# ---- fetch_decode_flat ----
### src/rtl/fetch_decode_if.sv
// fetch_decode bus bundle: instruction fetch port,
// decoded controls, datapath feedback and data-memory handshake.
interface fetch_decode_if #(
    parameter int NBITS      = 8,
    parameter int NREGS      = 32,
    parameter int WIDTH_ALUF = 4
);
    localparam int RW = $clog2(NREGS);

    logic [NBITS-1:0]        IAddress;
    logic                    IReq;
    logic                    IAck;
    logic [31:0]             Instr;
    logic [RW-1:0]           RS1;
    logic [RW-1:0]           RS2;
    logic [RW-1:0]           RD;
    logic signed [NBITS-1:0] IMM;
    logic [WIDTH_ALUF-1:0]   ALUControl;
    logic                    ALUSrc;
    logic                    MemtoReg;
    logic                    RegWrite;
    logic                    link;
    logic [NBITS-1:0]        pclink;
    logic [NBITS-1:0]        PCReg;
    logic                    Zero;
    logic                    MemRead;
    logic                    MemWrite;
    logic                    DAck;
    logic                    Illegal;

    modport master (
        output IAddress, IReq, RS1, RS2, RD, IMM, ALUControl,
        output ALUSrc, MemtoReg, RegWrite, link, pclink,
        output MemRead, MemWrite, Illegal,
        input  IAck, Instr, PCReg, Zero, DAck
    );

    modport slave (
        input  IAddress, IReq, RS1, RS2, RD, IMM, ALUControl,
        input  ALUSrc, MemtoReg, RegWrite, link, pclink,
        input  MemRead, MemWrite, Illegal,
        output IAck, Instr, PCReg, Zero, DAck
    );
endinterface

### src/rtl/fetch_decode.sv
// Multi-cycle RV32I subset fetch/decode/control unit.
// Holds PC and IR, sequences FETCH/DECODE/EXEC/MEM/HALT.
module fetch_decode #(
    parameter int NBITS      = 8,
    parameter int NREGS      = 32,
    parameter int WIDTH_ALUF = 4
) (
    input logic            clock,
    input logic            reset,
    fetch_decode_if.master bus
);
    localparam int RW = $clog2(NREGS);
    localparam logic [WIDTH_ALUF-1:0] ALU_ADD = WIDTH_ALUF'(4'b0000);
    localparam logic [WIDTH_ALUF-1:0] ALU_XOR = WIDTH_ALUF'(4'b0100);
    localparam logic [WIDTH_ALUF-1:0] ALU_SUB = WIDTH_ALUF'(4'b1000);

    typedef enum logic [2:0] {
        S_FETCH, S_DECODE, S_EXEC, S_MEM, S_HALT
    } state_t;

    state_t           r_state;
    state_t           w_next;
    logic [NBITS-1:0] r_pc;
    logic [31:0]      r_ir;
    logic [NBITS-1:0] w_pc_next;
    logic [NBITS-1:0] w_imm;
    logic [NBITS-1:0] w_pc4;

    logic [6:0] w_op;
    logic [2:0] w_f3;
    logic [6:0] w_f7;
    logic w_addi, w_xori, w_add, w_xor, w_beq;
    logic w_jal, w_jalr, w_lw, w_sw, w_alu, w_legal;
    logic w_fmt_i, w_fmt_s, w_fmt_b, w_fmt_j;

    assign w_op = r_ir[6:0];
    assign w_f3 = r_ir[14:12];
    assign w_f7 = r_ir[31:25];

    assign w_addi = (w_op == 7'b0010011) && (w_f3 == 3'b000);
    assign w_xori = (w_op == 7'b0010011) && (w_f3 == 3'b100);
    assign w_add  = (w_op == 7'b0110011) && (w_f7 == 7'd0)
                    && (w_f3 == 3'b000);
    assign w_xor  = (w_op == 7'b0110011) && (w_f7 == 7'd0)
                    && (w_f3 == 3'b100);
    assign w_beq  = (w_op == 7'b1100011) && (w_f3 == 3'b000);
    assign w_jal  = (w_op == 7'b1101111);
    assign w_jalr = (w_op == 7'b1100111) && (w_f3 == 3'b000);
    assign w_lw   = (w_op == 7'b0000011) && (w_f3 == 3'b010);
    assign w_sw   = (w_op == 7'b0100011) && (w_f3 == 3'b010);
    assign w_alu  = w_addi | w_xori | w_add | w_xor;
    assign w_legal = w_alu | w_beq | w_jal | w_jalr | w_lw | w_sw;

    assign w_fmt_i = (w_op == 7'b0010011) || (w_op == 7'b0000011)
                     || (w_op == 7'b1100111);
    assign w_fmt_s = (w_op == 7'b0100011);
    assign w_fmt_b = (w_op == 7'b1100011);
    assign w_fmt_j = (w_op == 7'b1101111);

    // Sign-extend the immediate per instruction format, then truncate.
    always_comb begin
        w_imm = '0;
        unique case (1'b1)
            w_fmt_i: w_imm = NBITS'({{20{r_ir[31]}}, r_ir[31:20]});
            w_fmt_s: w_imm = NBITS'({{20{r_ir[31]}}, r_ir[31:25],
                                     r_ir[11:7]});
            w_fmt_b: w_imm = NBITS'({{19{r_ir[31]}}, r_ir[31], r_ir[7],
                                     r_ir[30:25], r_ir[11:8], 1'b0});
            w_fmt_j: w_imm = NBITS'({{11{r_ir[31]}}, r_ir[31],
                                     r_ir[19:12], r_ir[20],
                                     r_ir[30:21], 1'b0});
            default: w_imm = '0;
        endcase
    end

    assign w_pc4          = r_pc + NBITS'(4);
    assign bus.IAddress   = r_pc;
    assign bus.pclink     = w_pc4;
    assign bus.IMM        = w_imm;
    assign bus.RS1        = r_ir[15 +: RW];
    assign bus.RS2        = r_ir[20 +: RW];
    assign bus.RD         = r_ir[7 +: RW];
    assign bus.ALUSrc     = w_addi | w_xori | w_jalr | w_lw | w_sw;

    // ALU function follows the decoded instruction.
    always_comb begin
        bus.ALUControl = ALU_ADD;
        unique case (1'b1)
            w_xori | w_xor: bus.ALUControl = ALU_XOR;
            w_beq:          bus.ALUControl = ALU_SUB;
            default:        bus.ALUControl = ALU_ADD;
        endcase
    end

    // State register.
    always_ff @(posedge clock or negedge reset) begin
        if (!reset) r_state <= S_FETCH;
        else        r_state <= w_next;
    end

    // Next-state logic.
    always_comb begin
        w_next = r_state;
        unique case (r_state)
            S_FETCH:  w_next = bus.IAck ? S_DECODE : S_FETCH;
            S_DECODE: w_next = w_legal ? S_EXEC : S_HALT;
            S_EXEC:   w_next = (w_lw | w_sw) ? S_MEM : S_FETCH;
            S_MEM:    w_next = bus.DAck ? S_FETCH : S_MEM;
            S_HALT:   w_next = S_HALT;
            default:  w_next = S_FETCH;
        endcase
    end

    // State-dependent strobes; IReq held low while reset is asserted.
    always_comb begin
        bus.IReq     = 1'b0;
        bus.RegWrite = 1'b0;
        bus.link     = 1'b0;
        bus.MemRead  = 1'b0;
        bus.MemWrite = 1'b0;
        bus.MemtoReg = 1'b0;
        bus.Illegal  = 1'b0;
        unique case (r_state)
            S_FETCH: bus.IReq = reset;
            S_EXEC: begin
                bus.RegWrite = w_alu | w_jal | w_jalr;
                bus.link     = w_jal | w_jalr;
            end
            S_MEM: begin
                bus.MemRead  = w_lw;
                bus.MemWrite = w_sw;
                bus.MemtoReg = w_lw & bus.DAck;
                bus.RegWrite = w_lw & bus.DAck;
            end
            S_HALT:  bus.Illegal = 1'b1;
            default: bus.IReq = 1'b0;
        endcase
    end

    // Next PC: commits at the end of EXEC or the DAck cycle.
    always_comb begin
        w_pc_next = r_pc;
        unique case (1'b1)
            (r_state == S_EXEC) && w_alu:
                w_pc_next = w_pc4;
            (r_state == S_EXEC) && w_beq:
                w_pc_next = bus.Zero ? (r_pc + w_imm) : w_pc4;
            (r_state == S_EXEC) && w_jal:
                w_pc_next = r_pc + w_imm;
            (r_state == S_EXEC) && w_jalr:
                w_pc_next = (bus.PCReg + w_imm) & ~NBITS'(1);
            (r_state == S_MEM) && bus.DAck:
                w_pc_next = w_pc4;
            default:
                w_pc_next = r_pc;
        endcase
    end

    // PC and instruction register; IR resets to a NOP.
    always_ff @(posedge clock or negedge reset) begin
        if (!reset) begin
            r_pc <= '0;
            r_ir <= 32'h0000_0013;
        end else begin
            r_pc <= w_pc_next;
            if ((r_state == S_FETCH) && bus.IAck) r_ir <= bus.Instr;
        end
    end
endmodule

### src/flat_wrapper.sv
// flat-port wrapper written by rule: the top's interface ports become plain ports
module fetch_decode_flat 
#(
    parameter int NBITS      = 8,
    parameter int NREGS      = 32,
    parameter int WIDTH_ALUF = 4
)
  (clock, reset, bus_IAddress, bus_IReq, bus_RS1, bus_RS2, bus_RD, bus_IMM, bus_ALUControl, bus_ALUSrc, bus_MemtoReg, bus_RegWrite, bus_link, bus_pclink, bus_MemRead, bus_MemWrite, bus_Illegal, bus_IAck, bus_Instr, bus_PCReg, bus_Zero, bus_DAck);
  fetch_decode_if #(.NBITS(NBITS), .NREGS(NREGS), .WIDTH_ALUF(WIDTH_ALUF)) bus_i ();
  input logic clock;
  input logic reset;
  output wire logic [$bits(bus_i.IAddress)-1:0] bus_IAddress;
  output wire logic [$bits(bus_i.IReq)-1:0] bus_IReq;
  output wire logic [$bits(bus_i.RS1)-1:0] bus_RS1;
  output wire logic [$bits(bus_i.RS2)-1:0] bus_RS2;
  output wire logic [$bits(bus_i.RD)-1:0] bus_RD;
  output wire logic [$bits(bus_i.IMM)-1:0] bus_IMM;
  output wire logic [$bits(bus_i.ALUControl)-1:0] bus_ALUControl;
  output wire logic [$bits(bus_i.ALUSrc)-1:0] bus_ALUSrc;
  output wire logic [$bits(bus_i.MemtoReg)-1:0] bus_MemtoReg;
  output wire logic [$bits(bus_i.RegWrite)-1:0] bus_RegWrite;
  output wire logic [$bits(bus_i.link)-1:0] bus_link;
  output wire logic [$bits(bus_i.pclink)-1:0] bus_pclink;
  output wire logic [$bits(bus_i.MemRead)-1:0] bus_MemRead;
  output wire logic [$bits(bus_i.MemWrite)-1:0] bus_MemWrite;
  output wire logic [$bits(bus_i.Illegal)-1:0] bus_Illegal;
  input wire logic [$bits(bus_i.IAck)-1:0] bus_IAck;
  input wire logic [$bits(bus_i.Instr)-1:0] bus_Instr;
  input wire logic [$bits(bus_i.PCReg)-1:0] bus_PCReg;
  input wire logic [$bits(bus_i.Zero)-1:0] bus_Zero;
  input wire logic [$bits(bus_i.DAck)-1:0] bus_DAck;
  assign bus_IAddress = bus_i.IAddress;
  assign bus_IReq = bus_i.IReq;
  assign bus_RS1 = bus_i.RS1;
  assign bus_RS2 = bus_i.RS2;
  assign bus_RD = bus_i.RD;
  assign bus_IMM = bus_i.IMM;
  assign bus_ALUControl = bus_i.ALUControl;
  assign bus_ALUSrc = bus_i.ALUSrc;
  assign bus_MemtoReg = bus_i.MemtoReg;
  assign bus_RegWrite = bus_i.RegWrite;
  assign bus_link = bus_i.link;
  assign bus_pclink = bus_i.pclink;
  assign bus_MemRead = bus_i.MemRead;
  assign bus_MemWrite = bus_i.MemWrite;
  assign bus_Illegal = bus_i.Illegal;
  assign bus_i.IAck = bus_IAck;
  assign bus_i.Instr = bus_Instr;
  assign bus_i.PCReg = bus_PCReg;
  assign bus_i.Zero = bus_Zero;
  assign bus_i.DAck = bus_DAck;
  fetch_decode #(.NBITS(NBITS), .NREGS(NREGS), .WIDTH_ALUF(WIDTH_ALUF)) u_core (.clock(clock), .reset(reset), .bus(bus_i));
endmodule
### config.mk
export PLATFORM = sky130hd
export DESIGN_NAME = fetch_decode_flat
export DESIGN_NICKNAME = d
export VERILOG_FILES = /design/src/rtl/fetch_decode_if.sv /design/src/rtl/fetch_decode.sv /design/src/flat_wrapper.sv
export SDC_FILE = /design/constraint.sdc
export NUM_CORES = 1
export LEC_CHECK = 0
export CORE_MARGIN = 5
export CORE_UTILIZATION = 43
export CTS_CLUSTER_DIAMETER = 80
export DETAILED_ROUTE_END_ITERATION = 16
export PLACE_DENSITY = 0.77
export SYNTH_ARGS = -nofsm -noshare
export SYNTH_HDL_FRONTEND = slang
export SYNTH_SLANG_ARGS = --single-unit
### constraint.sdc
create_clock -name clock -period 3.2 [get_ports clock]
set_clock_uncertainty 0.1 [all_clocks]
set_input_delay 0.64 -clock clock [delete_from_list [all_inputs] [get_ports clock]]
set_output_delay 0.64 -clock clock [all_outputs]
set_load 0.01 [all_outputs]
Figure 1. M2 wires (fetch_decode_flat).
Scale: 4 px per um.
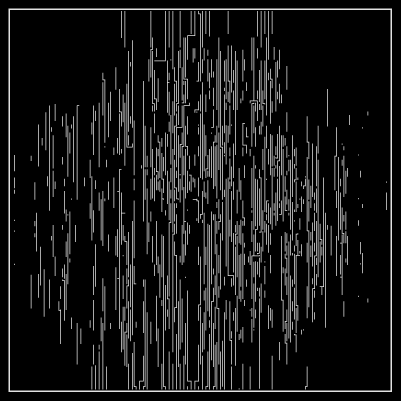
- nets with wire on the layer: 455
- wire length on this layer: 4650 um
- main direction: vertical

Figure 2. Close-up of the layout (fetch_decode_flat).
Window x 35 to 60, y 35 to 60 um. Cells in grey, sequential cells in the stronger grey; small squares are vias.
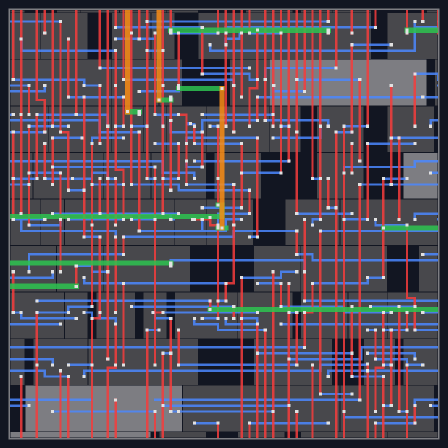
- metal 3: green
- metal 4: orange
- metal 1: blue
- metal 2: red
- netlist names of flops here include: u_core.bus.IAddress (2)
- cells with their middle in the window: 55
- most frequent: buf_4 (7), nand2_1 (3), o211ai_1 (3)
- sequential cells in the window: 2

==> results.sh <==
# implementation run metrics
export IMPL_status="complete, no violations"
export IMPL_critPathTopFamily="simple AND/OR/NAND/NOR gates"
export IMPL_numPortBuffers=93
export IMPL_syn_area_sq_um=3120
export IMPL_grt_pass1_vias=2877
export IMPL_fin_area_sq_um=4480
export IMPL_dp_cells=510
export IMPL_use_met1_pct=24.7
export IMPL_track_usage_pct=20.2
export IMPL_top_cells_by_area="dfrtp_1, mux2_2, ha_1"
export IMPL_fmaxAchievable_mhz=327
export IMPL_power_frac_seq_pct=35.6
export IMPL_finalSetupViolCount=0
export IMPL_power_clock_mw=0.437
export IMPL_yosys_stat_cells=321
export IMPL_ys_area_sq_um=3120
export IMPL_post_synth_top_area_cell="dfrtp_1"
export IMPL_place_area_sq_um=4180
export IMPL_ys_flops=43
export IMPL_cp_max_fo=2
export IMPL_fp_dieH_um=95.2
export IMPL_r2r_end="u_core.bus.IAddress[6]"
export IMPL_p_switching_mw=1.09
export IMPL_arrival_ns=2.32
export IMPL_most_common_cell="dfrtp_1"
export IMPL_htreeDepth=2
export IMPL_p_seq_mw=1.05
export IMPL_peakVddDrop_mv=0.392
export IMPL_power_mw=2.95
export IMPL_endpoint_kind="output port"
export IMPL_fp_utilization_pct=43.7
export IMPL_met3_length_um=615
export IMPL_setup_tns_ns=0
export IMPL_cts_root_buffer="clkbuf_8"
export IMPL_maxCapViolations=0
export IMPL_crit_chain="or4_4, o41ai_4, nand3_2, buf_4, nor2_1, or3_1, clkdlybuf4s15_1"
export IMPL_cp_endpoint="bus_RegWrite"
export IMPL_required_ns=2.46
export IMPL_synthMuxAreaShare_pct=11.5
[layout make-up]
class                           count  area (sq um)
Inverter                           16          60.1
Timing Repair Buffer              125          1170
Clock buffer                        6          72.6
Fill cell                         622          2660
Tap cell                           99           124
Sequential cell                    43          1080
Clock inverter                      2          37.5
Multi-Input combinational cell    234          1930
[flip-flops by register name, indices dropped and copies added, names as in the netlist]
name                 cells
u_core.r_ir             32
u_core.r_state           3
u_core.bus.IAddress      8

# ---- debug_panel ----
Figure 3. Sizing map (debug_panel).
Scale: 2 px per um.
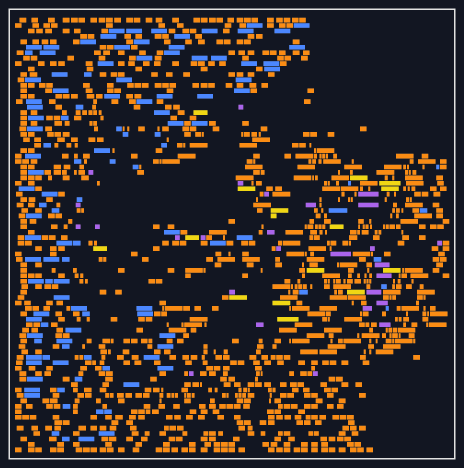
Figure 4. Close-up of the layout (debug_panel).
Window x 98 to 123, y 100 to 125 um. Cells in grey, sequential cells in the stronger grey; small squares are vias.
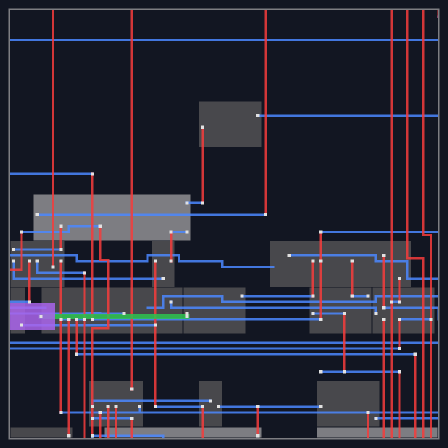
==> src/rtl/debug_panel.sv <==
// Debug panel: byte-wise switch register entry, word-bank viewer with manual or auto-scroll,
// freeze snapshot and a latched clock-lock control, all driven from slide switches and two keys.
module debug_panel #(
   parameter int WORD_W     = 16,
   parameter int NUM_WORDS  = 32,
   parameter int SCROLL_DIV = 50000000,
   localparam int IDX_W  = $clog2(NUM_WORDS),
   localparam int LANES  = WORD_W / 8,
   localparam int LANE_W = (LANES > 1) ? $clog2(LANES) : 1,
   localparam int CNT_W  = $clog2(SCROLL_DIV)
) (
   input  logic                          i_clock,
   input  logic                          i_reset,
   input  logic [9:0]                    i_sw,
   input  logic                          i_key_load,
   input  logic                          i_key_clear,
   input  logic [NUM_WORDS*WORD_W-1:0]   i_words,
   output logic [WORD_W-1:0]             o_switch_word,
   output logic [WORD_W-1:0]             o_view_word,
   output logic [IDX_W-1:0]              o_view_index,
   output logic [LANE_W-1:0]             o_lane_ptr,
   output logic                          o_clock_lock,
   output logic                          o_frozen,
   output logic                          o_any_nonzero
);

   logic [1:0]        r_load_sync, r_clear_sync;
   logic              r_load_prev, r_clear_prev;
   logic              r_load_arm, r_clear_arm;
   logic [1:0]        r_warm;
   logic [WORD_W-1:0] r_switch_word, r_view_word;
   logic [LANE_W-1:0] r_lane_ptr;
   logic [IDX_W-1:0]  r_view_index;
   logic [CNT_W-1:0]  r_scroll_cnt;
   logic              r_scroll_en, r_frozen, r_clock_lock, r_any_nonzero;

   logic              w_special, w_load_ev, w_clear_ev;
   logic              w_scroll_now, w_freeze_now, w_scroll_tc;
   logic [WORD_W-1:0] w_switch_next;
   logic [LANE_W-1:0] w_lane_next;
   logic [WORD_W-1:0] w_bank [NUM_WORDS];
   logic              w_unused_sw8;

   genvar g;
   generate
      for (g = 0; g < NUM_WORDS; g++) begin : g_bank
         assign w_bank[g] = i_words[g*WORD_W +: WORD_W];
      end
   endgenerate

   assign w_unused_sw8 = i_sw[8];
   assign w_special    = i_sw[9];

   // A key only arms once it has been seen released after reset, so a key held
   // through reset release never produces an event.
   assign w_load_ev  = r_load_sync[1]  & ~r_load_prev  & r_load_arm;
   assign w_clear_ev = r_clear_sync[1] & ~r_clear_prev & r_clear_arm;

   assign w_scroll_now = w_special ? i_sw[7] : r_scroll_en;
   assign w_freeze_now = w_special ? i_sw[6] : r_frozen;
   assign w_scroll_tc  = (r_scroll_cnt == CNT_W'(SCROLL_DIV - 1));

   always_comb begin
      w_switch_next = r_switch_word;
      w_lane_next   = r_lane_ptr;
      if (!w_special) begin
         if (w_clear_ev) begin
            w_switch_next = '0;
            w_lane_next   = '0;
         end else if (w_load_ev) begin
            for (int l = 0; l < LANES; l++) begin
               if (LANE_W'(l) == r_lane_ptr) w_switch_next[l*8 +: 8] = i_sw[7:0];
            end
            w_lane_next = (r_lane_ptr == LANE_W'(LANES - 1)) ? '0 : r_lane_ptr + 1'b1;
         end
      end
   end

   always_ff @(posedge i_clock or posedge i_reset) begin
      if (i_reset) begin
         r_load_sync   <= '0;
         r_clear_sync  <= '0;
         r_load_prev   <= 1'b0;
         r_clear_prev  <= 1'b0;
         r_load_arm    <= 1'b0;
         r_clear_arm   <= 1'b0;
         r_warm        <= '0;
         r_switch_word <= '0;
         r_lane_ptr    <= '0;
         r_view_word   <= '0;
         r_view_index  <= '0;
         r_scroll_cnt  <= '0;
         r_scroll_en   <= 1'b0;
         r_frozen      <= 1'b0;
         r_clock_lock  <= 1'b0;
         r_any_nonzero <= 1'b0;
      end else begin
         r_load_sync  <= {r_load_sync[0], i_key_load};
         r_clear_sync <= {r_clear_sync[0], i_key_clear};
         r_load_prev  <= r_load_sync[1];
         r_clear_prev <= r_clear_sync[1];
         r_warm       <= {r_warm[0], 1'b1};
         if (r_warm[1] && !r_load_sync[1])  r_load_arm  <= 1'b1;
         if (r_warm[1] && !r_clear_sync[1]) r_clear_arm <= 1'b1;

         r_switch_word <= w_switch_next;
         r_lane_ptr    <= w_lane_next;
         r_any_nonzero <= |r_switch_word;

         if (w_special) r_clock_lock <= i_sw[5];
         r_scroll_en <= w_scroll_now;
         r_frozen    <= w_freeze_now;

         if (w_scroll_now) begin
            if (w_scroll_tc) begin
               r_scroll_cnt <= '0;
               r_view_index <= r_view_index + 1'b1;
            end else begin
               r_scroll_cnt <= r_scroll_cnt + 1'b1;
            end
         end else begin
            r_scroll_cnt <= '0;
            if (w_special) r_view_index <= i_sw[IDX_W-1:0];
         end

         if (!w_freeze_now) r_view_word <= w_bank[r_view_index];
      end
   end

   assign o_switch_word = r_switch_word;
   assign o_view_word   = r_view_word;
   assign o_view_index  = r_view_index;
   assign o_lane_ptr    = r_lane_ptr;
   assign o_clock_lock  = r_clock_lock;
   assign o_frozen      = r_frozen;
   assign o_any_nonzero = r_any_nonzero;

endmodule
==> config.mk <==
export PLATFORM = sky130hd
export DESIGN_NAME = debug_panel
export DESIGN_NICKNAME = d
export VERILOG_FILES = /design/src/rtl/debug_panel.sv
export SDC_FILE = /design/constraint.sdc
export NUM_CORES = 1
export LEC_CHECK = 0
export CORE_AREA = 2 2 220 222
export DETAILED_ROUTE_END_ITERATION = 6
export DIE_AREA = 0 0 222 224
export PLACE_DENSITY = 0.43
export RECOVER_POWER = 25
export SLEW_MARGIN = 0
export SYNTH_ARGS = -nofsm -noshare
export SYNTH_HDL_FRONTEND = slang
export SYNTH_SLANG_ARGS = --single-unit
==> constraint.sdc <==
create_clock -name i_clock -period 4.08 [get_ports i_clock]
set_input_delay 0.408 -clock i_clock [delete_from_list [all_inputs] [get_ports i_clock]]
set_output_delay 0.408 -clock i_clock [all_outputs]
set_load 0.005 [all_outputs]
==> results.sh <==
# implementation run metrics
export IMPL_status="complete, no violations"
export IMPL_synth_top_cell_area_share_pct=25.0
export IMPL_edf_count=0
export IMPL_cpMaxStageDelayCell="dfrtp_4"
export IMPL_area_share_nonclk_buffers_pct=40.6
export IMPL_cts_setup_buffers=0
export IMPL_gp_congestion=0.869
export IMPL_tightest_slew_ns=1.26
export IMPL_synthAoiAreaFrac_pct=12.6
export IMPL_power_per_cell_area_nw_per_um2=309
export IMPL_place_hpwl_mm=42.6
export IMPL_most_common_cell="mux2i_1"
export IMPL_synth_avg_cell_area_sq_um=10.7
export IMPL_post_synth_top_area_cell="dfrtp_1"
export IMPL_p_switching_mw=1.61
export IMPL_drive_gt1_share_pct=13.0
export IMPL_clock_skew_ns=0.00906
export IMPL_worstPathBufferInverterCount=1
export IMPL_reg2reg_depth=5
export IMPL_antenna_cells=12
export IMPL_clkPwrFrac_pct=19.8
export IMPL_seq_area_sq_um=1960
export IMPL_slowest_delay_ns=0.79
export IMPL_nNonClkBuffers=583
export IMPL_grt_pass1_wl_mm=67.5
export IMPL_worstHoldPathCells=0
export IMPL_seq_cell_share_pct=13.7
export IMPL_numPortBuffers=565
export IMPL_p_int_mw=2.83
export IMPL_grt_max_degree=77
About Figure 3:
- _3 and _4 cells: purple (cells 27; share 2.1%)
- _6 and larger: yellow (cells 16; share 1.3%)
- _0 and _1 cells: orange (cells 1095; share 87%)
- _2 cells: blue (cells 120; share 9.5%)

About Figure 4:
- metal 2: red
- metal 5: purple
- metal 3: green
- metal 1: blue
- cells with their middle in the window: 12
- most frequent: clkdlybuf4s50_1 (4)
- sequential cells in the window: 1
- netlist names of flops here include: o_view_word (1)

## flip-flops by register name, summed over array words and instances, names as in the netlist, 2 cells and up
register / flops
o_view_index: 5
o_view_word: 16
r_scroll_cnt: 26
r_load_sync: 2
o_switch_word: 16
r_clear_sync: 2
r_warm: 2
## routing by layer
layer / wire (um) / GRT usage, % / vias up
met5: 125 / 0 / -
met1: 18900 / 21.8 / 4114
met2: 26300 / 35.4 / 300
li1: - / - / 3908
met3: 2810 / 4.67 / 53
met4: 1190 / 5.97 / 18

# ---- sips4_ram_arbiter_flat ----
$ cat config.mk
export PLATFORM = sky130hd
export DESIGN_NAME = sips4_ram_arbiter_flat
export DESIGN_NICKNAME = d
export VERILOG_FILES = /design/src/rtl/sips4_ram_arbiter_if.sv /design/src/rtl/sips4_ram_arbiter.sv /design/src/flat_wrapper.sv
export SDC_FILE = /design/constraint.sdc
export NUM_CORES = 1
export LEC_CHECK = 0
export CAP_MARGIN = 0
export CORE_ASPECT_RATIO = 1.4
export CORE_MARGIN = 2
export CORE_UTILIZATION = 43
export CTS_BUF_LIST = sky130_fd_sc_hd__clkbuf_8 sky130_fd_sc_hd__clkbuf_16
export DETAILED_ROUTE_END_ITERATION = 7
export PLACE_DENSITY = 0.84
export SLEW_MARGIN = 20
export SYNTH_ARGS = -nofsm -noshare
export SYNTH_HDL_FRONTEND = slang
export SYNTH_SLANG_ARGS = --single-unit
$ cat constraint.sdc
create_clock -name clk -period 3.4 [get_ports clk]
set_input_delay 0.68 -clock clk [delete_from_list [all_inputs] [get_ports clk]]
set_output_delay 0.68 -clock clk [all_outputs]
set_load 0.1 [all_outputs]
$ cat src/rtl/sips4_ram_arbiter_if.sv
// Bundles the requester-side and RAM-side signals of the SIPS4 data-RAM arbiter.
// The slave modport is the arbiter's view; master is the requesters plus the RAM.
interface sips4_ram_arbiter_if #(
    parameter int AW = 4,
    parameter int DW = 4
);
    logic          cpu_req;
    logic          cpu_we;
    logic [AW-1:0] cpu_addr;
    logic [DW-1:0] cpu_wdata;
    logic          cpu_gnt;
    logic          cpu_rvalid;
    logic [DW-1:0] cpu_rdata;

    logic          dbg_req;
    logic          dbg_we;
    logic [AW-1:0] dbg_addr;
    logic [DW-1:0] dbg_wdata;
    logic          dbg_gnt;
    logic          dbg_rvalid;
    logic [DW-1:0] dbg_rdata;

    logic          ram_wen;
    logic [AW-1:0] ram_waddr;
    logic [AW-1:0] ram_raddr;
    logic [DW-1:0] ram_wdata;
    logic [DW-1:0] ram_rdata;

    modport slave (
        input  cpu_req, cpu_we, cpu_addr, cpu_wdata,
        output cpu_gnt, cpu_rvalid, cpu_rdata,
        input  dbg_req, dbg_we, dbg_addr, dbg_wdata,
        output dbg_gnt, dbg_rvalid, dbg_rdata,
        output ram_wen, ram_waddr, ram_raddr, ram_wdata,
        input  ram_rdata
    );

    modport master (
        output cpu_req, cpu_we, cpu_addr, cpu_wdata,
        input  cpu_gnt, cpu_rvalid, cpu_rdata,
        output dbg_req, dbg_we, dbg_addr, dbg_wdata,
        input  dbg_gnt, dbg_rvalid, dbg_rdata,
        input  ram_wen, ram_waddr, ram_raddr, ram_wdata,
        output ram_rdata
    );
endinterface

$ cat src/rtl/sips4_ram_arbiter.sv
// Shares the SIPS4 16x4 data RAM between the CPU and debug/loader ports, with registered outputs.
// Define SIPS4_ARB_RR_EN for round-robin arbitration; otherwise the debug port has fixed priority.
module sips4_ram_arbiter #(
    parameter int AW = 4,
    parameter int DW = 4
) (
    input  logic                  clk,
    input  logic                  rst_n,
    sips4_ram_arbiter_if.slave    bus,
    output logic                  busy
);

    typedef enum logic [1:0] {
        IDLE  = 2'd0,
        WRITE = 2'd1,
        READ1 = 2'd2,
        READ2 = 2'd3
    } state_t;

    state_t        state_r, state_s;
    logic          win_dbg_r, win_dbg_s;
    logic          pick_dbg_s;
    logic          req_any_s;
    logic          sel_we_s;

    logic          cpu_gnt_r, cpu_gnt_s;
    logic          dbg_gnt_r, dbg_gnt_s;
    logic          cpu_rvalid_r, cpu_rvalid_s;
    logic          dbg_rvalid_r, dbg_rvalid_s;
    logic [DW-1:0] cpu_rdata_r, cpu_rdata_s;
    logic [DW-1:0] dbg_rdata_r, dbg_rdata_s;
    logic          ram_wen_r, ram_wen_s;
    logic [AW-1:0] ram_waddr_r, ram_waddr_s;
    logic [AW-1:0] ram_raddr_r, ram_raddr_s;
    logic [DW-1:0] ram_wdata_r, ram_wdata_s;
    logic          busy_r, busy_s;

`ifdef SIPS4_ARB_RR_EN
    logic          ptr_dbg_r, ptr_dbg_s;
`endif

    // Winner selection among the current requesters
    always_comb begin
        req_any_s = bus.cpu_req | bus.dbg_req;
`ifdef SIPS4_ARB_RR_EN
        if (bus.cpu_req && bus.dbg_req) begin
            pick_dbg_s = ptr_dbg_r;
        end else begin
            pick_dbg_s = bus.dbg_req;
        end
`else
        pick_dbg_s = bus.dbg_req;
`endif
    end

    // Next-state and next-output computation
    always_comb begin
        state_s      = state_r;
        win_dbg_s    = win_dbg_r;
        sel_we_s     = 1'b0;
        cpu_gnt_s    = 1'b0;
        dbg_gnt_s    = 1'b0;
        cpu_rvalid_s = 1'b0;
        dbg_rvalid_s = 1'b0;
        cpu_rdata_s  = cpu_rdata_r;
        dbg_rdata_s  = dbg_rdata_r;
        ram_waddr_s  = ram_waddr_r;
        ram_raddr_s  = ram_raddr_r;
        ram_wdata_s  = ram_wdata_r;
`ifdef SIPS4_ARB_RR_EN
        ptr_dbg_s    = ptr_dbg_r;
`endif
        case (state_r)
            IDLE: begin
                if (req_any_s) begin
                    win_dbg_s   = pick_dbg_s;
                    cpu_gnt_s   = ~pick_dbg_s;
                    dbg_gnt_s   = pick_dbg_s;
                    sel_we_s    = pick_dbg_s ? bus.dbg_we    : bus.cpu_we;
                    ram_waddr_s = pick_dbg_s ? bus.dbg_addr  : bus.cpu_addr;
                    ram_raddr_s = pick_dbg_s ? bus.dbg_addr  : bus.cpu_addr;
                    ram_wdata_s = pick_dbg_s ? bus.dbg_wdata : bus.cpu_wdata;
                    state_s     = sel_we_s ? WRITE : READ1;
`ifdef SIPS4_ARB_RR_EN
                    ptr_dbg_s   = ~pick_dbg_s;
`endif
                end else begin
                    state_s = IDLE;
                end
            end
            WRITE: state_s = IDLE;
            READ1: state_s = READ2;
            READ2: begin
                // RAM q is valid now, one cycle after the address edge
                state_s = IDLE;
                if (win_dbg_r) begin
                    dbg_rdata_s  = bus.ram_rdata;
                    dbg_rvalid_s = 1'b1;
                end else begin
                    cpu_rdata_s  = bus.ram_rdata;
                    cpu_rvalid_s = 1'b1;
                end
            end
            default: state_s = IDLE;
        endcase
        ram_wen_s = (state_s == WRITE);
        busy_s    = (state_s != IDLE);
    end

    // FSM state and winner ID register
    always_ff @(posedge clk or negedge rst_n) begin
        if (!rst_n) begin
            state_r   <= IDLE;
            win_dbg_r <= 1'b0;
        end else begin
            state_r   <= state_s;
            win_dbg_r <= win_dbg_s;
        end
    end

    // Registered outputs toward requesters and RAM
    always_ff @(posedge clk or negedge rst_n) begin
        if (!rst_n) begin
            cpu_gnt_r    <= 1'b0;
            dbg_gnt_r    <= 1'b0;
            cpu_rvalid_r <= 1'b0;
            dbg_rvalid_r <= 1'b0;
            cpu_rdata_r  <= {DW{1'b0}};
            dbg_rdata_r  <= {DW{1'b0}};
            ram_wen_r    <= 1'b0;
            ram_waddr_r  <= {AW{1'b0}};
            ram_raddr_r  <= {AW{1'b0}};
            ram_wdata_r  <= {DW{1'b0}};
            busy_r       <= 1'b0;
        end else begin
            cpu_gnt_r    <= cpu_gnt_s;
            dbg_gnt_r    <= dbg_gnt_s;
            cpu_rvalid_r <= cpu_rvalid_s;
            dbg_rvalid_r <= dbg_rvalid_s;
            cpu_rdata_r  <= cpu_rdata_s;
            dbg_rdata_r  <= dbg_rdata_s;
            ram_wen_r    <= ram_wen_s;
            ram_waddr_r  <= ram_waddr_s;
            ram_raddr_r  <= ram_raddr_s;
            ram_wdata_r  <= ram_wdata_s;
            busy_r       <= busy_s;
        end
    end

`ifdef SIPS4_ARB_RR_EN
    // Round-robin preference pointer, CPU preferred after reset
    always_ff @(posedge clk or negedge rst_n) begin
        if (!rst_n) begin
            ptr_dbg_r <= 1'b0;
        end else begin
            ptr_dbg_r <= ptr_dbg_s;
        end
    end
`endif

    assign bus.cpu_gnt    = cpu_gnt_r;
    assign bus.dbg_gnt    = dbg_gnt_r;
    assign bus.cpu_rvalid = cpu_rvalid_r;
    assign bus.dbg_rvalid = dbg_rvalid_r;
    assign bus.cpu_rdata  = cpu_rdata_r;
    assign bus.dbg_rdata  = dbg_rdata_r;
    assign bus.ram_wen    = ram_wen_r;
    assign bus.ram_waddr  = ram_waddr_r;
    assign bus.ram_raddr  = ram_raddr_r;
    assign bus.ram_wdata  = ram_wdata_r;
    assign busy           = busy_r;

endmodule

$ cat src/flat_wrapper.sv
// flat-port wrapper written by rule: the top's interface ports become plain ports
module sips4_ram_arbiter_flat 
#(
    parameter int AW = 4,
    parameter int DW = 4
)
  (clk, rst_n, busy, bus_cpu_req, bus_cpu_we, bus_cpu_addr, bus_cpu_wdata, bus_cpu_gnt, bus_cpu_rvalid, bus_cpu_rdata, bus_dbg_req, bus_dbg_we, bus_dbg_addr, bus_dbg_wdata, bus_dbg_gnt, bus_dbg_rvalid, bus_dbg_rdata, bus_ram_wen, bus_ram_waddr, bus_ram_raddr, bus_ram_wdata, bus_ram_rdata);
  sips4_ram_arbiter_if #(.AW(AW), .DW(DW)) bus_i ();
  input  logic clk;
  input  logic rst_n;
  output logic busy;
  input wire logic [$bits(bus_i.cpu_req)-1:0] bus_cpu_req;
  input wire logic [$bits(bus_i.cpu_we)-1:0] bus_cpu_we;
  input wire logic [$bits(bus_i.cpu_addr)-1:0] bus_cpu_addr;
  input wire logic [$bits(bus_i.cpu_wdata)-1:0] bus_cpu_wdata;
  output wire logic [$bits(bus_i.cpu_gnt)-1:0] bus_cpu_gnt;
  output wire logic [$bits(bus_i.cpu_rvalid)-1:0] bus_cpu_rvalid;
  output wire logic [$bits(bus_i.cpu_rdata)-1:0] bus_cpu_rdata;
  input wire logic [$bits(bus_i.dbg_req)-1:0] bus_dbg_req;
  input wire logic [$bits(bus_i.dbg_we)-1:0] bus_dbg_we;
  input wire logic [$bits(bus_i.dbg_addr)-1:0] bus_dbg_addr;
  input wire logic [$bits(bus_i.dbg_wdata)-1:0] bus_dbg_wdata;
  output wire logic [$bits(bus_i.dbg_gnt)-1:0] bus_dbg_gnt;
  output wire logic [$bits(bus_i.dbg_rvalid)-1:0] bus_dbg_rvalid;
  output wire logic [$bits(bus_i.dbg_rdata)-1:0] bus_dbg_rdata;
  output wire logic [$bits(bus_i.ram_wen)-1:0] bus_ram_wen;
  output wire logic [$bits(bus_i.ram_waddr)-1:0] bus_ram_waddr;
  output wire logic [$bits(bus_i.ram_raddr)-1:0] bus_ram_raddr;
  output wire logic [$bits(bus_i.ram_wdata)-1:0] bus_ram_wdata;
  input wire logic [$bits(bus_i.ram_rdata)-1:0] bus_ram_rdata;
  assign bus_i.cpu_req = bus_cpu_req;
  assign bus_i.cpu_we = bus_cpu_we;
  assign bus_i.cpu_addr = bus_cpu_addr;
  assign bus_i.cpu_wdata = bus_cpu_wdata;
  assign bus_cpu_gnt = bus_i.cpu_gnt;
  assign bus_cpu_rvalid = bus_i.cpu_rvalid;
  assign bus_cpu_rdata = bus_i.cpu_rdata;
  assign bus_i.dbg_req = bus_dbg_req;
  assign bus_i.dbg_we = bus_dbg_we;
  assign bus_i.dbg_addr = bus_dbg_addr;
  assign bus_i.dbg_wdata = bus_dbg_wdata;
  assign bus_dbg_gnt = bus_i.dbg_gnt;
  assign bus_dbg_rvalid = bus_i.dbg_rvalid;
  assign bus_dbg_rdata = bus_i.dbg_rdata;
  assign bus_ram_wen = bus_i.ram_wen;
  assign bus_ram_waddr = bus_i.ram_waddr;
  assign bus_ram_raddr = bus_i.ram_raddr;
  assign bus_ram_wdata = bus_i.ram_wdata;
  assign bus_i.ram_rdata = bus_ram_rdata;
  sips4_ram_arbiter #(.AW(AW), .DW(DW)) u_core (.clk(clk), .rst_n(rst_n), .bus(bus_i), .busy(busy));
endmodule
Figure 5. Cell density map (sips4_ram_arbiter_flat).
Scale: 6 px per um. 5 x 6 tiles, from black (low) to pale yellow (high), 0 to 100% covered.
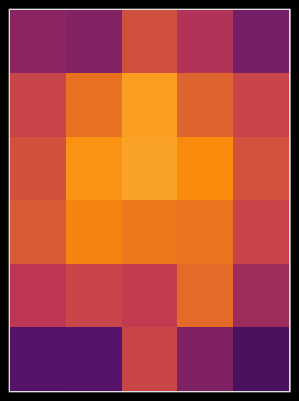
- densest ninth of the die: centre
- fullest tile: 80%
- tiles over 75% full: 10%

Figure 6. Close-up of the layout (sips4_ram_arbiter_flat).
Window x 11 to 36, y 19 to 44 um. Cells in grey, sequential cells in the stronger grey; small squares are vias.
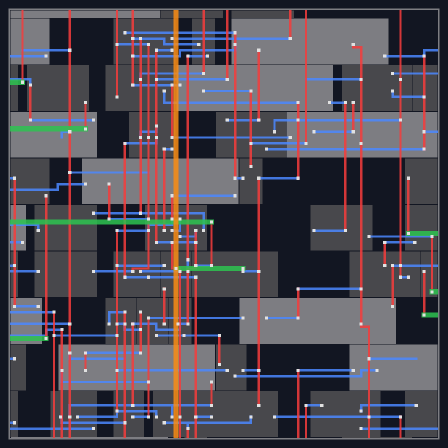
- metal 2: red
- metal 3: green
- metal 4: orange
- metal 1: blue
- most frequent: dfrtp_1 (8), clkdlybuf4s50_1 (6), mux2_2 (5)
- netlist names of flops here include: u_core.bus.ram_wdata (2), u_core.state_r (2)
- sequential cells in the window: 8
- cells with their middle in the window: 36

==> results.sh <==
# implementation run metrics
export IMPL_rrSetupSlack_ns=2.11
export IMPL_adder_share_pct=0
export IMPL_cts_sinks=25
export IMPL_worstHoldPathCells=1
export IMPL_gr_usage_met2_pct=28.0
export IMPL_synthMuxAreaShare_pct=26.8
export IMPL_setup_tns_ns=0
export IMPL_ys_area_sq_um=1090
export IMPL_common_cells="dfrtp_1, mux2_2, a21oi_1, buf_4, inv_1"
export IMPL_drc=0
export IMPL_drive_gt1_share_pct=26.2
export IMPL_tightest_slew_ns=0.984
export IMPL_log_warning_count=26
export IMPL_final_max_slew_viol_count=0
export IMPL_yosys_stat_cells=76
export IMPL_area_growth_pct=50.2
export IMPL_start_kind="flip-flop"
export IMPL_cts_max_path_buffers=2
export IMPL_drt_wl_total_mm=2.25
export IMPL_cts_tree="done"
export IMPL_hold_violations=0
export IMPL_n_fill_cell=178
export IMPL_ys_top_logic_family="multiplexers"
export IMPL_pin_count=52
export IMPL_xor_share_pct=0
export IMPL_reg2reg_from="u_core.state_r[0]"
export IMPL_status="complete, no violations"
==> routing by layer <==
metal / part of all wire, % / wire, um / vias up
met5: 0 / 0 / -
met1: 37 / 835 / 360
met4: 2.4 / 55 / 0
met2: 51 / 1140 / 43
met3: 9.8 / 220 / 5
li1: - / - / 356
==> layout by cell type (no fill, tap or decap), types with 2 or more instances in the layout <==
master and n:
a21oi_1 4, buf_4 3, clkbuf_8 3, clkdlybuf4s50_1 49
dfrtp_1 25, inv_1 4, mux2_2 21, mux2_4 3
nand3b_1 2, nor2_1 3

# ---- calc2_req_sched ----
Figure 7. Routing congestion (calc2_req_sched).
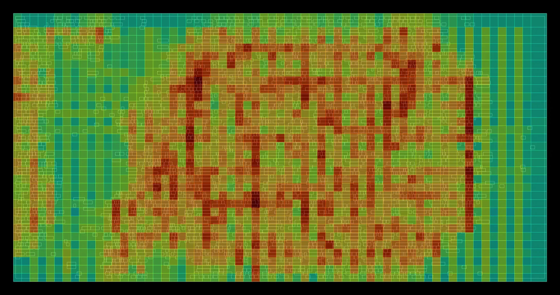
## src/rtl/calc2_req_sched.sv

```systemverilog
// calc2_req_sched: four-port request capture, per-port queues and arbitration
// in front of one shared pipelined calc2 ALU. Completions and local answers
// (invalid command, queue full) are routed back to the requesting port.
// Latency: cmd at T, op2 at T+1 -> earliest alu_valid at T+2; local response
// at T+2; completion at D -> out_resp at D+1.
// Backpressure: dispatch only while alu_ready=1; a full queue rejects (11).
// Ports: c_clk/reset (sync, active-high); req_cmd_in/req_data_in/req_tag_in
// (four packed requester lanes); alu_* dispatch and completion; out_resp/
// out_data/out_tag (four packed one-cycle response lanes).
// Build option: define CALC2_SCHED_PRIO_EN to give port 0 strict priority
// over round-robin among ports 1-3; undefined gives plain 4-way round-robin.
module calc2_req_sched #(
  parameter int DATA_W     = 32,
  parameter int FIFO_DEPTH = 2
) (
  input  logic                c_clk,
  input  logic                reset,
  input  logic [15:0]         req_cmd_in,
  input  logic [4*DATA_W-1:0] req_data_in,
  input  logic [7:0]          req_tag_in,
  input  logic                alu_ready,
  output logic                alu_valid,
  output logic [3:0]          alu_cmd,
  output logic [DATA_W-1:0]   alu_op1,
  output logic [DATA_W-1:0]   alu_op2,
  output logic [3:0]          alu_id,
  input  logic                alu_done,
  input  logic [DATA_W-1:0]   alu_result,
  input  logic                alu_ovf,
  input  logic [3:0]          alu_id_in,
  output logic [7:0]          out_resp,
  output logic [4*DATA_W-1:0] out_data,
  output logic [7:0]          out_tag
);
  localparam int PW = (FIFO_DEPTH > 1) ? $clog2(FIFO_DEPTH) : 1;
  localparam int CW = $clog2(FIFO_DEPTH + 1);

  typedef enum logic {S_IDLE, S_OP2} cap_st_e;
  typedef struct packed {
    logic [3:0]        cmd;
    logic [DATA_W-1:0] op1;
    logic [DATA_W-1:0] op2;
    logic [1:0]        tag;
  } entry_t;

  function automatic logic cmd_valid(input logic [3:0] c);
    return (c == 4'h1) || (c == 4'h2) || (c == 4'h5) || (c == 4'h6);
  endfunction

  function automatic logic [PW-1:0] ptr_inc(input logic [PW-1:0] v);
    return (v == PW'(FIFO_DEPTH - 1)) ? '0 : v + PW'(1);
  endfunction

  cap_st_e           cap_st_q  [4];
  logic [3:0]        cap_cmd_q [4];
  logic [DATA_W-1:0] cap_op1_q [4];
  logic [1:0]        cap_tag_q [4];
  entry_t            fifo_q    [4][FIFO_DEPTH];
  logic [PW-1:0]     wr_ptr_q  [4];
  logic [PW-1:0]     rd_ptr_q  [4];
  logic [CW-1:0]     cnt_q     [4];
  logic [1:0]        rr_q, rr_d;
  logic              loc_vld_q [4], loc_vld_d [4];
  logic [1:0]        loc_code_q[4], loc_code_d[4];
  logic [1:0]        loc_tag_q [4], loc_tag_d [4];
  logic [7:0]          out_resp_d, out_tag_d;
  logic [4*DATA_W-1:0] out_data_d;

  entry_t     incoming [4];
  logic [3:0] want_push, empty, full, elig, gnt, pop_fifo, bypass, push_acc, loc_new;
  logic [1:0] loc_new_code [4];
  logic       gnt_vld;
  logic [1:0] gnt_port, scan_idx;
  entry_t     gnt_ent;

  // Request completing its OP2 cycle counts as eligible, so an empty queue
  // can be bypassed straight to the ALU register.
  always_comb begin
    for (int p = 0; p < 4; p++) begin
      incoming[p].cmd = cap_cmd_q[p];
      incoming[p].op1 = cap_op1_q[p];
      incoming[p].op2 = req_data_in[DATA_W*p +: DATA_W];
      incoming[p].tag = cap_tag_q[p];
      want_push[p] = (cap_st_q[p] == S_OP2) && cmd_valid(cap_cmd_q[p]);
      empty[p]     = (cnt_q[p] == '0);
      full[p]      = (cnt_q[p] == CW'(FIFO_DEPTH));
      elig[p]      = !empty[p] || want_push[p];
    end
  end

  always_comb begin
    gnt_vld  = 1'b0;
    gnt_port = 2'd0;
    scan_idx = 2'd0;
    if (alu_ready) begin
`ifdef CALC2_SCHED_PRIO_EN
      if (elig[0]) begin
        gnt_vld  = 1'b1;
        gnt_port = 2'd0;
      end
      for (int i = 0; i < 4; i++) begin
        scan_idx = rr_q + 2'(i);
        if (!gnt_vld && scan_idx != 2'd0 && elig[scan_idx]) begin
          gnt_vld  = 1'b1;
          gnt_port = scan_idx;
        end
      end
`else
      for (int i = 0; i < 4; i++) begin
        scan_idx = rr_q + 2'(i);
        if (!gnt_vld && elig[scan_idx]) begin
          gnt_vld  = 1'b1;
          gnt_port = scan_idx;
        end
      end
`endif
    end
    gnt  = gnt_vld ? (4'b0001 << gnt_port) : 4'b0000;
    rr_d = rr_q;
`ifdef CALC2_SCHED_PRIO_EN
    // Port 0 wins by priority, so it does not move the ports 1-3 rotation.
    if (gnt_vld && gnt_port != 2'd0) rr_d = gnt_port + 2'd1;
`else
    if (gnt_vld) rr_d = gnt_port + 2'd1;
`endif
    gnt_ent = empty[gnt_port] ? incoming[gnt_port] : fifo_q[gnt_port][rd_ptr_q[gnt_port]];
  end

  always_comb begin
    out_resp_d = '0;
    out_data_d = '0;
    out_tag_d  = '0;
    for (int p = 0; p < 4; p++) begin
      pop_fifo[p] = gnt[p] && !empty[p];
      bypass[p]   = gnt[p] && empty[p];
      push_acc[p] = want_push[p] && !bypass[p] && (!full[p] || pop_fifo[p]);
      loc_new[p]  = (cap_st_q[p] == S_OP2) &&
                    (!cmd_valid(cap_cmd_q[p]) || (want_push[p] && !bypass[p] && full[p] && !pop_fifo[p]));
      loc_new_code[p] = cmd_valid(cap_cmd_q[p]) ? 2'b11 : 2'b10;
      loc_vld_d[p]  = loc_vld_q[p];
      loc_code_d[p] = loc_code_q[p];
      loc_tag_d[p]  = loc_tag_q[p];
      if (alu_done && alu_id_in[3:2] == 2'(p)) begin
        // Completion owns the lane; a simultaneous local answer is parked.
        out_resp_d[2*p +: 2]           = alu_ovf ? 2'b10 : 2'b01;
        out_data_d[DATA_W*p +: DATA_W] = alu_result;
        out_tag_d[2*p +: 2]            = alu_id_in[1:0];
        if (loc_new[p]) begin
          loc_vld_d[p]  = 1'b1;
          loc_code_d[p] = loc_new_code[p];
          loc_tag_d[p]  = cap_tag_q[p];
        end
      end else if (loc_new[p]) begin
        // A fresh local answer supersedes any parked one.
        out_resp_d[2*p +: 2] = loc_new_code[p];
        out_tag_d[2*p +: 2]  = cap_tag_q[p];
        loc_vld_d[p]         = 1'b0;
      end else if (loc_vld_q[p]) begin
        out_resp_d[2*p +: 2] = loc_code_q[p];
        out_tag_d[2*p +: 2]  = loc_tag_q[p];
        loc_vld_d[p]         = 1'b0;
      end
    end
  end

  always_ff @(posedge c_clk) begin
    if (reset) begin
      for (int p = 0; p < 4; p++) begin
        cap_st_q[p]   <= S_IDLE;
        cap_cmd_q[p]  <= '0;
        cap_op1_q[p]  <= '0;
        cap_tag_q[p]  <= '0;
        wr_ptr_q[p]   <= '0;
        rd_ptr_q[p]   <= '0;
        cnt_q[p]      <= '0;
        loc_vld_q[p]  <= 1'b0;
        loc_code_q[p] <= '0;
        loc_tag_q[p]  <= '0;
      end
      rr_q      <= 2'd0;
      alu_valid <= 1'b0;
      alu_cmd   <= '0;
      alu_op1   <= '0;
      alu_op2   <= '0;
      alu_id    <= '0;
      out_resp  <= '0;
      out_data  <= '0;
      out_tag   <= '0;
    end else begin
      for (int p = 0; p < 4; p++) begin
        case (cap_st_q[p])
          S_IDLE: begin
            if (req_cmd_in[4*p +: 4] != 4'h0) begin
              cap_cmd_q[p] <= req_cmd_in[4*p +: 4];
              cap_op1_q[p] <= req_data_in[DATA_W*p +: DATA_W];
              cap_tag_q[p] <= req_tag_in[2*p +: 2];
              cap_st_q[p]  <= S_OP2;
            end
          end
          default: cap_st_q[p] <= S_IDLE;
        endcase
        if (push_acc[p]) begin
          fifo_q[p][wr_ptr_q[p]] <= incoming[p];
          wr_ptr_q[p]            <= ptr_inc(wr_ptr_q[p]);
        end
        if (pop_fifo[p]) rd_ptr_q[p] <= ptr_inc(rd_ptr_q[p]);
        if (push_acc[p] && !pop_fifo[p])      cnt_q[p] <= cnt_q[p] + CW'(1);
        else if (!push_acc[p] && pop_fifo[p]) cnt_q[p] <= cnt_q[p] - CW'(1);
        loc_vld_q[p]  <= loc_vld_d[p];
        loc_code_q[p] <= loc_code_d[p];
        loc_tag_q[p]  <= loc_tag_d[p];
      end
      rr_q      <= rr_d;
      alu_valid <= gnt_vld;
      alu_cmd   <= gnt_vld ? gnt_ent.cmd : '0;
      alu_op1   <= gnt_vld ? gnt_ent.op1 : '0;
      alu_op2   <= gnt_vld ? gnt_ent.op2 : '0;
      alu_id    <= gnt_vld ? {gnt_port, gnt_ent.tag} : '0;
      out_resp  <= out_resp_d;
      out_data  <= out_data_d;
      out_tag   <= out_tag_d;
    end
  end
endmodule

```

## config.mk

```make
export PLATFORM = sky130hd
export DESIGN_NAME = calc2_req_sched
export DESIGN_NICKNAME = d
export VERILOG_FILES = /design/src/rtl/calc2_req_sched.sv
export SDC_FILE = /design/constraint.sdc
export NUM_CORES = 1
export LEC_CHECK = 0
export CAP_MARGIN = 30
export CORE_ASPECT_RATIO = 0.5
export CORE_MARGIN = 1.5
export CORE_UTILIZATION = 39
export CTS_CLUSTER_SIZE = 25
export DETAILED_ROUTE_END_ITERATION = 6
export PLACE_DENSITY = 0.62
export SLEW_MARGIN = 20
export SYNTH_ARGS = -nofsm -noshare
export SYNTH_HDL_FRONTEND = slang
export SYNTH_SLANG_ARGS = --single-unit
```

## constraint.sdc

```tcl
create_clock -name c_clk -period 25.2 [get_ports c_clk]
set_clock_uncertainty 0.05 [all_clocks]
set_input_delay 3.78 -clock c_clk [delete_from_list [all_inputs] [get_ports c_clk]]
set_output_delay 3.78 -clock c_clk [all_outputs]
set_load 0.01 [all_outputs]
```

==> results.sh <==
# implementation run metrics
export IMPL_switching_share_pct=27.9
export IMPL_worstPathBufferInverterCount=6
export IMPL_area_growth_pct=22.2
export IMPL_comb_area_share_pct=23.3
export IMPL_start_kind="primary input"
export IMPL_simple_gate_share_pct=9.28
export IMPL_edf_count=732
export IMPL_maxCapViolations=0
export IMPL_logic_gates=1473
export IMPL_viasPerCell=5.76
export IMPL_clk_latency_ns=0.69
export IMPL_critPathTopFamily="buffers and inverters"
export IMPL_crit_cells=13
export IMPL_cts_resized=0
export IMPL_p_switching_mw=1.12
export IMPL_synth_top_cell_area_share_pct=56.9
export IMPL_reg2reg_from="cap_cmd_q[2][0]"
export IMPL_cts_tree="done"
export IMPL_hold_path_class="reg -> reg"
export IMPL_post_route_util_pct=48.2
export IMPL_ys_area_sq_um=38600
export IMPL_clock_buffers=121
export IMPL_drive_gt1_share_pct=10.1
export IMPL_required_ns=25.46
export IMPL_endpoint_kind="flip-flop"
export IMPL_clk_pin_slew_worst_paths_ns=0.06
export IMPL_peakVddDrop_mv=0.0624
export IMPL_seq_cell_share_pct=56.7
export IMPL_n_fill_cell=8482
export IMPL_status="complete, no violations"
export IMPL_finalCritPeriodShare_pct=34.7
export IMPL_vias=25500
export IMPL_synthFlopType="edfxtp_1"
export IMPL_fp_dieH_um=225
export IMPL_fp_utilization_pct=39.4
About Figure 7:
met3 track demand over resource: 6.16%
met2 Use GR: 36.2%
Avg WL per Cell: 26.3 um
grt peak-use layer: met2

flip-flops by register name, indices dropped and copies added, names as in the netlist:
register	flops
out_resp	8
cap_op1_q	128
cap_cmd_q	16
loc_code_q	8
cnt_q	8
wr_ptr_q	4
cap_tag_q	8
alu_op1	32
rr_q	2
cap_st_q	4
alu_id	4
alu_op2	32
loc_vld_q	4
alu_cmd	4
out_tag	8
alu_valid	1
loc_tag_q	8
fifo_q	560
rd_ptr_q	4
out_data	128
logic make-up after synthesis:
logic type      after synthesis
compound gates              722
xor+xnor                      8
fa+ha+maj                     6
buf+inv                     247
flops                       971
mux                          76
simple gates                661

# ---- cam_op_scheduler ----
===== src/rtl/cam_op_scheduler.sv =====
// Shares the single CAM op port between a lookup stream and an update stream.
// Lookups win by default; updates are forced in after a lookup burst, and a drain mode quiesces the CAM.
module cam_op_scheduler #(
    parameter int KEY_SIZE         = 8,
    parameter int VALUE_SIZE       = 32,
    parameter int USER_WIDTH       = 4,
    parameter int MAX_LOOKUP_BURST = 4,
    parameter int MAX_OUTSTANDING  = 4
) (
    input  logic                                   clk,
    input  logic                                   rst,
    input  logic [KEY_SIZE-1:0]                    lookup_req_index,
    input  logic [USER_WIDTH-1:0]                  lookup_req_user,
    input  logic                                   lookup_req_valid,
    output logic                                   lookup_req_ready,
    input  logic [KEY_SIZE-1:0]                    update_req_index,
    input  logic [VALUE_SIZE-1:0]                  update_req_data,
    input  logic [USER_WIDTH-1:0]                  update_req_user,
    input  logic                                   update_req_valid,
    output logic                                   update_req_ready,
    output logic                                   cam_op_valid,
    output logic                                   cam_op_write,
    output logic [KEY_SIZE-1:0]                    cam_op_index,
    output logic [VALUE_SIZE-1:0]                  cam_op_data,
    output logic [USER_WIDTH-1:0]                  cam_op_user,
    input  logic                                   cam_op_ready,
    input  logic                                   cam_rsp_valid,
    input  logic                                   cam_rsp_ready,
    input  logic                                   flush_req,
    output logic                                   flush_done,
    output logic [$clog2(MAX_OUTSTANDING+1)-1:0]   outstanding,
    output logic                                   err_underflow
);

    localparam int OUT_W   = $clog2(MAX_OUTSTANDING + 1);
    localparam int BURST_W = $clog2(MAX_LOOKUP_BURST + 1);

    typedef enum logic [1:0] {
        RUN,
        FORCE_UPD,
        DRAIN
    } state_t;

    state_t               state;
    state_t               state_nxt;
    logic [BURST_W-1:0]   burst_cnt;
    logic [BURST_W:0]     burst_inc;
    logic                 burst_hit;
    logic                 load_en;
    logic                 credit_ok;
    logic                 lk_elig;
    logic                 lk_hs;
    logic                 up_hs;
    logic                 rsp_hs;
    logic                 drain_idle;
    logic                 enter_drain;

    assign load_en    = !cam_op_valid || cam_op_ready;
    assign credit_ok  = outstanding < OUT_W'(MAX_OUTSTANDING);
    assign lk_elig    = lookup_req_valid && credit_ok;
    assign lk_hs      = lookup_req_valid && lookup_req_ready;
    assign up_hs      = update_req_valid && update_req_ready;
    assign rsp_hs     = cam_rsp_valid && cam_rsp_ready;
    assign drain_idle = !cam_op_valid && (outstanding == '0);
    assign burst_inc  = {1'b0, burst_cnt} + (BURST_W+1)'(1);
    assign burst_hit  = burst_inc >= (BURST_W+1)'(MAX_LOOKUP_BURST);
    assign enter_drain = (state != DRAIN) && (state_nxt == DRAIN);

    // Readys are gated by rst so every output reads 0 while reset is held.
    assign lookup_req_ready = !rst && (state == RUN) && load_en && credit_ok;
    assign update_req_ready = !rst && load_en &&
                              (((state == RUN) && !lk_elig) || (state == FORCE_UPD));

    always_comb begin
        state_nxt  = state;
        flush_done = 1'b0;
        case (state)
            RUN: begin
                if (flush_req)
                    state_nxt = DRAIN;
                else if (lk_hs && burst_hit && update_req_valid)
                    state_nxt = FORCE_UPD;
            end
            FORCE_UPD: begin
                if (flush_req)
                    state_nxt = DRAIN;
                else if (up_hs || !update_req_valid)
                    state_nxt = RUN;
            end
            DRAIN: begin
                if (drain_idle) begin
                    flush_done = 1'b1;
                    state_nxt  = RUN;
                end
            end
            default: state_nxt = RUN;
        endcase
    end

    // NOTE: sequential state uses non-blocking assignments so every register samples pre-edge values.
    always_ff @(posedge clk or posedge rst) begin
        if (rst)
            state <= RUN;
        else
            state <= state_nxt;
    end

    always_ff @(posedge clk or posedge rst) begin
        if (rst)
            burst_cnt <= '0;
        else if (enter_drain || up_hs)
            burst_cnt <= '0;
        else if (lk_hs && (burst_cnt < BURST_W'(MAX_LOOKUP_BURST)))
            burst_cnt <= burst_inc[BURST_W-1:0];
    end

    // A lookup handshake cannot happen at full credit, so the increment never wraps.
    always_ff @(posedge clk or posedge rst) begin
        if (rst) begin
            outstanding   <= '0;
            err_underflow <= 1'b0;
        end else begin
            if (lk_hs && !rsp_hs)
                outstanding <= outstanding + OUT_W'(1);
            else if (!lk_hs && rsp_hs && (outstanding != '0))
                outstanding <= outstanding - OUT_W'(1);
            if (rsp_hs && (outstanding == '0))
                err_underflow <= 1'b1;
        end
    end

    always_ff @(posedge clk or posedge rst) begin
        if (rst) begin
            cam_op_valid <= 1'b0;
            cam_op_write <= 1'b0;
            cam_op_index <= '0;
            cam_op_data  <= '0;
            cam_op_user  <= '0;
        end else if (load_en) begin
            cam_op_valid <= lk_hs || up_hs;
            if (lk_hs) begin
                cam_op_write <= 1'b0;
                cam_op_index <= lookup_req_index;
                cam_op_data  <= '0;
                cam_op_user  <= lookup_req_user;
            end else if (up_hs) begin
                cam_op_write <= 1'b1;
                cam_op_index <= update_req_index;
                cam_op_data  <= update_req_data;
                cam_op_user  <= update_req_user;
            end
        end
    end

endmodule


===== config.mk =====
export PLATFORM = sky130hd
export DESIGN_NAME = cam_op_scheduler
export DESIGN_NICKNAME = d
export VERILOG_FILES = /design/src/rtl/cam_op_scheduler.sv
export SDC_FILE = /design/constraint.sdc
export NUM_CORES = 1
export LEC_CHECK = 0
export CORE_AREA = 10 10 86 88
export CTS_CLUSTER_SIZE = 14
export DETAILED_ROUTE_END_ITERATION = 8
export DIE_AREA = 0 0 96 98
export GPL_TIMING_DRIVEN = 0
export MAX_ROUTING_LAYER = met4
export PLACE_DENSITY = 0.92
export SLEW_MARGIN = 25
export SYNTH_ARGS = -nofsm -noshare
export SYNTH_HDL_FRONTEND = slang
export SYNTH_SLANG_ARGS = --single-unit
export TNS_END_PERCENT = 50

===== constraint.sdc =====
create_clock -name clk -period 4.65 [get_ports clk]
set_input_delay 0.93 -clock clk [delete_from_list [all_inputs] [get_ports clk]]
set_output_delay 0.93 -clock clk [all_outputs]
set_load 0.05 [all_outputs]

Figure 8. Close-up of the layout (cam_op_scheduler).
Window x 36 to 61, y 36 to 61 um. Cells in grey, sequential cells in the stronger grey; small squares are vias.
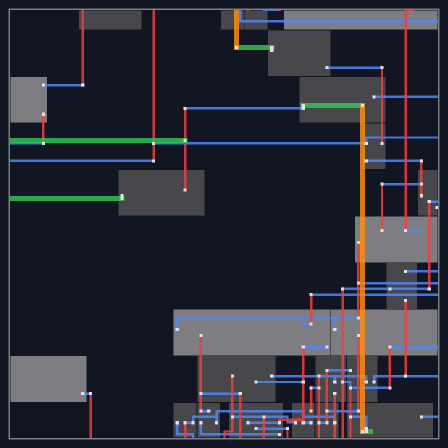
- metal 4: orange
- metal 1: blue
- metal 3: green
- metal 2: red
- sequential cells in the window: 3
- most frequent: nor2_1 (4), dfrtp_1 (3), clkbuf_8 (3)
- cells with their middle in the window: 18
- netlist names of flops here include: burst_cnt (2), cam_op_user (1)

==> results.sh <==
# implementation run metrics
export IMPL_cts_tree="done"
export IMPL_synthMuxAreaShare_pct=1.68
export IMPL_power_clock_mw=0.253
export IMPL_power_leader="combinational cells"
export IMPL_simple_gate_share_pct=28.2
export IMPL_status="complete, no violations"
export IMPL_power_per_cell_area_nw_per_um2=758
export IMPL_htreeDepth=2
export IMPL_first_pass_iters=4
export IMPL_clock_skew_ns=0.00304
export IMPL_final_max_slew_viol_count=0
export IMPL_dominant_cells="flip-flops and latches"
export IMPL_hold_path_class="reg -> reg"
export IMPL_rrSetupSlack_ns=1.61
export IMPL_nNonClkBuffers=132
export IMPL_hold_violations=0
export IMPL_drc=0
export IMPL_wl_met1_mm=3.22
export IMPL_ys_flops=55
export IMPL_ys_top_logic_family="simple AND/OR/NAND/NOR gates"
export IMPL_viasPerCell=5.09
export IMPL_seq_area_sq_um=1380
export IMPL_core_area_sq_um=5750
export IMPL_clock_buffers=7
export IMPL_clkPwrFrac_pct=8.9
export IMPL_clk_latency_ns=0.30
export IMPL_arrival_ns=2.75
export IMPL_p_switching_mw=1.45
export IMPL_lay_top_count="clkdlybuf4s50_1"
export IMPL_dieArea_sq_um=9410
export IMPL_n_tap_cell=75
export IMPL_logic_area_sq_um=940
export IMPL_fmaxAchievable_mhz=272
export IMPL_fin_nets=454
export IMPL_tightest_slew_ns=0.855
export IMPL_rows=28
export IMPL_setup_tns_ns=0
export IMPL_hold_buffers=0
export IMPL_crit_top_cell="clkdlybuf4s50_1"
export IMPL_top_cells_by_area="dfrtp_1, nand2_1, nand3_1"
export IMPL_relSlewSlack_pct=42.6
export IMPL_cts_max_path_buffers=2
export IMPL_p_comb_mw=1.74
export IMPL_cts_sinks=55
Figure 9. M2 wires (cam_op_scheduler).
Scale: 4 px per um.
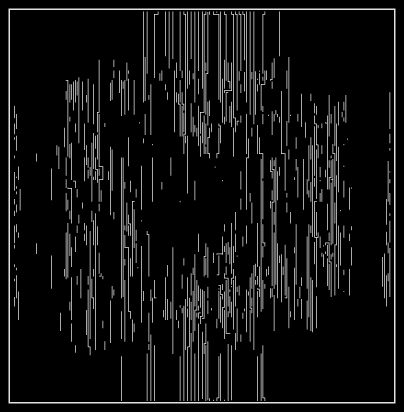
- wire length on this layer: 3590 um
- longest straight run: 38.1 um
- main direction: vertical
- share of all routed wire: 48%
- nets with wire on the layer: 385

how the worst max path moves through the flow:
stage / to / slack [ns] / cells past startpoint
floorplan: flush_done / 1.56 / 2
CTS: update_req_ready / 0.97 / 4
detailed placement: outstanding[2] / 0.72 / 7
global placement: outstanding[2] / 0.77 / 7
global route: outstanding[2] / 0.88 / 7
finish: update_req_ready / 0.97 / 4
per-stage QoR:
stage / std cells / setup WS (ns)
2_1_floorplan: 264 / 1.56
3_3_place_gp: 455 / 0.773
3_5_place_dp: 456 / 0.722
4_1_cts: 464 / 0.974
5_1_grt: 464 / 0.881
6_report: 464 / 0.972

# ---- gray_counter_flat ----
$ cat config.mk
export PLATFORM = sky130hd
export DESIGN_NAME = gray_counter_flat
export DESIGN_NICKNAME = d
export VERILOG_FILES = /design/src/rtl/gray_counter_if.sv /design/src/rtl/gray_counter.sv /design/src/flat_wrapper.sv
export SDC_FILE = /design/constraint.sdc
export NUM_CORES = 1
export LEC_CHECK = 0
export CORE_MARGIN = 1
export CORE_UTILIZATION = 30
export CTS_BUF_LIST = sky130_fd_sc_hd__clkbuf_16
export CTS_CLUSTER_SIZE = 40
export DETAILED_ROUTE_END_ITERATION = 6
export SYNTH_ARGS = -nofsm -noshare
export SYNTH_HDL_FRONTEND = slang
export SYNTH_SLANG_ARGS = --single-unit
$ cat constraint.sdc
create_clock -name clk -period 2.26 [get_ports clk]
set_input_delay 0.452 -clock clk [delete_from_list [all_inputs] [get_ports clk]]
set_output_delay 0.452 -clock clk [all_outputs]
set_load 0.01 [all_outputs]
$ cat src/rtl/gray_counter_if.sv
// ============================================================================
//  Module   : gray_counter_if
//  Brief    : Control/status bundle for the Gray-code up/down counter.
//  Revision : 1.0
// ============================================================================
`default_nettype none

interface gray_counter_if #(
    parameter int WIDTH = 4
);
    logic             en;
    logic             up;
    logic             wrap_en;
    logic             load;
    logic [WIDTH-1:0] load_bin;
    logic             clr_ovf;
    logic [WIDTH-1:0] g;
    logic             tc;
    logic             ovf;

    modport master (
        output en, up, wrap_en, load, load_bin, clr_ovf,
        input  g, tc, ovf
    );

    modport slave (
        input  en, up, wrap_en, load, load_bin, clr_ovf,
        output g, tc, ovf
    );
endinterface

`default_nettype wire

$ cat src/rtl/gray_counter.sv
// ============================================================================
//  Module   : gray_counter
//  Brief    : Up/down binary counter with registered Gray output, wrap or
//             saturate at the range limits, and a sticky overflow flag.
//  Revision : 1.0
// ============================================================================
`default_nettype none

module gray_counter #(
    parameter int WIDTH = 4
) (
    input  wire logic         clk,
    input  wire logic         rst,
    gray_counter_if.slave     bus
);
    localparam logic [WIDTH-1:0] c_MAX  = {WIDTH{1'b1}};
    localparam logic [WIDTH-1:0] c_ZERO = '0;
    localparam logic [WIDTH-1:0] c_ONE  = WIDTH'(1);

    logic [WIDTH-1:0] r_cnt;
    logic [WIDTH-1:0] r_g;
    logic             r_ovf;

    logic [WIDTH-1:0] w_cnt_nxt;
    logic [WIDTH-1:0] w_g_nxt;
    logic             w_sat;
    logic             w_ovf_nxt;

    always_comb begin
        w_cnt_nxt = r_cnt;
        w_sat     = 1'b0;
        if (bus.load) begin
            w_cnt_nxt = bus.load_bin;
        end else if (bus.en) begin
            if (bus.up) begin
                if (r_cnt != c_MAX)    w_cnt_nxt = r_cnt + c_ONE;
                else if (bus.wrap_en)  w_cnt_nxt = c_ZERO;
                else                   w_sat     = 1'b1;
            end else begin
                if (r_cnt != c_ZERO)   w_cnt_nxt = r_cnt - c_ONE;
                else if (bus.wrap_en)  w_cnt_nxt = c_MAX;
                else                   w_sat     = 1'b1;
            end
        end
    end

    // Gray code is computed from the next count so g lands on the same edge as cnt.
    assign w_g_nxt   = w_cnt_nxt ^ (w_cnt_nxt >> 1);
    // A saturate event on the same edge as clr_ovf leaves the flag set.
    assign w_ovf_nxt = w_sat | (r_ovf & ~bus.clr_ovf);

    always_ff @(posedge clk or posedge rst) begin
        if (rst) begin
            r_cnt <= '0;
            r_g   <= '0;
            r_ovf <= 1'b0;
        end else begin
            r_cnt <= w_cnt_nxt;
            r_g   <= w_g_nxt;
            r_ovf <= w_ovf_nxt;
        end
    end

    assign bus.g   = r_g;
    assign bus.ovf = r_ovf;
    assign bus.tc  = bus.up ? (r_cnt == c_MAX) : (r_cnt == c_ZERO);

endmodule

`default_nettype wire

$ cat src/flat_wrapper.sv
// flat-port wrapper written by rule: the top's interface ports become plain ports
module gray_counter_flat 
#(
    parameter int WIDTH = 4
)
  (clk, rst, bus_en, bus_up, bus_wrap_en, bus_load, bus_load_bin, bus_clr_ovf, bus_g, bus_tc, bus_ovf);
  gray_counter_if #(.WIDTH(WIDTH)) bus_i ();
  input  wire logic clk;
  input  wire logic rst;
  input wire logic [$bits(bus_i.en)-1:0] bus_en;
  input wire logic [$bits(bus_i.up)-1:0] bus_up;
  input wire logic [$bits(bus_i.wrap_en)-1:0] bus_wrap_en;
  input wire logic [$bits(bus_i.load)-1:0] bus_load;
  input wire logic [$bits(bus_i.load_bin)-1:0] bus_load_bin;
  input wire logic [$bits(bus_i.clr_ovf)-1:0] bus_clr_ovf;
  output wire logic [$bits(bus_i.g)-1:0] bus_g;
  output wire logic [$bits(bus_i.tc)-1:0] bus_tc;
  output wire logic [$bits(bus_i.ovf)-1:0] bus_ovf;
  assign bus_i.en = bus_en;
  assign bus_i.up = bus_up;
  assign bus_i.wrap_en = bus_wrap_en;
  assign bus_i.load = bus_load;
  assign bus_i.load_bin = bus_load_bin;
  assign bus_i.clr_ovf = bus_clr_ovf;
  assign bus_g = bus_i.g;
  assign bus_tc = bus_i.tc;
  assign bus_ovf = bus_i.ovf;
  gray_counter #(.WIDTH(WIDTH)) u_core (.clk(clk), .rst(rst), .bus(bus_i));
endmodule
Figure 10. Sizing map (gray_counter_flat).
Scale: 10 px per um.
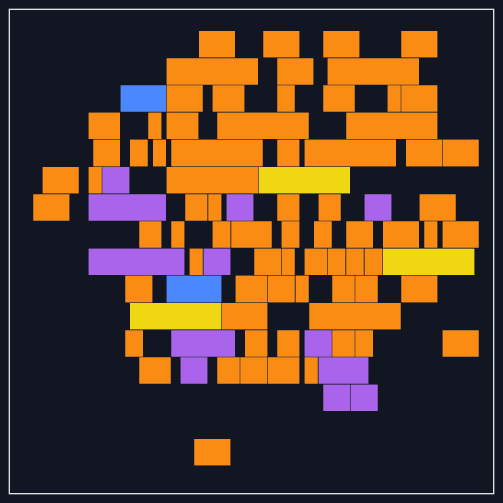
- _0 and _1 cells: orange (cells 73; share 81%)
- _3 and _4 cells: purple (cells 12; share 13%)
- _2 cells: blue (cells 2; share 2.2%)
- _6 and larger: yellow (cells 3; share 3.3%)

==> results.sh <==
# implementation run metrics
export IMPL_cp_endpoint="bus_tc"
export IMPL_tightest_slew_ns=0.468
export IMPL_clkCellAreaFrac_pct=7.97
export IMPL_dominant_cells="multi-input combinational cells"
export IMPL_critPathTopFamily="buffers and inverters"
export IMPL_log_warning_count=27
export IMPL_n_fill_cell=193
export IMPL_most_common_cell="dfrtp_1"
export IMPL_area_share_nonclk_buffers_pct=23.4
export IMPL_gr_usage_met2_pct=25.1
export IMPL_synth_nets=81
export IMPL_synth_avg_cell_area_sq_um=9.46
export IMPL_power_clock_mw=0.300
export IMPL_status="complete, no violations"
export IMPL_reg2reg_from="u_core.r_cnt[1]"
export IMPL_seq_area_sq_um=200
export IMPL_synthCells=68
export IMPL_synth_top_cell_area_share_pct=31.1
export IMPL_reg2reg_depth=8
export IMPL_wl_met1_um=724
export IMPL_cts_sinks=8
export IMPL_hold_violations=0
export IMPL_grt_max_degree=12
export IMPL_post_synth_top_area_cell="dfrtp_1"
export IMPL_dieArea_sq_um=2330
export IMPL_synthMuxAreaShare_pct=0
export IMPL_start_kind="primary input"
export IMPL_drc=0
[cell usage in the layout (no fill, tap or decap), types with 2 or more instances in the layout]
cell / count
buf_4: 8
xor2_1: 2
nor3_1: 2
inv_1: 6
a21oi_1: 3
clkbuf_16: 3
nor2b_1: 2
nand4_1: 2
nand3b_1: 2
o21ai_1: 3
dfrtp_1: 8
o2111ai_1: 2
nor2_1: 2
nand2b_1: 2
a31oi_1: 2
nand2_1: 2
clkdlybuf4s50_1: 15
[state kept, by name (all words and copies together), names as in the netlist]
register / count
u_core.r_cnt: 4
u_core.bus.g: 3
u_core.bus.ovf: 1

# ---- mux_stream_nto1 ----
$ cat config.mk
export PLATFORM = sky130hd
export DESIGN_NAME = mux_stream_nto1
export DESIGN_NICKNAME = d
export VERILOG_FILES = /design/src/rtl/mux_stream_nto1.sv
export SDC_FILE = /design/constraint.sdc
export NUM_CORES = 1
export LEC_CHECK = 0
export CAP_MARGIN = 20
export CORE_MARGIN = 2
export CORE_UTILIZATION = 34
export CTS_BUF_LIST = sky130_fd_sc_hd__clkbuf_4 sky130_fd_sc_hd__clkbuf_8
export CTS_CLUSTER_SIZE = 8
export DETAILED_ROUTE_END_ITERATION = 10
export PLACE_DENSITY = 0.81
export SKIP_CTS_REPAIR_TIMING = 1
export SYNTH_ARGS = -nofsm -noshare
export SYNTH_HDL_FRONTEND = slang
export SYNTH_SLANG_ARGS = --single-unit
export TNS_END_PERCENT = 30
$ cat constraint.sdc
create_clock -name clk -period 1.55 [get_ports clk]
set_input_delay 0.31 -clock clk [delete_from_list [all_inputs] [get_ports clk]]
set_output_delay 0.31 -clock clk [all_outputs]
set_load 0.01 [all_outputs]
$ cat src/rtl/mux_stream_nto1.sv
// N-to-1 registered stream multiplexer with valid/ready on every channel and a one-beat output slot.
// Define STREAM_MUX_RR_EN to build the round-robin arbiter selected by rr_mode.
module mux_stream_nto1 #(
  parameter int unsigned WIDTH    = 8,
  parameter int unsigned CHANNELS = 4,
  localparam int unsigned SEL_W   = $clog2(CHANNELS)
) (
  input  logic                      clk,
  input  logic                      rst_n,
  input  logic [CHANNELS*WIDTH-1:0] in_data,
  input  logic [CHANNELS-1:0]       in_valid,
  output logic [CHANNELS-1:0]       in_ready,
  input  logic [SEL_W-1:0]          select,
  input  logic                      rr_mode,
  output logic [WIDTH-1:0]          out_data,
  output logic                      out_valid,
  input  logic                      out_ready,
  output logic [SEL_W-1:0]          active_ch
);

  logic             free;
  logic [SEL_W-1:0] grant;
  logic             grant_valid;
  logic             xfer;
  logic [WIDTH-1:0] grant_data;

  logic             out_valid_q, out_valid_d;
  logic [WIDTH-1:0] out_data_q, out_data_d;
  logic [SEL_W-1:0] active_ch_q, active_ch_d;

  // The slot can take a beat when empty or when its current beat leaves this cycle.
  assign free = !out_valid_q || out_ready;

`ifdef STREAM_MUX_RR_EN
  logic [SEL_W-1:0] rr_ptr_q, rr_ptr_d;
  logic [SEL_W-1:0] rr_grant;
  logic [SEL_W-1:0] rr_idx;
  logic             rr_found;

  // First valid channel at or above the pointer, wrapping modulo CHANNELS.
  always_comb begin
    rr_found = 1'b0;
    rr_grant = '0;
    rr_idx   = '0;
    for (int unsigned k = 0; k < CHANNELS; k++) begin
      rr_idx = SEL_W'((32'(rr_ptr_q) + k) % CHANNELS);
      if (!rr_found && in_valid[rr_idx]) begin
        rr_found = 1'b1;
        rr_grant = rr_idx;
      end
    end
  end

  always_comb begin
    if (rr_mode) begin
      grant       = rr_grant;
      grant_valid = rr_found;
    end else begin
      grant       = select;
      grant_valid = 32'(select) < CHANNELS;
    end
  end

  always_comb begin
    rr_ptr_d = rr_ptr_q;
    if (xfer && rr_mode) begin
      rr_ptr_d = (32'(grant) == CHANNELS - 1) ? '0 : grant + 1'b1;
    end
  end

  always_ff @(posedge clk or negedge rst_n) begin
    if (!rst_n) begin
      rr_ptr_q <= '0;
    end else begin
      rr_ptr_q <= rr_ptr_d;
    end
  end
`else
  logic rr_mode_unused;
  assign rr_mode_unused = rr_mode;
  assign grant          = select;
  assign grant_valid    = 32'(select) < CHANNELS;
`endif

  always_comb begin
    in_ready = '0;
    for (int unsigned i = 0; i < CHANNELS; i++) begin
      in_ready[i] = grant_valid && free && rst_n && (32'(grant) == i);
    end
  end

  always_comb begin
    grant_data = '0;
    for (int unsigned i = 0; i < CHANNELS; i++) begin
      if (32'(grant) == i) begin
        grant_data = in_data[i*WIDTH +: WIDTH];
      end
    end
  end

  assign xfer = |(in_valid & in_ready);

  always_comb begin
    out_valid_d = out_valid_q;
    out_data_d  = out_data_q;
    active_ch_d = active_ch_q;
    if (xfer) begin
      out_valid_d = 1'b1;
      out_data_d  = grant_data;
      active_ch_d = grant;
    end else if (out_ready) begin
      out_valid_d = 1'b0;
    end
  end

  always_ff @(posedge clk or negedge rst_n) begin
    if (!rst_n) begin
      out_valid_q <= 1'b0;
      out_data_q  <= '0;
      active_ch_q <= '0;
    end else begin
      out_valid_q <= out_valid_d;
      out_data_q  <= out_data_d;
      active_ch_q <= active_ch_d;
    end
  end

  assign out_valid = out_valid_q;
  assign out_data  = out_data_q;
  assign active_ch = active_ch_q;

endmodule

Figure 11. Close-up of the layout (mux_stream_nto1).
Window x 13 to 38, y 13 to 38 um. Cells in grey, sequential cells in the stronger grey; small squares are vias.
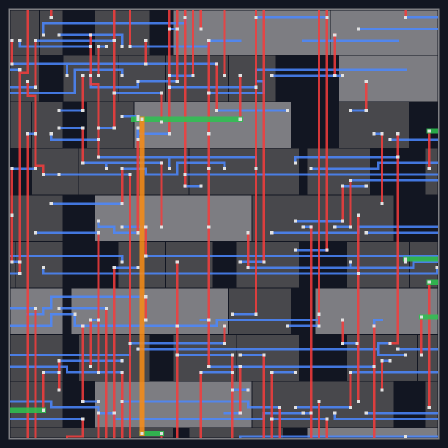
- metal 1: blue
- metal 4: orange
- metal 2: red
- metal 3: green
- most frequent: dfrtp_1 (8), clkdlybuf4s50_1 (8), buf_4 (5)
- cells with their middle in the window: 35
- netlist names of flops here include: out_data (6), active_ch (2)
- sequential cells in the window: 8

Figure 12. Sizing map (mux_stream_nto1).
Scale: 10 px per um.
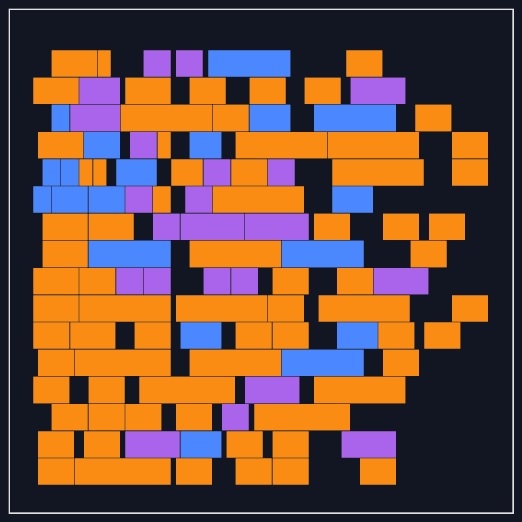
- _2 cells: blue (cells 19; share 17%)
- _3 and _4 cells: purple (cells 22; share 19%)
- _0 and _1 cells: orange (cells 72; share 64%)

==> results.sh <==
# implementation run metrics
export IMPL_status="complete, no violations"
export IMPL_cts_root_buffer="clkbuf_4"
export IMPL_critPathLaunch="out_data[3]"
export IMPL_place_hpwl_mm=1.56
export IMPL_antenna_found_initial=0
export IMPL_clock_buffers=4
export IMPL_synthCells=47
export IMPL_yosysWarnings=0
export IMPL_first_pass_iters=4
export IMPL_lay_top_cells="clkdlybuf4s50_1, dfrtp_1, dlymetal6s2s_1"
export IMPL_edf_count=0
export IMPL_leakage_nw=0.694
export IMPL_overflow=0
export IMPL_fin_crit_ns=1.51
export IMPL_largest_reg_flops=8
export IMPL_ys_area_sq_um=727
export IMPL_logic_gates=33
export IMPL_viasPerCell=4.99
export IMPL_reg2reg_from="out_valid"
export IMPL_die_w_um=50.2
export IMPL_cp_max_fo=2
export IMPL_cts_sinks=11
export IMPL_layout_setup_ws_ns=0.0426
export IMPL_relSlewSlack_pct=79.2
export IMPL_peakVddDrop_mv=0.539
export IMPL_hold_path_class="in -> async"
export IMPL_setup_tns_ns=0
export IMPL_clk_latency_ns=0.27
export IMPL_cpMaxStageDelayCell="clkdlybuf4s50_1"
export IMPL_area_growth_pct=99.5
export IMPL_adder_share_pct=0
export IMPL_grt_max_degree=15
export IMPL_lay_top_count="clkdlybuf4s50_1"
export IMPL_start_kind="flip-flop"
export IMPL_r2r_end="active_ch[0]"
export IMPL_synthFlopType="dfrtp_1"
export IMPL_log_warning_count=27
export IMPL_dp_slack_ns=-0.584
export IMPL_power_per_cell_area_nw_per_um2=799
export IMPL_maxCapViolations=0
export IMPL_cts_max_path_buffers=2
Figure 13. Routing congestion (mux_stream_nto1).
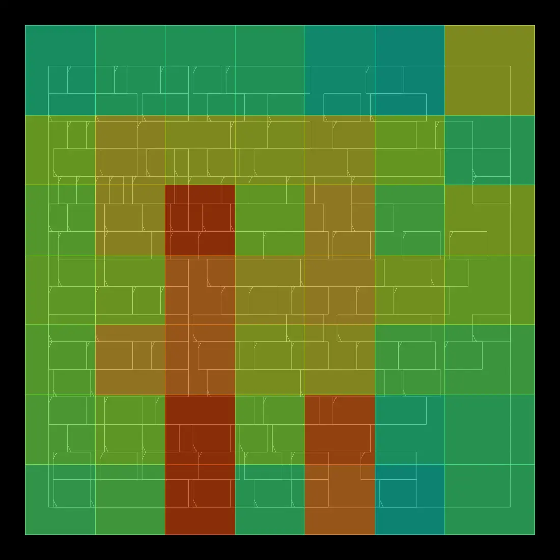
met3 track demand over resource: 6.55%
Avg WL per Cell: 15.8 um
GRT Overall Usage: 17.2%
grt peak-use layer: met2
GR Layer Usage met1: 18.9%

-- where the power goes --
group / internal, mW / leakage, nW / switching, mW / total, mW
sequential: 0.361 / 0.128 / 0.0441 / 0.405
combinational: 0.361 / 0.548 / 0.174 / 0.535
clock: 0.117 / 0.0184 / 0.101 / 0.218
total: 0.840 / 0.694 / 0.319 / 1.16
-- metal layers --
metal / track usage, % / vias up / wire length [um]
li1: - / 325 / -
met2: 30.0 / 41 / 1070
met3: 6.55 / 2 / 221
met5: 0 / - / 0
met1: 18.9 / 331 / 894
met4: 5.56 / 0 / 18

# ---- robot_packet_rx ----
[config.mk]
export PLATFORM = sky130hd
export DESIGN_NAME = robot_packet_rx
export DESIGN_NICKNAME = d
export VERILOG_FILES = /design/src/rtl/robot_packet_rx_pkg.sv /design/src/rtl/robot_packet_rx_sync_2ff.sv /design/src/rtl/robot_packet_rx.sv
export SDC_FILE = /design/constraint.sdc
export NUM_CORES = 1
export LEC_CHECK = 0
export CAP_MARGIN = 20
export CORE_ASPECT_RATIO = 1.2
export CORE_UTILIZATION = 40
export CTS_BUF_LIST = sky130_fd_sc_hd__clkbuf_4
export CTS_CLUSTER_DIAMETER = 80
export DETAILED_ROUTE_END_ITERATION = 6
export HOLD_SLACK_MARGIN = 0.12
export PLACE_DENSITY = 0.69
export SYNTH_ARGS = -nofsm -noshare
export SYNTH_HDL_FRONTEND = slang
export SYNTH_SLANG_ARGS = --single-unit
[constraint.sdc]
create_clock -name CLOCK -period 6.1 [get_ports CLOCK]
set_input_delay 0.61 -clock CLOCK [delete_from_list [all_inputs] [get_ports CLOCK]]
set_output_delay 0.61 -clock CLOCK [all_outputs]
set_load 0.01 [all_outputs]
[src/rtl/robot_packet_rx_pkg.sv]
// Shared definitions for the robot position-packet receiver: packet field
// positions, grid bounds, FSM state encoding and the packet validity rule.
package robot_packet_rx_pkg;

    localparam int ROW_LSB   = 0;
    localparam int COL_LSB   = 2;
    localparam int DONE_BIT  = 5;
    localparam int PAR_BIT   = 7;

    localparam int GRID_ROWS = 4;
    localparam int GRID_COLS = 5;

    typedef enum logic [1:0] {
        ST_IDLE   = 2'd0,
        ST_SETTLE = 2'd1,
        ST_CHECK  = 2'd2,
        ST_ACK    = 2'd3
    } rx_state_t;

    // Odd parity across the whole byte (PAR_BIT included) and column on the grid.
    function automatic logic pkt_valid(input logic [7:0] pkt);
        logic [2:0] col;
        col = pkt[COL_LSB +: 3];
        return (^pkt) && (int'(col) <= GRID_COLS - 1);
    endfunction

endpackage

[src/rtl/robot_packet_rx_sync_2ff.sv]
// Two-flop synchroniser for asynchronous level inputs; resets to all zeros.
module sync_2ff #(
    parameter int WIDTH = 1
) (
    input  logic             clk_sys,
    input  logic             rst_b,
    input  logic [WIDTH-1:0] d,
    output logic [WIDTH-1:0] q
);

    logic [WIDTH-1:0] meta;

    always_ff @(posedge clk_sys or negedge rst_b) begin
        if (!rst_b) begin
            meta <= '0;
            q    <= '0;
        end else begin
            meta <= d;
            q    <= meta;
        end
    end

endmodule

[src/rtl/robot_packet_rx.sv]
// Receives position packets over a strobe/ack GPIO handshake, waits for the
// bus to settle, validates parity and range, and emits accepted grid positions.
//
// state  | meaning
// IDLE   | waiting for synchronised strobe; ACK_OUT low
// SETTLE | counting consecutive cycles of unchanged data
// CHECK  | one cycle: validate captured packet, update outputs
// ACK    | ACK_OUT high until strobe releases; timeout counter runs
module robot_packet_rx
    import robot_packet_rx_pkg::*;
#(
    parameter int SETTLE_CYCLES  = 4,
    parameter int TIMEOUT_CYCLES = 25000000
) (
    input  logic       CLOCK,
    input  logic       RESET_N,
    input  logic [7:0] DATA_IN,
    input  logic       STROBE_IN,
    output logic       ACK_OUT,
    output logic       POS_VALID,
    output logic [1:0] POS_ROW,
    output logic [2:0] POS_COL,
    output logic       DONE,
    output logic [7:0] ERR_COUNT,
    output logic       TIMEOUT_FLAG
);

    localparam int              CW          = $clog2(SETTLE_CYCLES + 1);
    localparam logic [CW-1:0]   SETTLE_LAST = CW'(SETTLE_CYCLES - 1);
    localparam logic [24:0]     TO_LAST     = 25'(TIMEOUT_CYCLES - 1);

    logic [8:0]    sync_q;
    logic          strb_s;
    logic [7:0]    data_s;
    rx_state_t     state;
    logic [7:0]    cap;
    logic [CW-1:0] stable_cnt;
    logic [24:0]   tmo_cnt;

    sync_2ff #(.WIDTH(9)) u_sync (
        .clk_sys (CLOCK),
        .rst_b   (RESET_N),
        .d       ({STROBE_IN, DATA_IN}),
        .q       (sync_q)
    );

    assign strb_s = sync_q[8];
    assign data_s = sync_q[7:0];

    always_ff @(posedge CLOCK or negedge RESET_N) begin
        if (!RESET_N) begin
            state        <= ST_IDLE;
            cap          <= '0;
            stable_cnt   <= '0;
            tmo_cnt      <= '0;
            ACK_OUT      <= 1'b0;
            POS_VALID    <= 1'b0;
            POS_ROW      <= '0;
            POS_COL      <= '0;
            DONE         <= 1'b0;
            ERR_COUNT    <= '0;
            TIMEOUT_FLAG <= 1'b0;
        end else begin
            POS_VALID <= 1'b0;
            case (state)
                ST_IDLE: begin
                    ACK_OUT <= 1'b0;
                    if (strb_s) begin
                        cap        <= data_s;
                        stable_cnt <= '0;
                        state      <= ST_SETTLE;
                    end
                end
                ST_SETTLE: begin
                    // A strobe withdrawn before settling is silently abandoned.
                    if (!strb_s) begin
                        state <= ST_IDLE;
                    end else if (data_s != cap) begin
                        cap        <= data_s;
                        stable_cnt <= '0;
                    end else begin
                        stable_cnt <= stable_cnt + 1'b1;
                        if (stable_cnt == SETTLE_LAST) begin
                            state <= ST_CHECK;
                        end
                    end
                end
                ST_CHECK: begin
                    if (pkt_valid(cap)) begin
                        POS_ROW   <= cap[ROW_LSB +: 2];
                        POS_COL   <= cap[COL_LSB +: 3];
                        POS_VALID <= 1'b1;
                        if (cap[DONE_BIT]) begin
                            DONE <= 1'b1;
                        end
                    end else if (ERR_COUNT != 8'hFF) begin
                        ERR_COUNT <= ERR_COUNT + 8'd1;
                    end
                    ACK_OUT <= 1'b1;
                    tmo_cnt <= '0;
                    state   <= ST_ACK;
                end
                ST_ACK: begin
                    if (!strb_s) begin
                        ACK_OUT <= 1'b0;
                        state   <= ST_IDLE;
                    end else begin
                        if (tmo_cnt != '1) begin
                            tmo_cnt <= tmo_cnt + 25'd1;
                        end
                        if (tmo_cnt >= TO_LAST) begin
                            TIMEOUT_FLAG <= 1'b1;
                        end
                    end
                end
                default: begin
                    ACK_OUT <= 1'b0;
                    state   <= ST_IDLE;
                end
            endcase
        end
    end

endmodule

Figure 14. Close-up of the layout (robot_packet_rx).
Window x 31 to 56, y 39 to 64 um. Cells in grey, sequential cells in the stronger grey; small squares are vias.
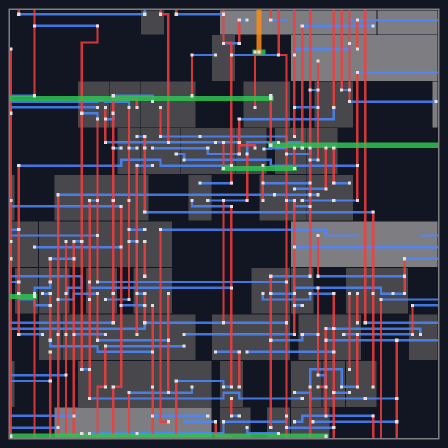
- metal 4: orange
- metal 1: blue
- metal 3: green
- metal 2: red
- sequential cells in the window: 4
- netlist names of flops here include: tmo_cnt (4)
- cells with their middle in the window: 43
- most frequent: nand2_1 (8), nand3_1 (5), a21oi_1 (5)

==> results.sh <==
# implementation run metrics
export IMPL_status="complete, no violations"
export IMPL_maxCapViolations=0
export IMPL_viasPerCell=5.31
export IMPL_numPortBuffers=27
export IMPL_syn_area_sq_um=3400
export IMPL_first_pass_iters=4
export IMPL_leakage_nw=1.77
export IMPL_clk_latency_ns=0.42
export IMPL_seq_cell_share_pct=46.9
export IMPL_min_from="u_sync.meta[3]"
export IMPL_fin_nets=347
export IMPL_n_fill_cell=765
export IMPL_inverters=6
export IMPL_met3_length_um=223
export IMPL_rsz0062_at_grt="no"
export IMPL_endpoint_kind="flip-flop"
export IMPL_power_per_cell_area_nw_per_um2=222
export IMPL_wl_per_cell_um=14.5
export IMPL_comb_area_share_pct=38.1
export IMPL_reg2reg_from="cap[2]"
export IMPL_core_area_sq_um=8200
export IMPL_async_flop_share_pct=100
export IMPL_power_clock_mw=0.299
export IMPL_rows=36
export IMPL_finalCritPeriodShare_pct=37.7
export IMPL_area_share_nonclk_buffers_pct=7.20
export IMPL_reg2reg_depth=6
export IMPL_clock_skew_ns=0.0127
export IMPL_grt_pass1_vias=2333
export IMPL_slowest_delay_ns=0.49
export IMPL_track_usage_pct=16.0
export IMPL_edf_count=0
export IMPL_critPathTopFamily="XOR/XNOR gates"
export IMPL_cts_resized=0
export IMPL_flops=73
export IMPL_start_kind="flip-flop"
export IMPL_tightest_slew_ns=0.890
export IMPL_synth_cell_types=53
export IMPL_crit_type="reg -> reg"
export IMPL_drtIter0Drc=100
export IMPL_p_int_mw=0.651
-- sequential cells by signal, indices dropped and copies added (netlist names), named ones only --
name	cells
ACK_OUT	1
DONE	1
ERR_COUNT	8
POS_COL	3
POS_ROW	2
POS_VALID	1
TIMEOUT_FLAG	1
cap	8
stable_cnt	3
state	1
tmo_cnt	25
u_sync.meta	9
u_sync.q	9
-- cell families after synthesis --
group	share of synthesized area, %
and+or+nand+nor	20.0
DFF	53.7
muxes	4.26
xor gates and xnor gates	6.47
buffers and inverters	2.68
adders and majority gates	1.84
AOI/OAI and AO/OA	11.1

# ---- threshold_stream_reader ----
Figure 15. Sizing map (threshold_stream_reader).
Scale: 4 px per um.
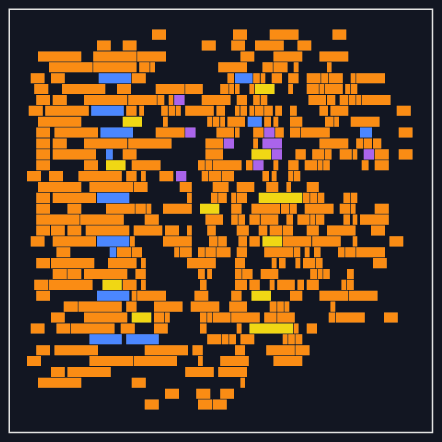
Figure 16. Routing congestion (threshold_stream_reader).
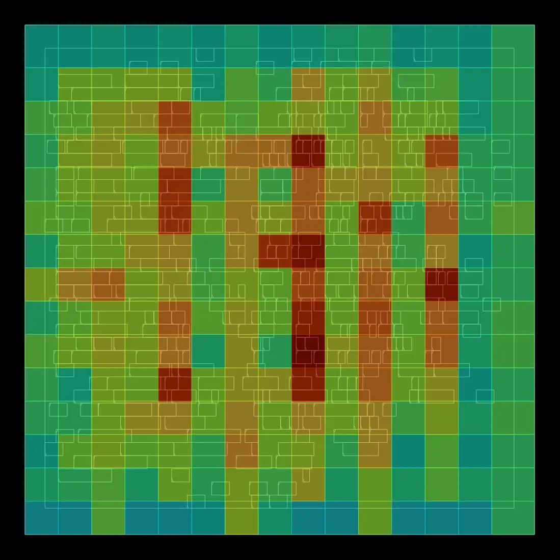
Figure 17. Close-up of the layout (threshold_stream_reader).
Window x 40 to 65, y 40 to 65 um. Cells in grey, sequential cells in the stronger grey; small squares are vias.
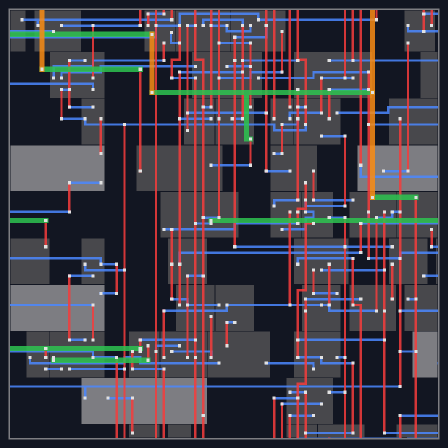
--- src/rtl/threshold_stream_reader.sv ---
// -----------------------------------------------------------------------------
// threshold_stream_reader
//
// Read-side sequencer for one per-block threshold ROM. A start pulse launches a
// run: the block reads consecutive ROM words starting at base_addr_i from an
// external 1-cycle-latency synchronous ROM. It unpacks each word LSB-field-first
// into THR_WIDTH-bit thresholds and hands them to the comparator stage one per
// valid/ready handshake. A run delivers exactly NUM_THR fields. That needs
// ceil(NUM_THR / (DATA_WIDTH/THR_WIDTH)) ROM reads. Unused high fields of the
// final word are never presented.
//
// Ports:
//   clk          system clock, rising edge
//   rst          synchronous active-high reset
//   start_i      1-cycle start request, honoured only while idle
//   base_addr_i  first ROM word address, sampled when start is accepted
//   rom_en_o     ROM read enable (high only in the fetch cycle)
//   rom_addr_o   ROM read address, wraps modulo 2^ADDR_WIDTH
//   rom_data_i   ROM registered read data, valid the cycle after rom_en_o
//   thr_o        current threshold field
//   thr_idx_o    index of thr_o within the run, 0-based
//   thr_valid_o  thr_o / thr_idx_o valid
//   thr_ready_i  consumer accepts the field when valid & ready
//   thr_last_o   high with the field whose index is NUM_THR-1
//   busy_o       high whenever a run is in progress
//   done_o       1-cycle pulse after the last field is accepted
//
// DATA_WIDTH must be an integer multiple of THR_WIDTH.
// -----------------------------------------------------------------------------
module threshold_stream_reader #(
    parameter int ADDR_WIDTH = 8,
    parameter int DATA_WIDTH = 32,
    parameter int THR_WIDTH  = 8,
    parameter int NUM_THR    = 8,
    localparam int IDX_WIDTH = (NUM_THR > 1) ? $clog2(NUM_THR) : 1
) (
    input  logic                  clk,
    input  logic                  rst,
    input  logic                  start_i,
    input  logic [ADDR_WIDTH-1:0] base_addr_i,
    output logic                  rom_en_o,
    output logic [ADDR_WIDTH-1:0] rom_addr_o,
    input  logic [DATA_WIDTH-1:0] rom_data_i,
    output logic [THR_WIDTH-1:0]  thr_o,
    output logic [IDX_WIDTH-1:0]  thr_idx_o,
    output logic                  thr_valid_o,
    input  logic                  thr_ready_i,
    output logic                  thr_last_o,
    output logic                  busy_o,
    output logic                  done_o
);

    // Fields per ROM word and the pointer that walks them.
    localparam int FPW       = DATA_WIDTH / THR_WIDTH;
    localparam int PTR_WIDTH = (FPW > 1) ? $clog2(FPW) : 1;

    localparam logic [IDX_WIDTH-1:0] LAST_IDX = IDX_WIDTH'(NUM_THR - 1);
    localparam logic [PTR_WIDTH-1:0] LAST_PTR = PTR_WIDTH'(FPW - 1);

    typedef enum logic [1:0] {
        S_IDLE,
        S_FETCH,
        S_CAPTURE,
        S_SERVE
    } state_e;

    // -------------------------------------------------------------------------
    // State
    // -------------------------------------------------------------------------
    state_e                  state_q,     state_d;
    logic [ADDR_WIDTH-1:0]   base_q,      base_d;
    logic [ADDR_WIDTH-1:0]   word_cnt_q,  word_cnt_d;
    logic [PTR_WIDTH-1:0]    ptr_q,       ptr_d;
    logic [IDX_WIDTH-1:0]    idx_q,       idx_d;
    logic [DATA_WIDTH-1:0]   word_buf_q,  word_buf_d;

    // All outputs come straight from flops, so thr_ready_i never reaches
    // thr_valid_o or thr_o combinationally.
    logic                    rom_en_q,    rom_en_d;
    logic [ADDR_WIDTH-1:0]   rom_addr_q,  rom_addr_d;
    logic [THR_WIDTH-1:0]    thr_q,       thr_d;
    logic                    thr_valid_q, thr_valid_d;
    logic                    thr_last_q,  thr_last_d;
    logic                    done_q,      done_d;

    // -------------------------------------------------------------------------
    // Helpers
    // -------------------------------------------------------------------------
    logic [PTR_WIDTH-1:0]    ptr_inc;
    logic [IDX_WIDTH-1:0]    idx_inc;
    logic [ADDR_WIDTH-1:0]   word_cnt_inc;
    logic [THR_WIDTH-1:0]    fields [FPW];

    assign ptr_inc      = ptr_q + PTR_WIDTH'(1);
    assign idx_inc      = idx_q + IDX_WIDTH'(1);
    assign word_cnt_inc = word_cnt_q + ADDR_WIDTH'(1);

    // Unpack the buffered word, field 0 in the least significant bits.
    for (genvar i = 0; i < FPW; i++) begin : g_fields
        assign fields[i] = word_buf_q[i*THR_WIDTH +: THR_WIDTH];
    end

    // -------------------------------------------------------------------------
    // Next-state / output logic
    // -------------------------------------------------------------------------
    always_comb begin
        // NOTE: every variable gets a default before the case statement, so no
        // path leaves one unassigned and no latch can be inferred.
        state_d     = state_q;
        base_d      = base_q;
        word_cnt_d  = word_cnt_q;
        ptr_d       = ptr_q;
        idx_d       = idx_q;
        word_buf_d  = word_buf_q;
        rom_en_d    = 1'b0;
        rom_addr_d  = rom_addr_q;
        thr_d       = thr_q;
        thr_valid_d = thr_valid_q;
        thr_last_d  = thr_last_q;
        done_d      = 1'b0;

        unique case (state_q)
            S_IDLE: begin
                if (start_i) begin
                    state_d    = S_FETCH;
                    base_d     = base_addr_i;
                    word_cnt_d = '0;
                    idx_d      = '0;
                    // The read is issued in the FETCH cycle, so the enable and
                    // address are loaded now.
                    rom_en_d   = 1'b1;
                    rom_addr_d = base_addr_i;
                end
            end

            S_FETCH: begin
                state_d = S_CAPTURE;
            end

            S_CAPTURE: begin
                // ROM data is valid this cycle; field 0 comes straight from
                // the ROM bus so it can be presented in the next cycle.
                state_d     = S_SERVE;
                word_buf_d  = rom_data_i;
                ptr_d       = '0;
                thr_d       = rom_data_i[THR_WIDTH-1:0];
                thr_valid_d = 1'b1;
                thr_last_d  = (idx_q == LAST_IDX);
            end

            S_SERVE: begin
                if (thr_valid_q && thr_ready_i) begin
                    if (idx_q == LAST_IDX) begin
                        // Run complete. Index holds so thr_idx_o stays in range.
                        state_d     = S_IDLE;
                        thr_valid_d = 1'b0;
                        thr_last_d  = 1'b0;
                        done_d      = 1'b1;
                    end else if (ptr_q == LAST_PTR) begin
                        // Word exhausted: fetch the next one (address wraps).
                        state_d     = S_FETCH;
                        idx_d       = idx_inc;
                        word_cnt_d  = word_cnt_inc;
                        thr_valid_d = 1'b0;
                        thr_last_d  = 1'b0;
                        rom_en_d    = 1'b1;
                        rom_addr_d  = base_q + word_cnt_inc;
                    end else begin
                        // Next field of the same word, back to back.
                        idx_d      = idx_inc;
                        ptr_d      = ptr_inc;
                        thr_d      = fields[ptr_inc];
                        thr_last_d = (idx_inc == LAST_IDX);
                    end
                end
            end

            default: begin
                state_d = S_IDLE;
            end
        endcase
    end

    // -------------------------------------------------------------------------
    // Control and output registers
    // -------------------------------------------------------------------------
    // NOTE: sequential state uses non-blocking assignments only, so every flop
    // samples its pre-edge value regardless of process ordering.
    always_ff @(posedge clk) begin
        if (rst) begin
            state_q     <= S_IDLE;
            base_q      <= '0;
            word_cnt_q  <= '0;
            ptr_q       <= '0;
            idx_q       <= '0;
            rom_en_q    <= 1'b0;
            rom_addr_q  <= '0;
            thr_q       <= '0;
            thr_valid_q <= 1'b0;
            thr_last_q  <= 1'b0;
            done_q      <= 1'b0;
        end else begin
            state_q     <= state_d;
            base_q      <= base_d;
            word_cnt_q  <= word_cnt_d;
            ptr_q       <= ptr_d;
            idx_q       <= idx_d;
            rom_en_q    <= rom_en_d;
            rom_addr_q  <= rom_addr_d;
            thr_q       <= thr_d;
            thr_valid_q <= thr_valid_d;
            thr_last_q  <= thr_last_d;
            done_q      <= done_d;
        end
    end

    // NOTE: the word buffer is pure datapath and is left without reset; it is
    // always written in CAPTURE before any field of it is presented.
    always_ff @(posedge clk) begin
        word_buf_q <= word_buf_d;
    end

    // -------------------------------------------------------------------------
    // Outputs
    // -------------------------------------------------------------------------
    assign rom_en_o    = rom_en_q;
    assign rom_addr_o  = rom_addr_q;
    assign thr_o       = thr_q;
    assign thr_idx_o   = idx_q;
    assign thr_valid_o = thr_valid_q;
    assign thr_last_o  = thr_last_q;
    assign busy_o      = (state_q != S_IDLE);
    assign done_o      = done_q;

endmodule
--- config.mk ---
export PLATFORM = sky130hd
export DESIGN_NAME = threshold_stream_reader
export DESIGN_NICKNAME = d
export VERILOG_FILES = /design/src/rtl/threshold_stream_reader.sv
export SDC_FILE = /design/constraint.sdc
export NUM_CORES = 1
export LEC_CHECK = 0
export CORE_MARGIN = 4
export CORE_UTILIZATION = 37
export CTS_CLUSTER_SIZE = 8
export DETAILED_ROUTE_END_ITERATION = 8
export PLACE_DENSITY = 0.63
export SKIP_LAST_GASP = 1
export SLEW_MARGIN = 5
export SYNTH_ARGS = -nofsm -noshare
export SYNTH_HDL_FRONTEND = slang
export SYNTH_SLANG_ARGS = --single-unit
--- constraint.sdc ---
create_clock -name clk -period 3.3 [get_ports clk]
set_input_delay 0.66 -clock clk [delete_from_list [all_inputs] [get_ports clk]]
set_output_delay 0.66 -clock clk [all_outputs]
set_load 0.02 [all_outputs]
==> results.sh <==
# implementation run metrics
export IMPL_layout_setup_ws_ns=0.563
export IMPL_tightest_slew_ns=0.632
export IMPL_p_seq_mw=1.31
export IMPL_holdWs_ns=0.456
export IMPL_status="complete, no violations"
export IMPL_dominant_cells="flip-flops and latches"
export IMPL_htreeDepth=3
export IMPL_synth_avg_cell_area_sq_um=10.9
export IMPL_grt_max_degree=45
export IMPL_p_int_mw=2.11
export IMPL_power_clock_mw=0.755
export IMPL_n_tap_cell=129
export IMPL_core_area_sq_um=9240
export IMPL_met3_length_um=626
export IMPL_setup_tns_ns=0
export IMPL_fin_area_sq_um=4540
export IMPL_power_leader="sequential cells"
export IMPL_async_flop_share_pct=0
export IMPL_top_cells_by_area="edfxtp_1, dfxtp_1, ha_1"
export IMPL_ys_area_sq_um=3510
export IMPL_cts_sinks=75
export IMPL_p_comb_mw=1.13
export IMPL_place_area_sq_um=4330
export IMPL_synth_seq_share_pct=51.9
export IMPL_clk_pin_slew_worst_paths_ns=0.08
export IMPL_clk_latency_ns=0.35
export IMPL_logic_gates=223
export IMPL_synth_nets=383
export IMPL_required_ns=2.64
export IMPL_fin_nets=451
export IMPL_reg2reg_from="word_cnt_q[0]"
export IMPL_power_per_cell_area_nw_per_um2=705
export IMPL_synth_top_cell_area_share_pct=27.4
export IMPL_power_mw=3.20
export IMPL_start_kind="flip-flop"
export IMPL_reg2reg_depth=8
export IMPL_cts_root_buffer="clkbuf_8"
export IMPL_arrival_ns=2.08
export IMPL_flops=75
## Picture notes: Figure 15
- _3 and _4 cells: purple (cells 9; share 2.3%)
- _0 and _1 cells: orange (cells 362; share 92%)
- _6 and larger: yellow (cells 11; share 2.8%)
- _2 cells: blue (cells 13; share 3.3%)

## Picture notes: Figure 16
GR Layer Usage met1: 19.2%
met3 track demand over resource: 5.27%
Avg WL per Cell: 15.1 um
met2 Use GR: 22.7%

## Picture notes: Figure 17
- metal 2: red
- metal 4: orange
- metal 1: blue
- metal 3: green
- most frequent: nand2b_1 (4), dfxtp_1 (4)
- netlist names of flops here include: rom_addr_o (2)
- cells with their middle in the window: 40
- sequential cells in the window: 4

[logic make-up after synthesis]
logic type,count (synthesis),share of synthesized area (%)
flip-flops,75,51.9
adder cells (fa/ha/maj),17,6.27
buffers and inverters,24,2.67
AND/OR/NAND/NOR,98,14.0
AND-OR/OR-AND,80,14.7
XOR/XNOR,8,1.99
multiplexers,20,8.55
[sequential cells by signal, summed over array words and instances, names as in the netlist, 2 cells and up]
signal	cells
rom_addr_o	8
thr_o	8
ptr_q	2
word_buf_q	32
base_q	8
state_q	2
word_cnt_q	8
thr_idx_o	3

# ---- i2s_clock_generator_flat ----
Figure 18. Where the registers sit (i2s_clock_generator_flat).
Scale: 6 px per um.
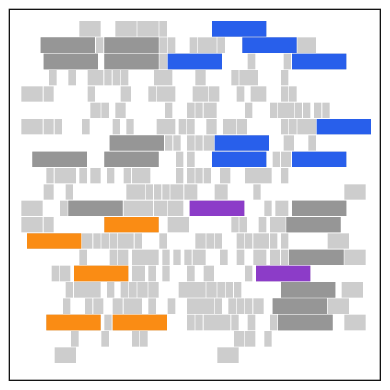
Figure 19. Routing congestion (i2s_clock_generator_flat).
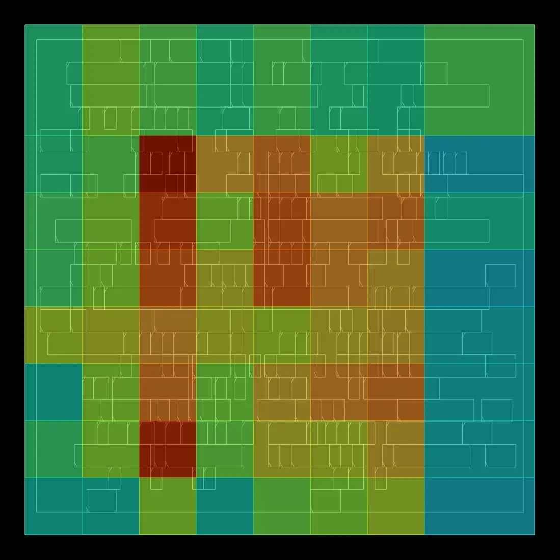
**config.mk**
```make
export PLATFORM = sky130hd
export DESIGN_NAME = i2s_clock_generator_flat
export DESIGN_NICKNAME = d
export VERILOG_FILES = /design/src/rtl/i2s_clock_generator_if.sv /design/src/rtl/i2s_clock_generator.sv /design/src/flat_wrapper.sv
export SDC_FILE = /design/constraint.sdc
export NUM_CORES = 1
export LEC_CHECK = 0
export ABC_AREA = 1
export CAP_MARGIN = 10
export CORE_UTILIZATION = 45
export DETAILED_ROUTE_END_ITERATION = 8
export HOLD_SLACK_MARGIN = 0.1
export PLACE_DENSITY = 0.66
export RECOVER_POWER = 100
export REMOVE_ABC_BUFFERS = 1
export SYNTH_ARGS = -nofsm -noshare
export SYNTH_HDL_FRONTEND = slang
export SYNTH_SLANG_ARGS = --single-unit
```
**constraint.sdc**
```tcl
create_clock -name i_CLK -period 4.2 [get_ports i_CLK]
set_input_delay 1.05 -clock i_CLK [delete_from_list [all_inputs] [get_ports i_CLK]]
set_output_delay 1.05 -clock i_CLK [all_outputs]
set_load 0.1 [all_outputs]
```
**src/rtl/i2s_clock_generator_if.sv**
```systemverilog
`default_nettype none
// ============================================================================
// i2s_clock_generator_if : control inputs and clock/strobe outputs of the
//                          I2S clock generator
// Revision: 1.0
// ============================================================================
interface i2s_clock_generator_if #(
  parameter int DIVIDER_WIDTH = 8
);
  logic                     i_ENABLE;
  logic [DIVIDER_WIDTH-1:0] i_DIVIDER;
  logic                     o_SCK;
  logic                     o_WS;
  logic                     o_SCK_RISE;
  logic                     o_SCK_FALL;
  logic                     o_FRAME_START;
  logic                     o_BUSY;

  modport master (
    output i_ENABLE, i_DIVIDER,
    input  o_SCK, o_WS, o_SCK_RISE, o_SCK_FALL, o_FRAME_START, o_BUSY
  );

  modport slave (
    input  i_ENABLE, i_DIVIDER,
    output o_SCK, o_WS, o_SCK_RISE, o_SCK_FALL, o_FRAME_START, o_BUSY
  );
endinterface
`default_nettype wire

```
**src/rtl/i2s_clock_generator.sv**
```systemverilog
`default_nettype none
// ============================================================================
// i2s_clock_generator : divides i_CLK into I2S SCK/WS with edge and frame
//                       strobes; starts and stops only on frame boundaries
// Revision: 1.0
// ============================================================================
module i2s_clock_generator #(
  parameter int DATA_WIDTH    = 16,
  parameter int DIVIDER_WIDTH = 8
) (
  input logic                  i_CLK,
  input logic                  i_NRESET,
  i2s_clock_generator_if.slave bus
);

  localparam int BC_W = $clog2(2 * DATA_WIDTH);
  localparam logic [BC_W-1:0] c_BC_LAST = BC_W'(2 * DATA_WIDTH - 1);
  localparam logic [BC_W-1:0] c_BC_HALF = BC_W'(DATA_WIDTH);

  typedef enum logic [1:0] {
    ST_IDLE  = 2'd0,
    ST_RUN   = 2'd1,
    ST_DRAIN = 2'd2
  } state_t;

  state_t                   r_state, w_state_nxt;
  logic [DIVIDER_WIDTH-1:0] r_hc, w_hc_nxt;
  logic [DIVIDER_WIDTH-1:0] r_divl, w_divl_nxt;
  logic [BC_W-1:0]          r_bc, w_bc_nxt;
  logic                     r_sck, w_sck_nxt;
  logic                     r_ws, w_ws_nxt;
  logic                     r_rise, w_rise_nxt;
  logic                     r_fall, w_fall_nxt;
  logic                     r_fs, w_fs_nxt;
  logic                     r_busy;
  logic [BC_W-1:0]          w_bc_inc;

  assign w_bc_inc = r_bc + 1'b1;

  always_ff @(posedge i_CLK or negedge i_NRESET) begin
    if (!i_NRESET) begin
      r_state <= ST_IDLE;
      r_hc    <= '0;
      r_divl  <= '0;
      r_bc    <= '0;
      r_sck   <= 1'b0;
      r_ws    <= 1'b0;
      r_rise  <= 1'b0;
      r_fall  <= 1'b0;
      r_fs    <= 1'b0;
      r_busy  <= 1'b0;
    end else begin
      r_state <= w_state_nxt;
      r_hc    <= w_hc_nxt;
      r_divl  <= w_divl_nxt;
      r_bc    <= w_bc_nxt;
      r_sck   <= w_sck_nxt;
      r_ws    <= w_ws_nxt;
      r_rise  <= w_rise_nxt;
      r_fall  <= w_fall_nxt;
      r_fs    <= w_fs_nxt;
      r_busy  <= (w_state_nxt != ST_IDLE);
    end
  end

  always_comb begin
    w_state_nxt = r_state;
    w_hc_nxt    = r_hc;
    w_divl_nxt  = r_divl;
    w_bc_nxt    = r_bc;
    w_sck_nxt   = r_sck;
    w_ws_nxt    = r_ws;
    w_rise_nxt  = 1'b0;
    w_fall_nxt  = 1'b0;
    w_fs_nxt    = 1'b0;

    unique case (r_state)
      ST_IDLE: begin
        w_sck_nxt = 1'b0;
        w_ws_nxt  = 1'b0;
        if (bus.i_ENABLE) begin
          w_state_nxt = ST_RUN;
          w_hc_nxt    = '0;
          w_bc_nxt    = '0;
          w_divl_nxt  = bus.i_DIVIDER;
          w_fs_nxt    = 1'b1;
        end
      end

      ST_RUN, ST_DRAIN: begin
        // RUN and DRAIN share the datapath; only the boundary action differs.
        w_state_nxt = bus.i_ENABLE ? ST_RUN : ST_DRAIN;
        if (r_hc == r_divl) begin
          w_hc_nxt  = '0;
          w_sck_nxt = ~r_sck;
          if (!r_sck) begin
            w_rise_nxt = 1'b1;
          end else begin
            w_fall_nxt = 1'b1;
            if (r_bc == c_BC_LAST) begin
              w_bc_nxt = '0;
              w_ws_nxt = 1'b0;
              // A draining generator that is still disabled stops here
              // instead of opening another frame.
              if (r_state == ST_DRAIN && !bus.i_ENABLE) begin
                w_state_nxt = ST_IDLE;
              end else begin
                w_fs_nxt   = 1'b1;
                w_divl_nxt = bus.i_DIVIDER;
              end
            end else begin
              w_bc_nxt = w_bc_inc;
              w_ws_nxt = (w_bc_inc >= c_BC_HALF);
            end
          end
        end else begin
          w_hc_nxt = r_hc + 1'b1;
        end
      end

      default: begin
        w_state_nxt = ST_IDLE;
      end
    endcase
  end

  assign bus.o_SCK         = r_sck;
  assign bus.o_WS          = r_ws;
  assign bus.o_SCK_RISE    = r_rise;
  assign bus.o_SCK_FALL    = r_fall;
  assign bus.o_FRAME_START = r_fs;
  assign bus.o_BUSY        = r_busy;

endmodule
`default_nettype wire

```
**src/flat_wrapper.sv**
```systemverilog
// flat-port wrapper written by rule: the top's interface ports become plain ports
module i2s_clock_generator_flat 
#(
  parameter int DATA_WIDTH    = 16,
  parameter int DIVIDER_WIDTH = 8
)
  (i_CLK, i_NRESET, bus_i_ENABLE, bus_i_DIVIDER, bus_o_SCK, bus_o_WS, bus_o_SCK_RISE, bus_o_SCK_FALL, bus_o_FRAME_START, bus_o_BUSY);
  i2s_clock_generator_if #(.DIVIDER_WIDTH(DIVIDER_WIDTH)) bus_i ();
  input logic i_CLK;
  input logic i_NRESET;
  input wire logic [$bits(bus_i.i_ENABLE)-1:0] bus_i_ENABLE;
  input wire logic [$bits(bus_i.i_DIVIDER)-1:0] bus_i_DIVIDER;
  output wire logic [$bits(bus_i.o_SCK)-1:0] bus_o_SCK;
  output wire logic [$bits(bus_i.o_WS)-1:0] bus_o_WS;
  output wire logic [$bits(bus_i.o_SCK_RISE)-1:0] bus_o_SCK_RISE;
  output wire logic [$bits(bus_i.o_SCK_FALL)-1:0] bus_o_SCK_FALL;
  output wire logic [$bits(bus_i.o_FRAME_START)-1:0] bus_o_FRAME_START;
  output wire logic [$bits(bus_i.o_BUSY)-1:0] bus_o_BUSY;
  assign bus_i.i_ENABLE = bus_i_ENABLE;
  assign bus_i.i_DIVIDER = bus_i_DIVIDER;
  assign bus_o_SCK = bus_i.o_SCK;
  assign bus_o_WS = bus_i.o_WS;
  assign bus_o_SCK_RISE = bus_i.o_SCK_RISE;
  assign bus_o_SCK_FALL = bus_i.o_SCK_FALL;
  assign bus_o_FRAME_START = bus_i.o_FRAME_START;
  assign bus_o_BUSY = bus_i.o_BUSY;
  i2s_clock_generator #(.DATA_WIDTH(DATA_WIDTH), .DIVIDER_WIDTH(DIVIDER_WIDTH)) u_core (.i_CLK(i_CLK), .i_NRESET(i_NRESET), .bus(bus_i));
endmodule
```
==> results.sh <==
# implementation run metrics
export IMPL_violations="capacitance limit, slew limit"
export IMPL_overflow=0
export IMPL_switching_share_pct=49.4
export IMPL_peakVddDrop_mv=0.314
export IMPL_area_share_nonclk_buffers_pct=8.92
export IMPL_power_per_cell_area_nw_per_um2=668
export IMPL_simple_gate_share_pct=33.6
export IMPL_leakage_nw=0.961
export IMPL_inverters=26
export IMPL_start_kind="flip-flop"
export IMPL_drc=0
export IMPL_synthFlopType="dfrtp_1"
export IMPL_ys_flops=29
export IMPL_maxCapViolations=1
export IMPL_fmaxAchievable_mhz=335
export IMPL_dieArea_sq_um=3800
export IMPL_wl_met2_mm=1.33
export IMPL_power_mw=1.23
export IMPL_tightest_slew_ns=1.50
export IMPL_area_growth_pct=14.9
export IMPL_critPathTopFamily="buffers and inverters"
export IMPL_fin_area_sq_um=1840
export IMPL_drtIter0Drc=86
export IMPL_endpoint_kind="output port"
export IMPL_holdPathEnd="u_core.bus.o_WS"
export IMPL_syn_area_sq_um=1600
export IMPL_final_max_slew_viol_count=29
export IMPL_clkPwrFrac_pct=14.1
export IMPL_met3_length_um=168
export IMPL_worstPathBufferInverterCount=1
export IMPL_status="finished with violations"
export IMPL_place_hpwl_mm=2.24
export IMPL_post_synth_top_area_cell="dfrtp_1"
export IMPL_p_comb_share_pct=51.3
export IMPL_ys_top_logic_family="simple AND/OR/NAND/NOR gates"
export IMPL_slowest_delay_ns=1.22
export IMPL_common_cells="nand2_1, dfrtp_1, inv_1"
export IMPL_power_leader="combinational cells"
export IMPL_cts_resized=0
## Picture notes: Figure 18
- u_core.r_bc: orange (sequential cells 5)
- u_core.r_hc: blue (sequential cells 8)
- u_core.r_state: purple (sequential cells 2)
- not coloured: 14

## Picture notes: Figure 19
GRT Overall Usage: 19.6%
grt peak-use layer: met2
final core occ: 54.7%

[through the flow]
step | hold slack [ns] | setup WS (ns)
finish | 0.480 | 1.21
floorplan | 0.448 | 2.23
CTS | 0.486 | 1.26
global placement | 0.457 | 1.57
detailed placement | 0.466 | 1.52
global route | 0.514 | 1.17
[sequential cells by signal (all words and copies together) (netlist names)]
name                      flops
u_core.bus.o_SCK              1
u_core.r_divl                 8
u_core.bus.o_BUSY             1
u_core.r_bc                   5
u_core.r_state                2
u_core.bus.o_WS               1
u_core.bus.o_SCK_FALL         1
u_core.r_hc                   8
u_core.bus.o_SCK_RISE         1
u_core.bus.o_FRAME_START      1

# ---- reg_scoreboard ----
Figure 20. Where the registers sit (reg_scoreboard).
Scale: 3 px per um.
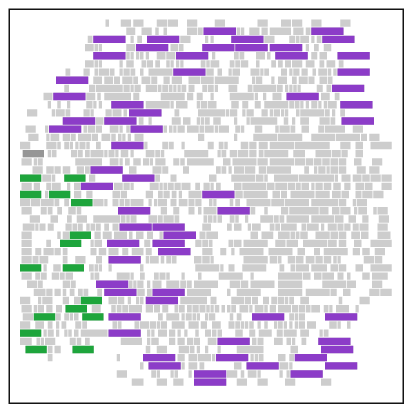
Figure 21. Sizing map (reg_scoreboard).
Scale: 4 px per um.
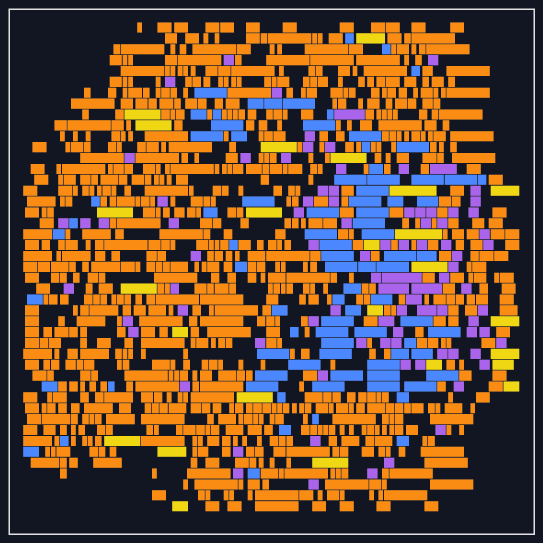
**src/rtl/reg_scoreboard.sv**
```systemverilog
// Register hazard scoreboard: per-register in-flight write counters gate instruction issue.
// Latency: issue_ready is combinational; pending_mask and counters update one cycle after issue/writeback.
// Backpressure: issue_ready drops on RAW against a pending write, on counter saturation, on flush and in reset.
module reg_scoreboard #(
   parameter int REG_NUM = 32,
   parameter int ADDR_W  = 5,
   parameter int CNT_W   = 2,
   parameter int STALL_W = 16
) (
   input  logic               clk,
   input  logic               rst,
   input  logic               issue_valid,
   output logic               issue_ready,
   input  logic               rs1_en,
   input  logic [ADDR_W-1:0]  rs1_addr,
   input  logic               rs2_en,
   input  logic [ADDR_W-1:0]  rs2_addr,
   input  logic               rd_we,
   input  logic [ADDR_W-1:0]  rd_addr,
   input  logic               wb_valid,
   input  logic [ADDR_W-1:0]  wb_addr,
   input  logic               flush,
   output logic [REG_NUM-1:0] pending_mask,
   output logic [STALL_W-1:0] stall_cnt,
   output logic               err_underflow
);

   localparam logic [CNT_W-1:0] CNT_MAX = {CNT_W{1'b1}};

   logic [CNT_W-1:0]   cnt [REG_NUM];
   logic               rs1_hz, rs2_hz, rd_hz, fire;
   logic [REG_NUM-1:0] inc_v, dec_v;

   // A source is still blocked if more writes are pending than the one retiring this cycle.
   always_comb begin
      rs1_hz = rs1_en && (rs1_addr != '0) &&
               (cnt[rs1_addr] > CNT_W'(wb_valid && (wb_addr == rs1_addr)));
      rs2_hz = rs2_en && (rs2_addr != '0) &&
               (cnt[rs2_addr] > CNT_W'(wb_valid && (wb_addr == rs2_addr)));
      rd_hz  = rd_we && (rd_addr != '0) && (cnt[rd_addr] == CNT_MAX);
      issue_ready = !rst && !flush && !rs1_hz && !rs2_hz && !rd_hz;
      fire = issue_valid && issue_ready && rd_we;
   end

   always_comb begin
      inc_v        = '0;
      dec_v        = '0;
      pending_mask = '0;
      for (int i = 1; i < REG_NUM; i++) begin
         inc_v[i]        = fire && (rd_addr == ADDR_W'(i));
         dec_v[i]        = wb_valid && (wb_addr == ADDR_W'(i)) && (cnt[i] != '0);
         pending_mask[i] = (cnt[i] != '0);
      end
   end

   always_ff @(posedge clk) begin
      if (rst) begin
         for (int i = 0; i < REG_NUM; i++) cnt[i] <= '0;
         stall_cnt     <= '0;
         err_underflow <= 1'b0;
      end else begin
         if (issue_valid && !issue_ready && (stall_cnt != {STALL_W{1'b1}}))
            stall_cnt <= stall_cnt + STALL_W'(1);
         if (flush) begin
            for (int i = 0; i < REG_NUM; i++) cnt[i] <= '0;
         end else begin
            if (wb_valid && (wb_addr != '0) && (cnt[wb_addr] == '0))
               err_underflow <= 1'b1;
            cnt[0] <= '0;
            for (int i = 1; i < REG_NUM; i++) begin
               if (inc_v[i] && !dec_v[i])
                  cnt[i] <= cnt[i] + CNT_W'(1);
               else if (dec_v[i] && !inc_v[i])
                  cnt[i] <= cnt[i] - CNT_W'(1);
            end
         end
      end
   end

endmodule

```
**config.mk**
```make
export PLATFORM = sky130hd
export DESIGN_NAME = reg_scoreboard
export DESIGN_NICKNAME = d
export VERILOG_FILES = /design/src/rtl/reg_scoreboard.sv
export SDC_FILE = /design/constraint.sdc
export NUM_CORES = 1
export LEC_CHECK = 0
export ABC_CLOCK_PERIOD_IN_PS = 4200
export CAP_MARGIN = 5
export CORE_MARGIN = 3
export CORE_UTILIZATION = 50
export CTS_CLUSTER_DIAMETER = 60
export DETAILED_ROUTE_END_ITERATION = 10
export MAX_ROUTING_LAYER = met4
export PLACE_DENSITY = 0.74
export SLEW_MARGIN = 40
export SYNTH_ARGS = -nofsm -noshare
export SYNTH_HDL_FRONTEND = slang
export SYNTH_SLANG_ARGS = --single-unit
```
**constraint.sdc**
```tcl
create_clock -name clk -period 4.2 [get_ports clk]
set_input_delay 0.63 -clock clk [delete_from_list [all_inputs] [get_ports clk]]
set_output_delay 0.63 -clock clk [all_outputs]
set_load 0.02 [all_outputs]
```
==> results.sh <==
# implementation run metrics
export IMPL_core_area_sq_um=15200
export IMPL_synth_nets=959
export IMPL_maxCapViolations=0
export IMPL_status="complete, no violations"
export IMPL_p_switching_mw=0.757
export IMPL_comb_area_share_pct=52.8
export IMPL_cts_root_buffer="clkbuf_16"
export IMPL_p_seq_mw=0.923
export IMPL_finalCritPeriodShare_pct=97.8
export IMPL_drt_wl_total_mm=28.4
export IMPL_yosys_stat_cells=911
export IMPL_busiest_layer="met2"
export IMPL_wl_met2_mm=12.3
export IMPL_power_per_cell_area_nw_per_um2=243
export IMPL_ys_area_sq_um=7790
export IMPL_place_area_sq_um=9140
export IMPL_reg_top3="cnt: 62 flops, stall_cnt: 16 flops, err_underflow: 1 flops"
export IMPL_grt_pass1_vias=7849
export IMPL_p_int_mw=1.59
export IMPL_antenna_found_initial=0
export IMPL_met3_length_mm=3.89
export IMPL_crit_type="reg -> out"
export IMPL_async_flop_share_pct=0
export IMPL_grt_max_degree=39
export IMPL_power_leader="sequential cells"
export IMPL_wl_met1_mm=10.8
export IMPL_layout_setup_ws_ns=0.0940
export IMPL_clkPwrFrac_pct=33.1
export IMPL_endpoint_kind="output port"
export IMPL_yosysWarnings=0
export IMPL_edf_count=62
export IMPL_post_route_util_pct=63.6
export IMPL_synthFlopType="edfxtp_1"
export IMPL_most_common_cell="nand2_1"
## Picture notes: Figure 20
- cnt: purple (sequential cells 62)
- stall_cnt: green (sequential cells 16)

## Picture notes: Figure 21
- _6 and larger: yellow (cells 25; share 2.4%)
- _3 and _4 cells: purple (cells 89; share 8.6%)
- _0 and _1 cells: orange (cells 835; share 81%)
- _2 cells: blue (cells 84; share 8.1%)

## worst min-delay path: stages (launching register included)
cell	delay, ns
dfxtp_1	0.31
inv_1	0.05
a21oi_1	0.05
## final timing paths
check / endpoint / slack [ns] / cells after the start
setup reg to reg: cnt[5][0] / 0.16 / 16
setup / recovery: issue_ready / 0.09 / 15
hold / removal: err_underflow / 0.45 / 2
hold reg to reg: err_underflow / 0.45 / 2
## what timing repair did
| item | CTS | global route |
|---|---|---|
| gates resized | 24 | 18 |
| endpoints found under the setup margin | 116 | 109 |
| cloned | 2 | 1 |
| pin swaps | 10 | 8 |
| buffers inserted | 5 | 4 |


==> layout pictures side by side <==
M2 wires.
shot_01.png
Scale: 4 px per um.
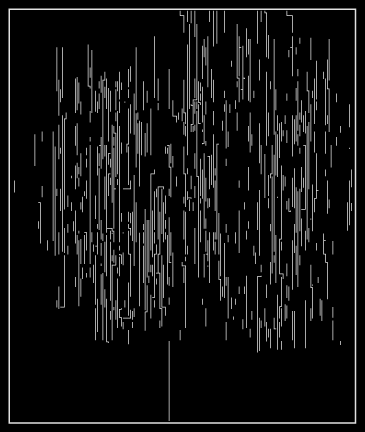
shot_02.png
Scale: 8 px per um.
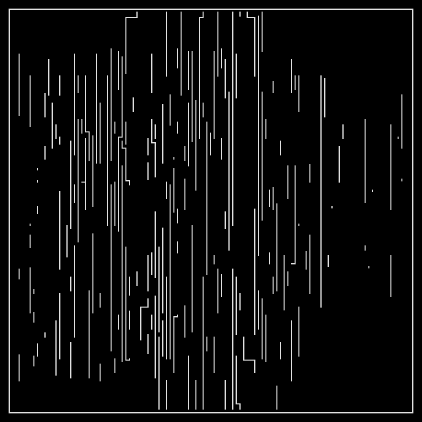
shot_03.png
Scale: 6 px per um.
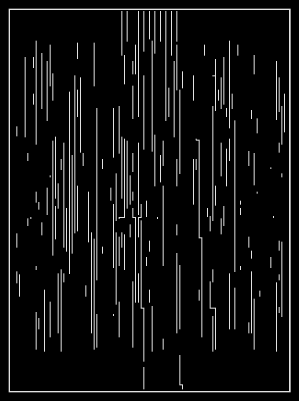
shot_04.png
Scale: 8 px per um.
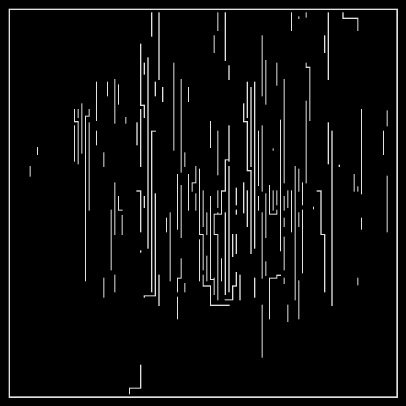
shot_05.png
Scale: 4 px per um.
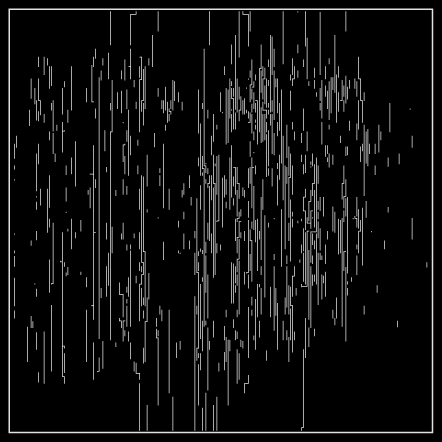
shot_06.png
Scale: 3 px per um.
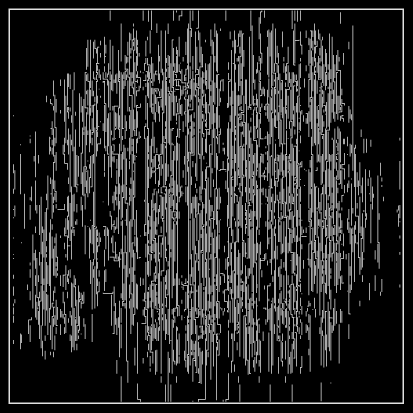
For robot_packet_rx, see shot_01.png.
For threshold_stream_reader, see shot_05.png.
For gray_counter_flat, see shot_04.png.
For reg_scoreboard, see shot_06.png.
For mux_stream_nto1, see shot_02.png.
For sips4_ram_arbiter_flat, see shot_03.png.


## Gallery

Close-up of the layout.
(a)
Window x 211 to 236, y 100 to 125 um. Cells in grey, sequential cells in the stronger grey; small squares are vias.
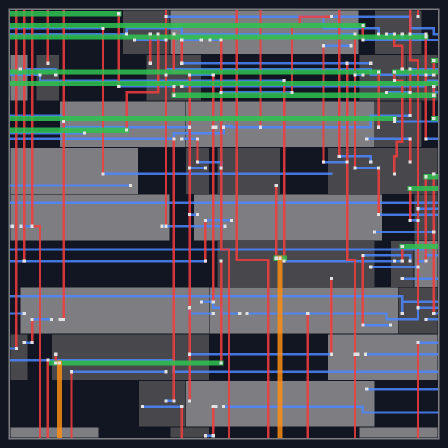
(b)
Window x 53 to 78, y 53 to 78 um. Cells in grey, sequential cells in the stronger grey; small squares are vias.
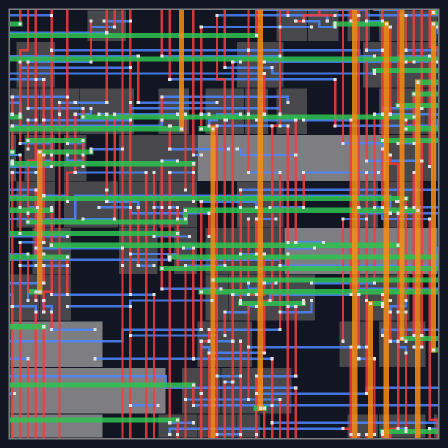
(c)
Window x 18 to 43, y 18 to 43 um. Cells in grey, sequential cells in the stronger grey; small squares are vias.
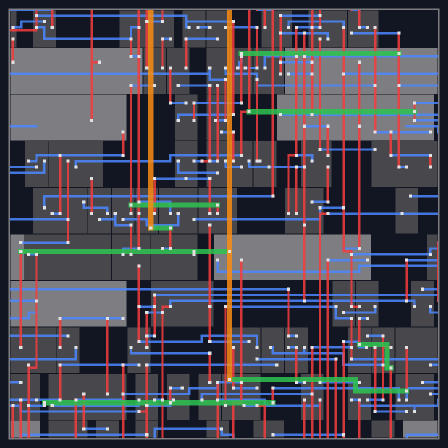
(d)
Window x 12 to 37, y 12 to 37 um. Cells in grey, sequential cells in the stronger grey; small squares are vias.
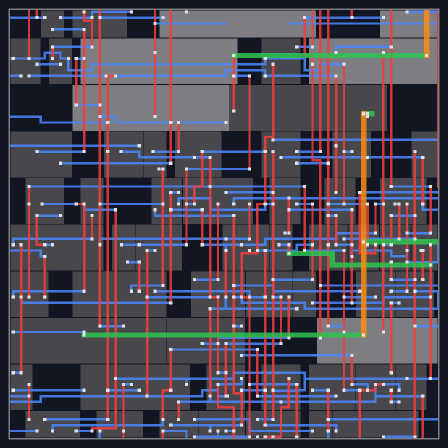
- gray_counter_flat = (d)
- reg_scoreboard = (b)
- calc2_req_sched = (a)
- i2s_clock_generator_flat = (c)

No activity file was given, so power comes from the tool's default toggle rates.
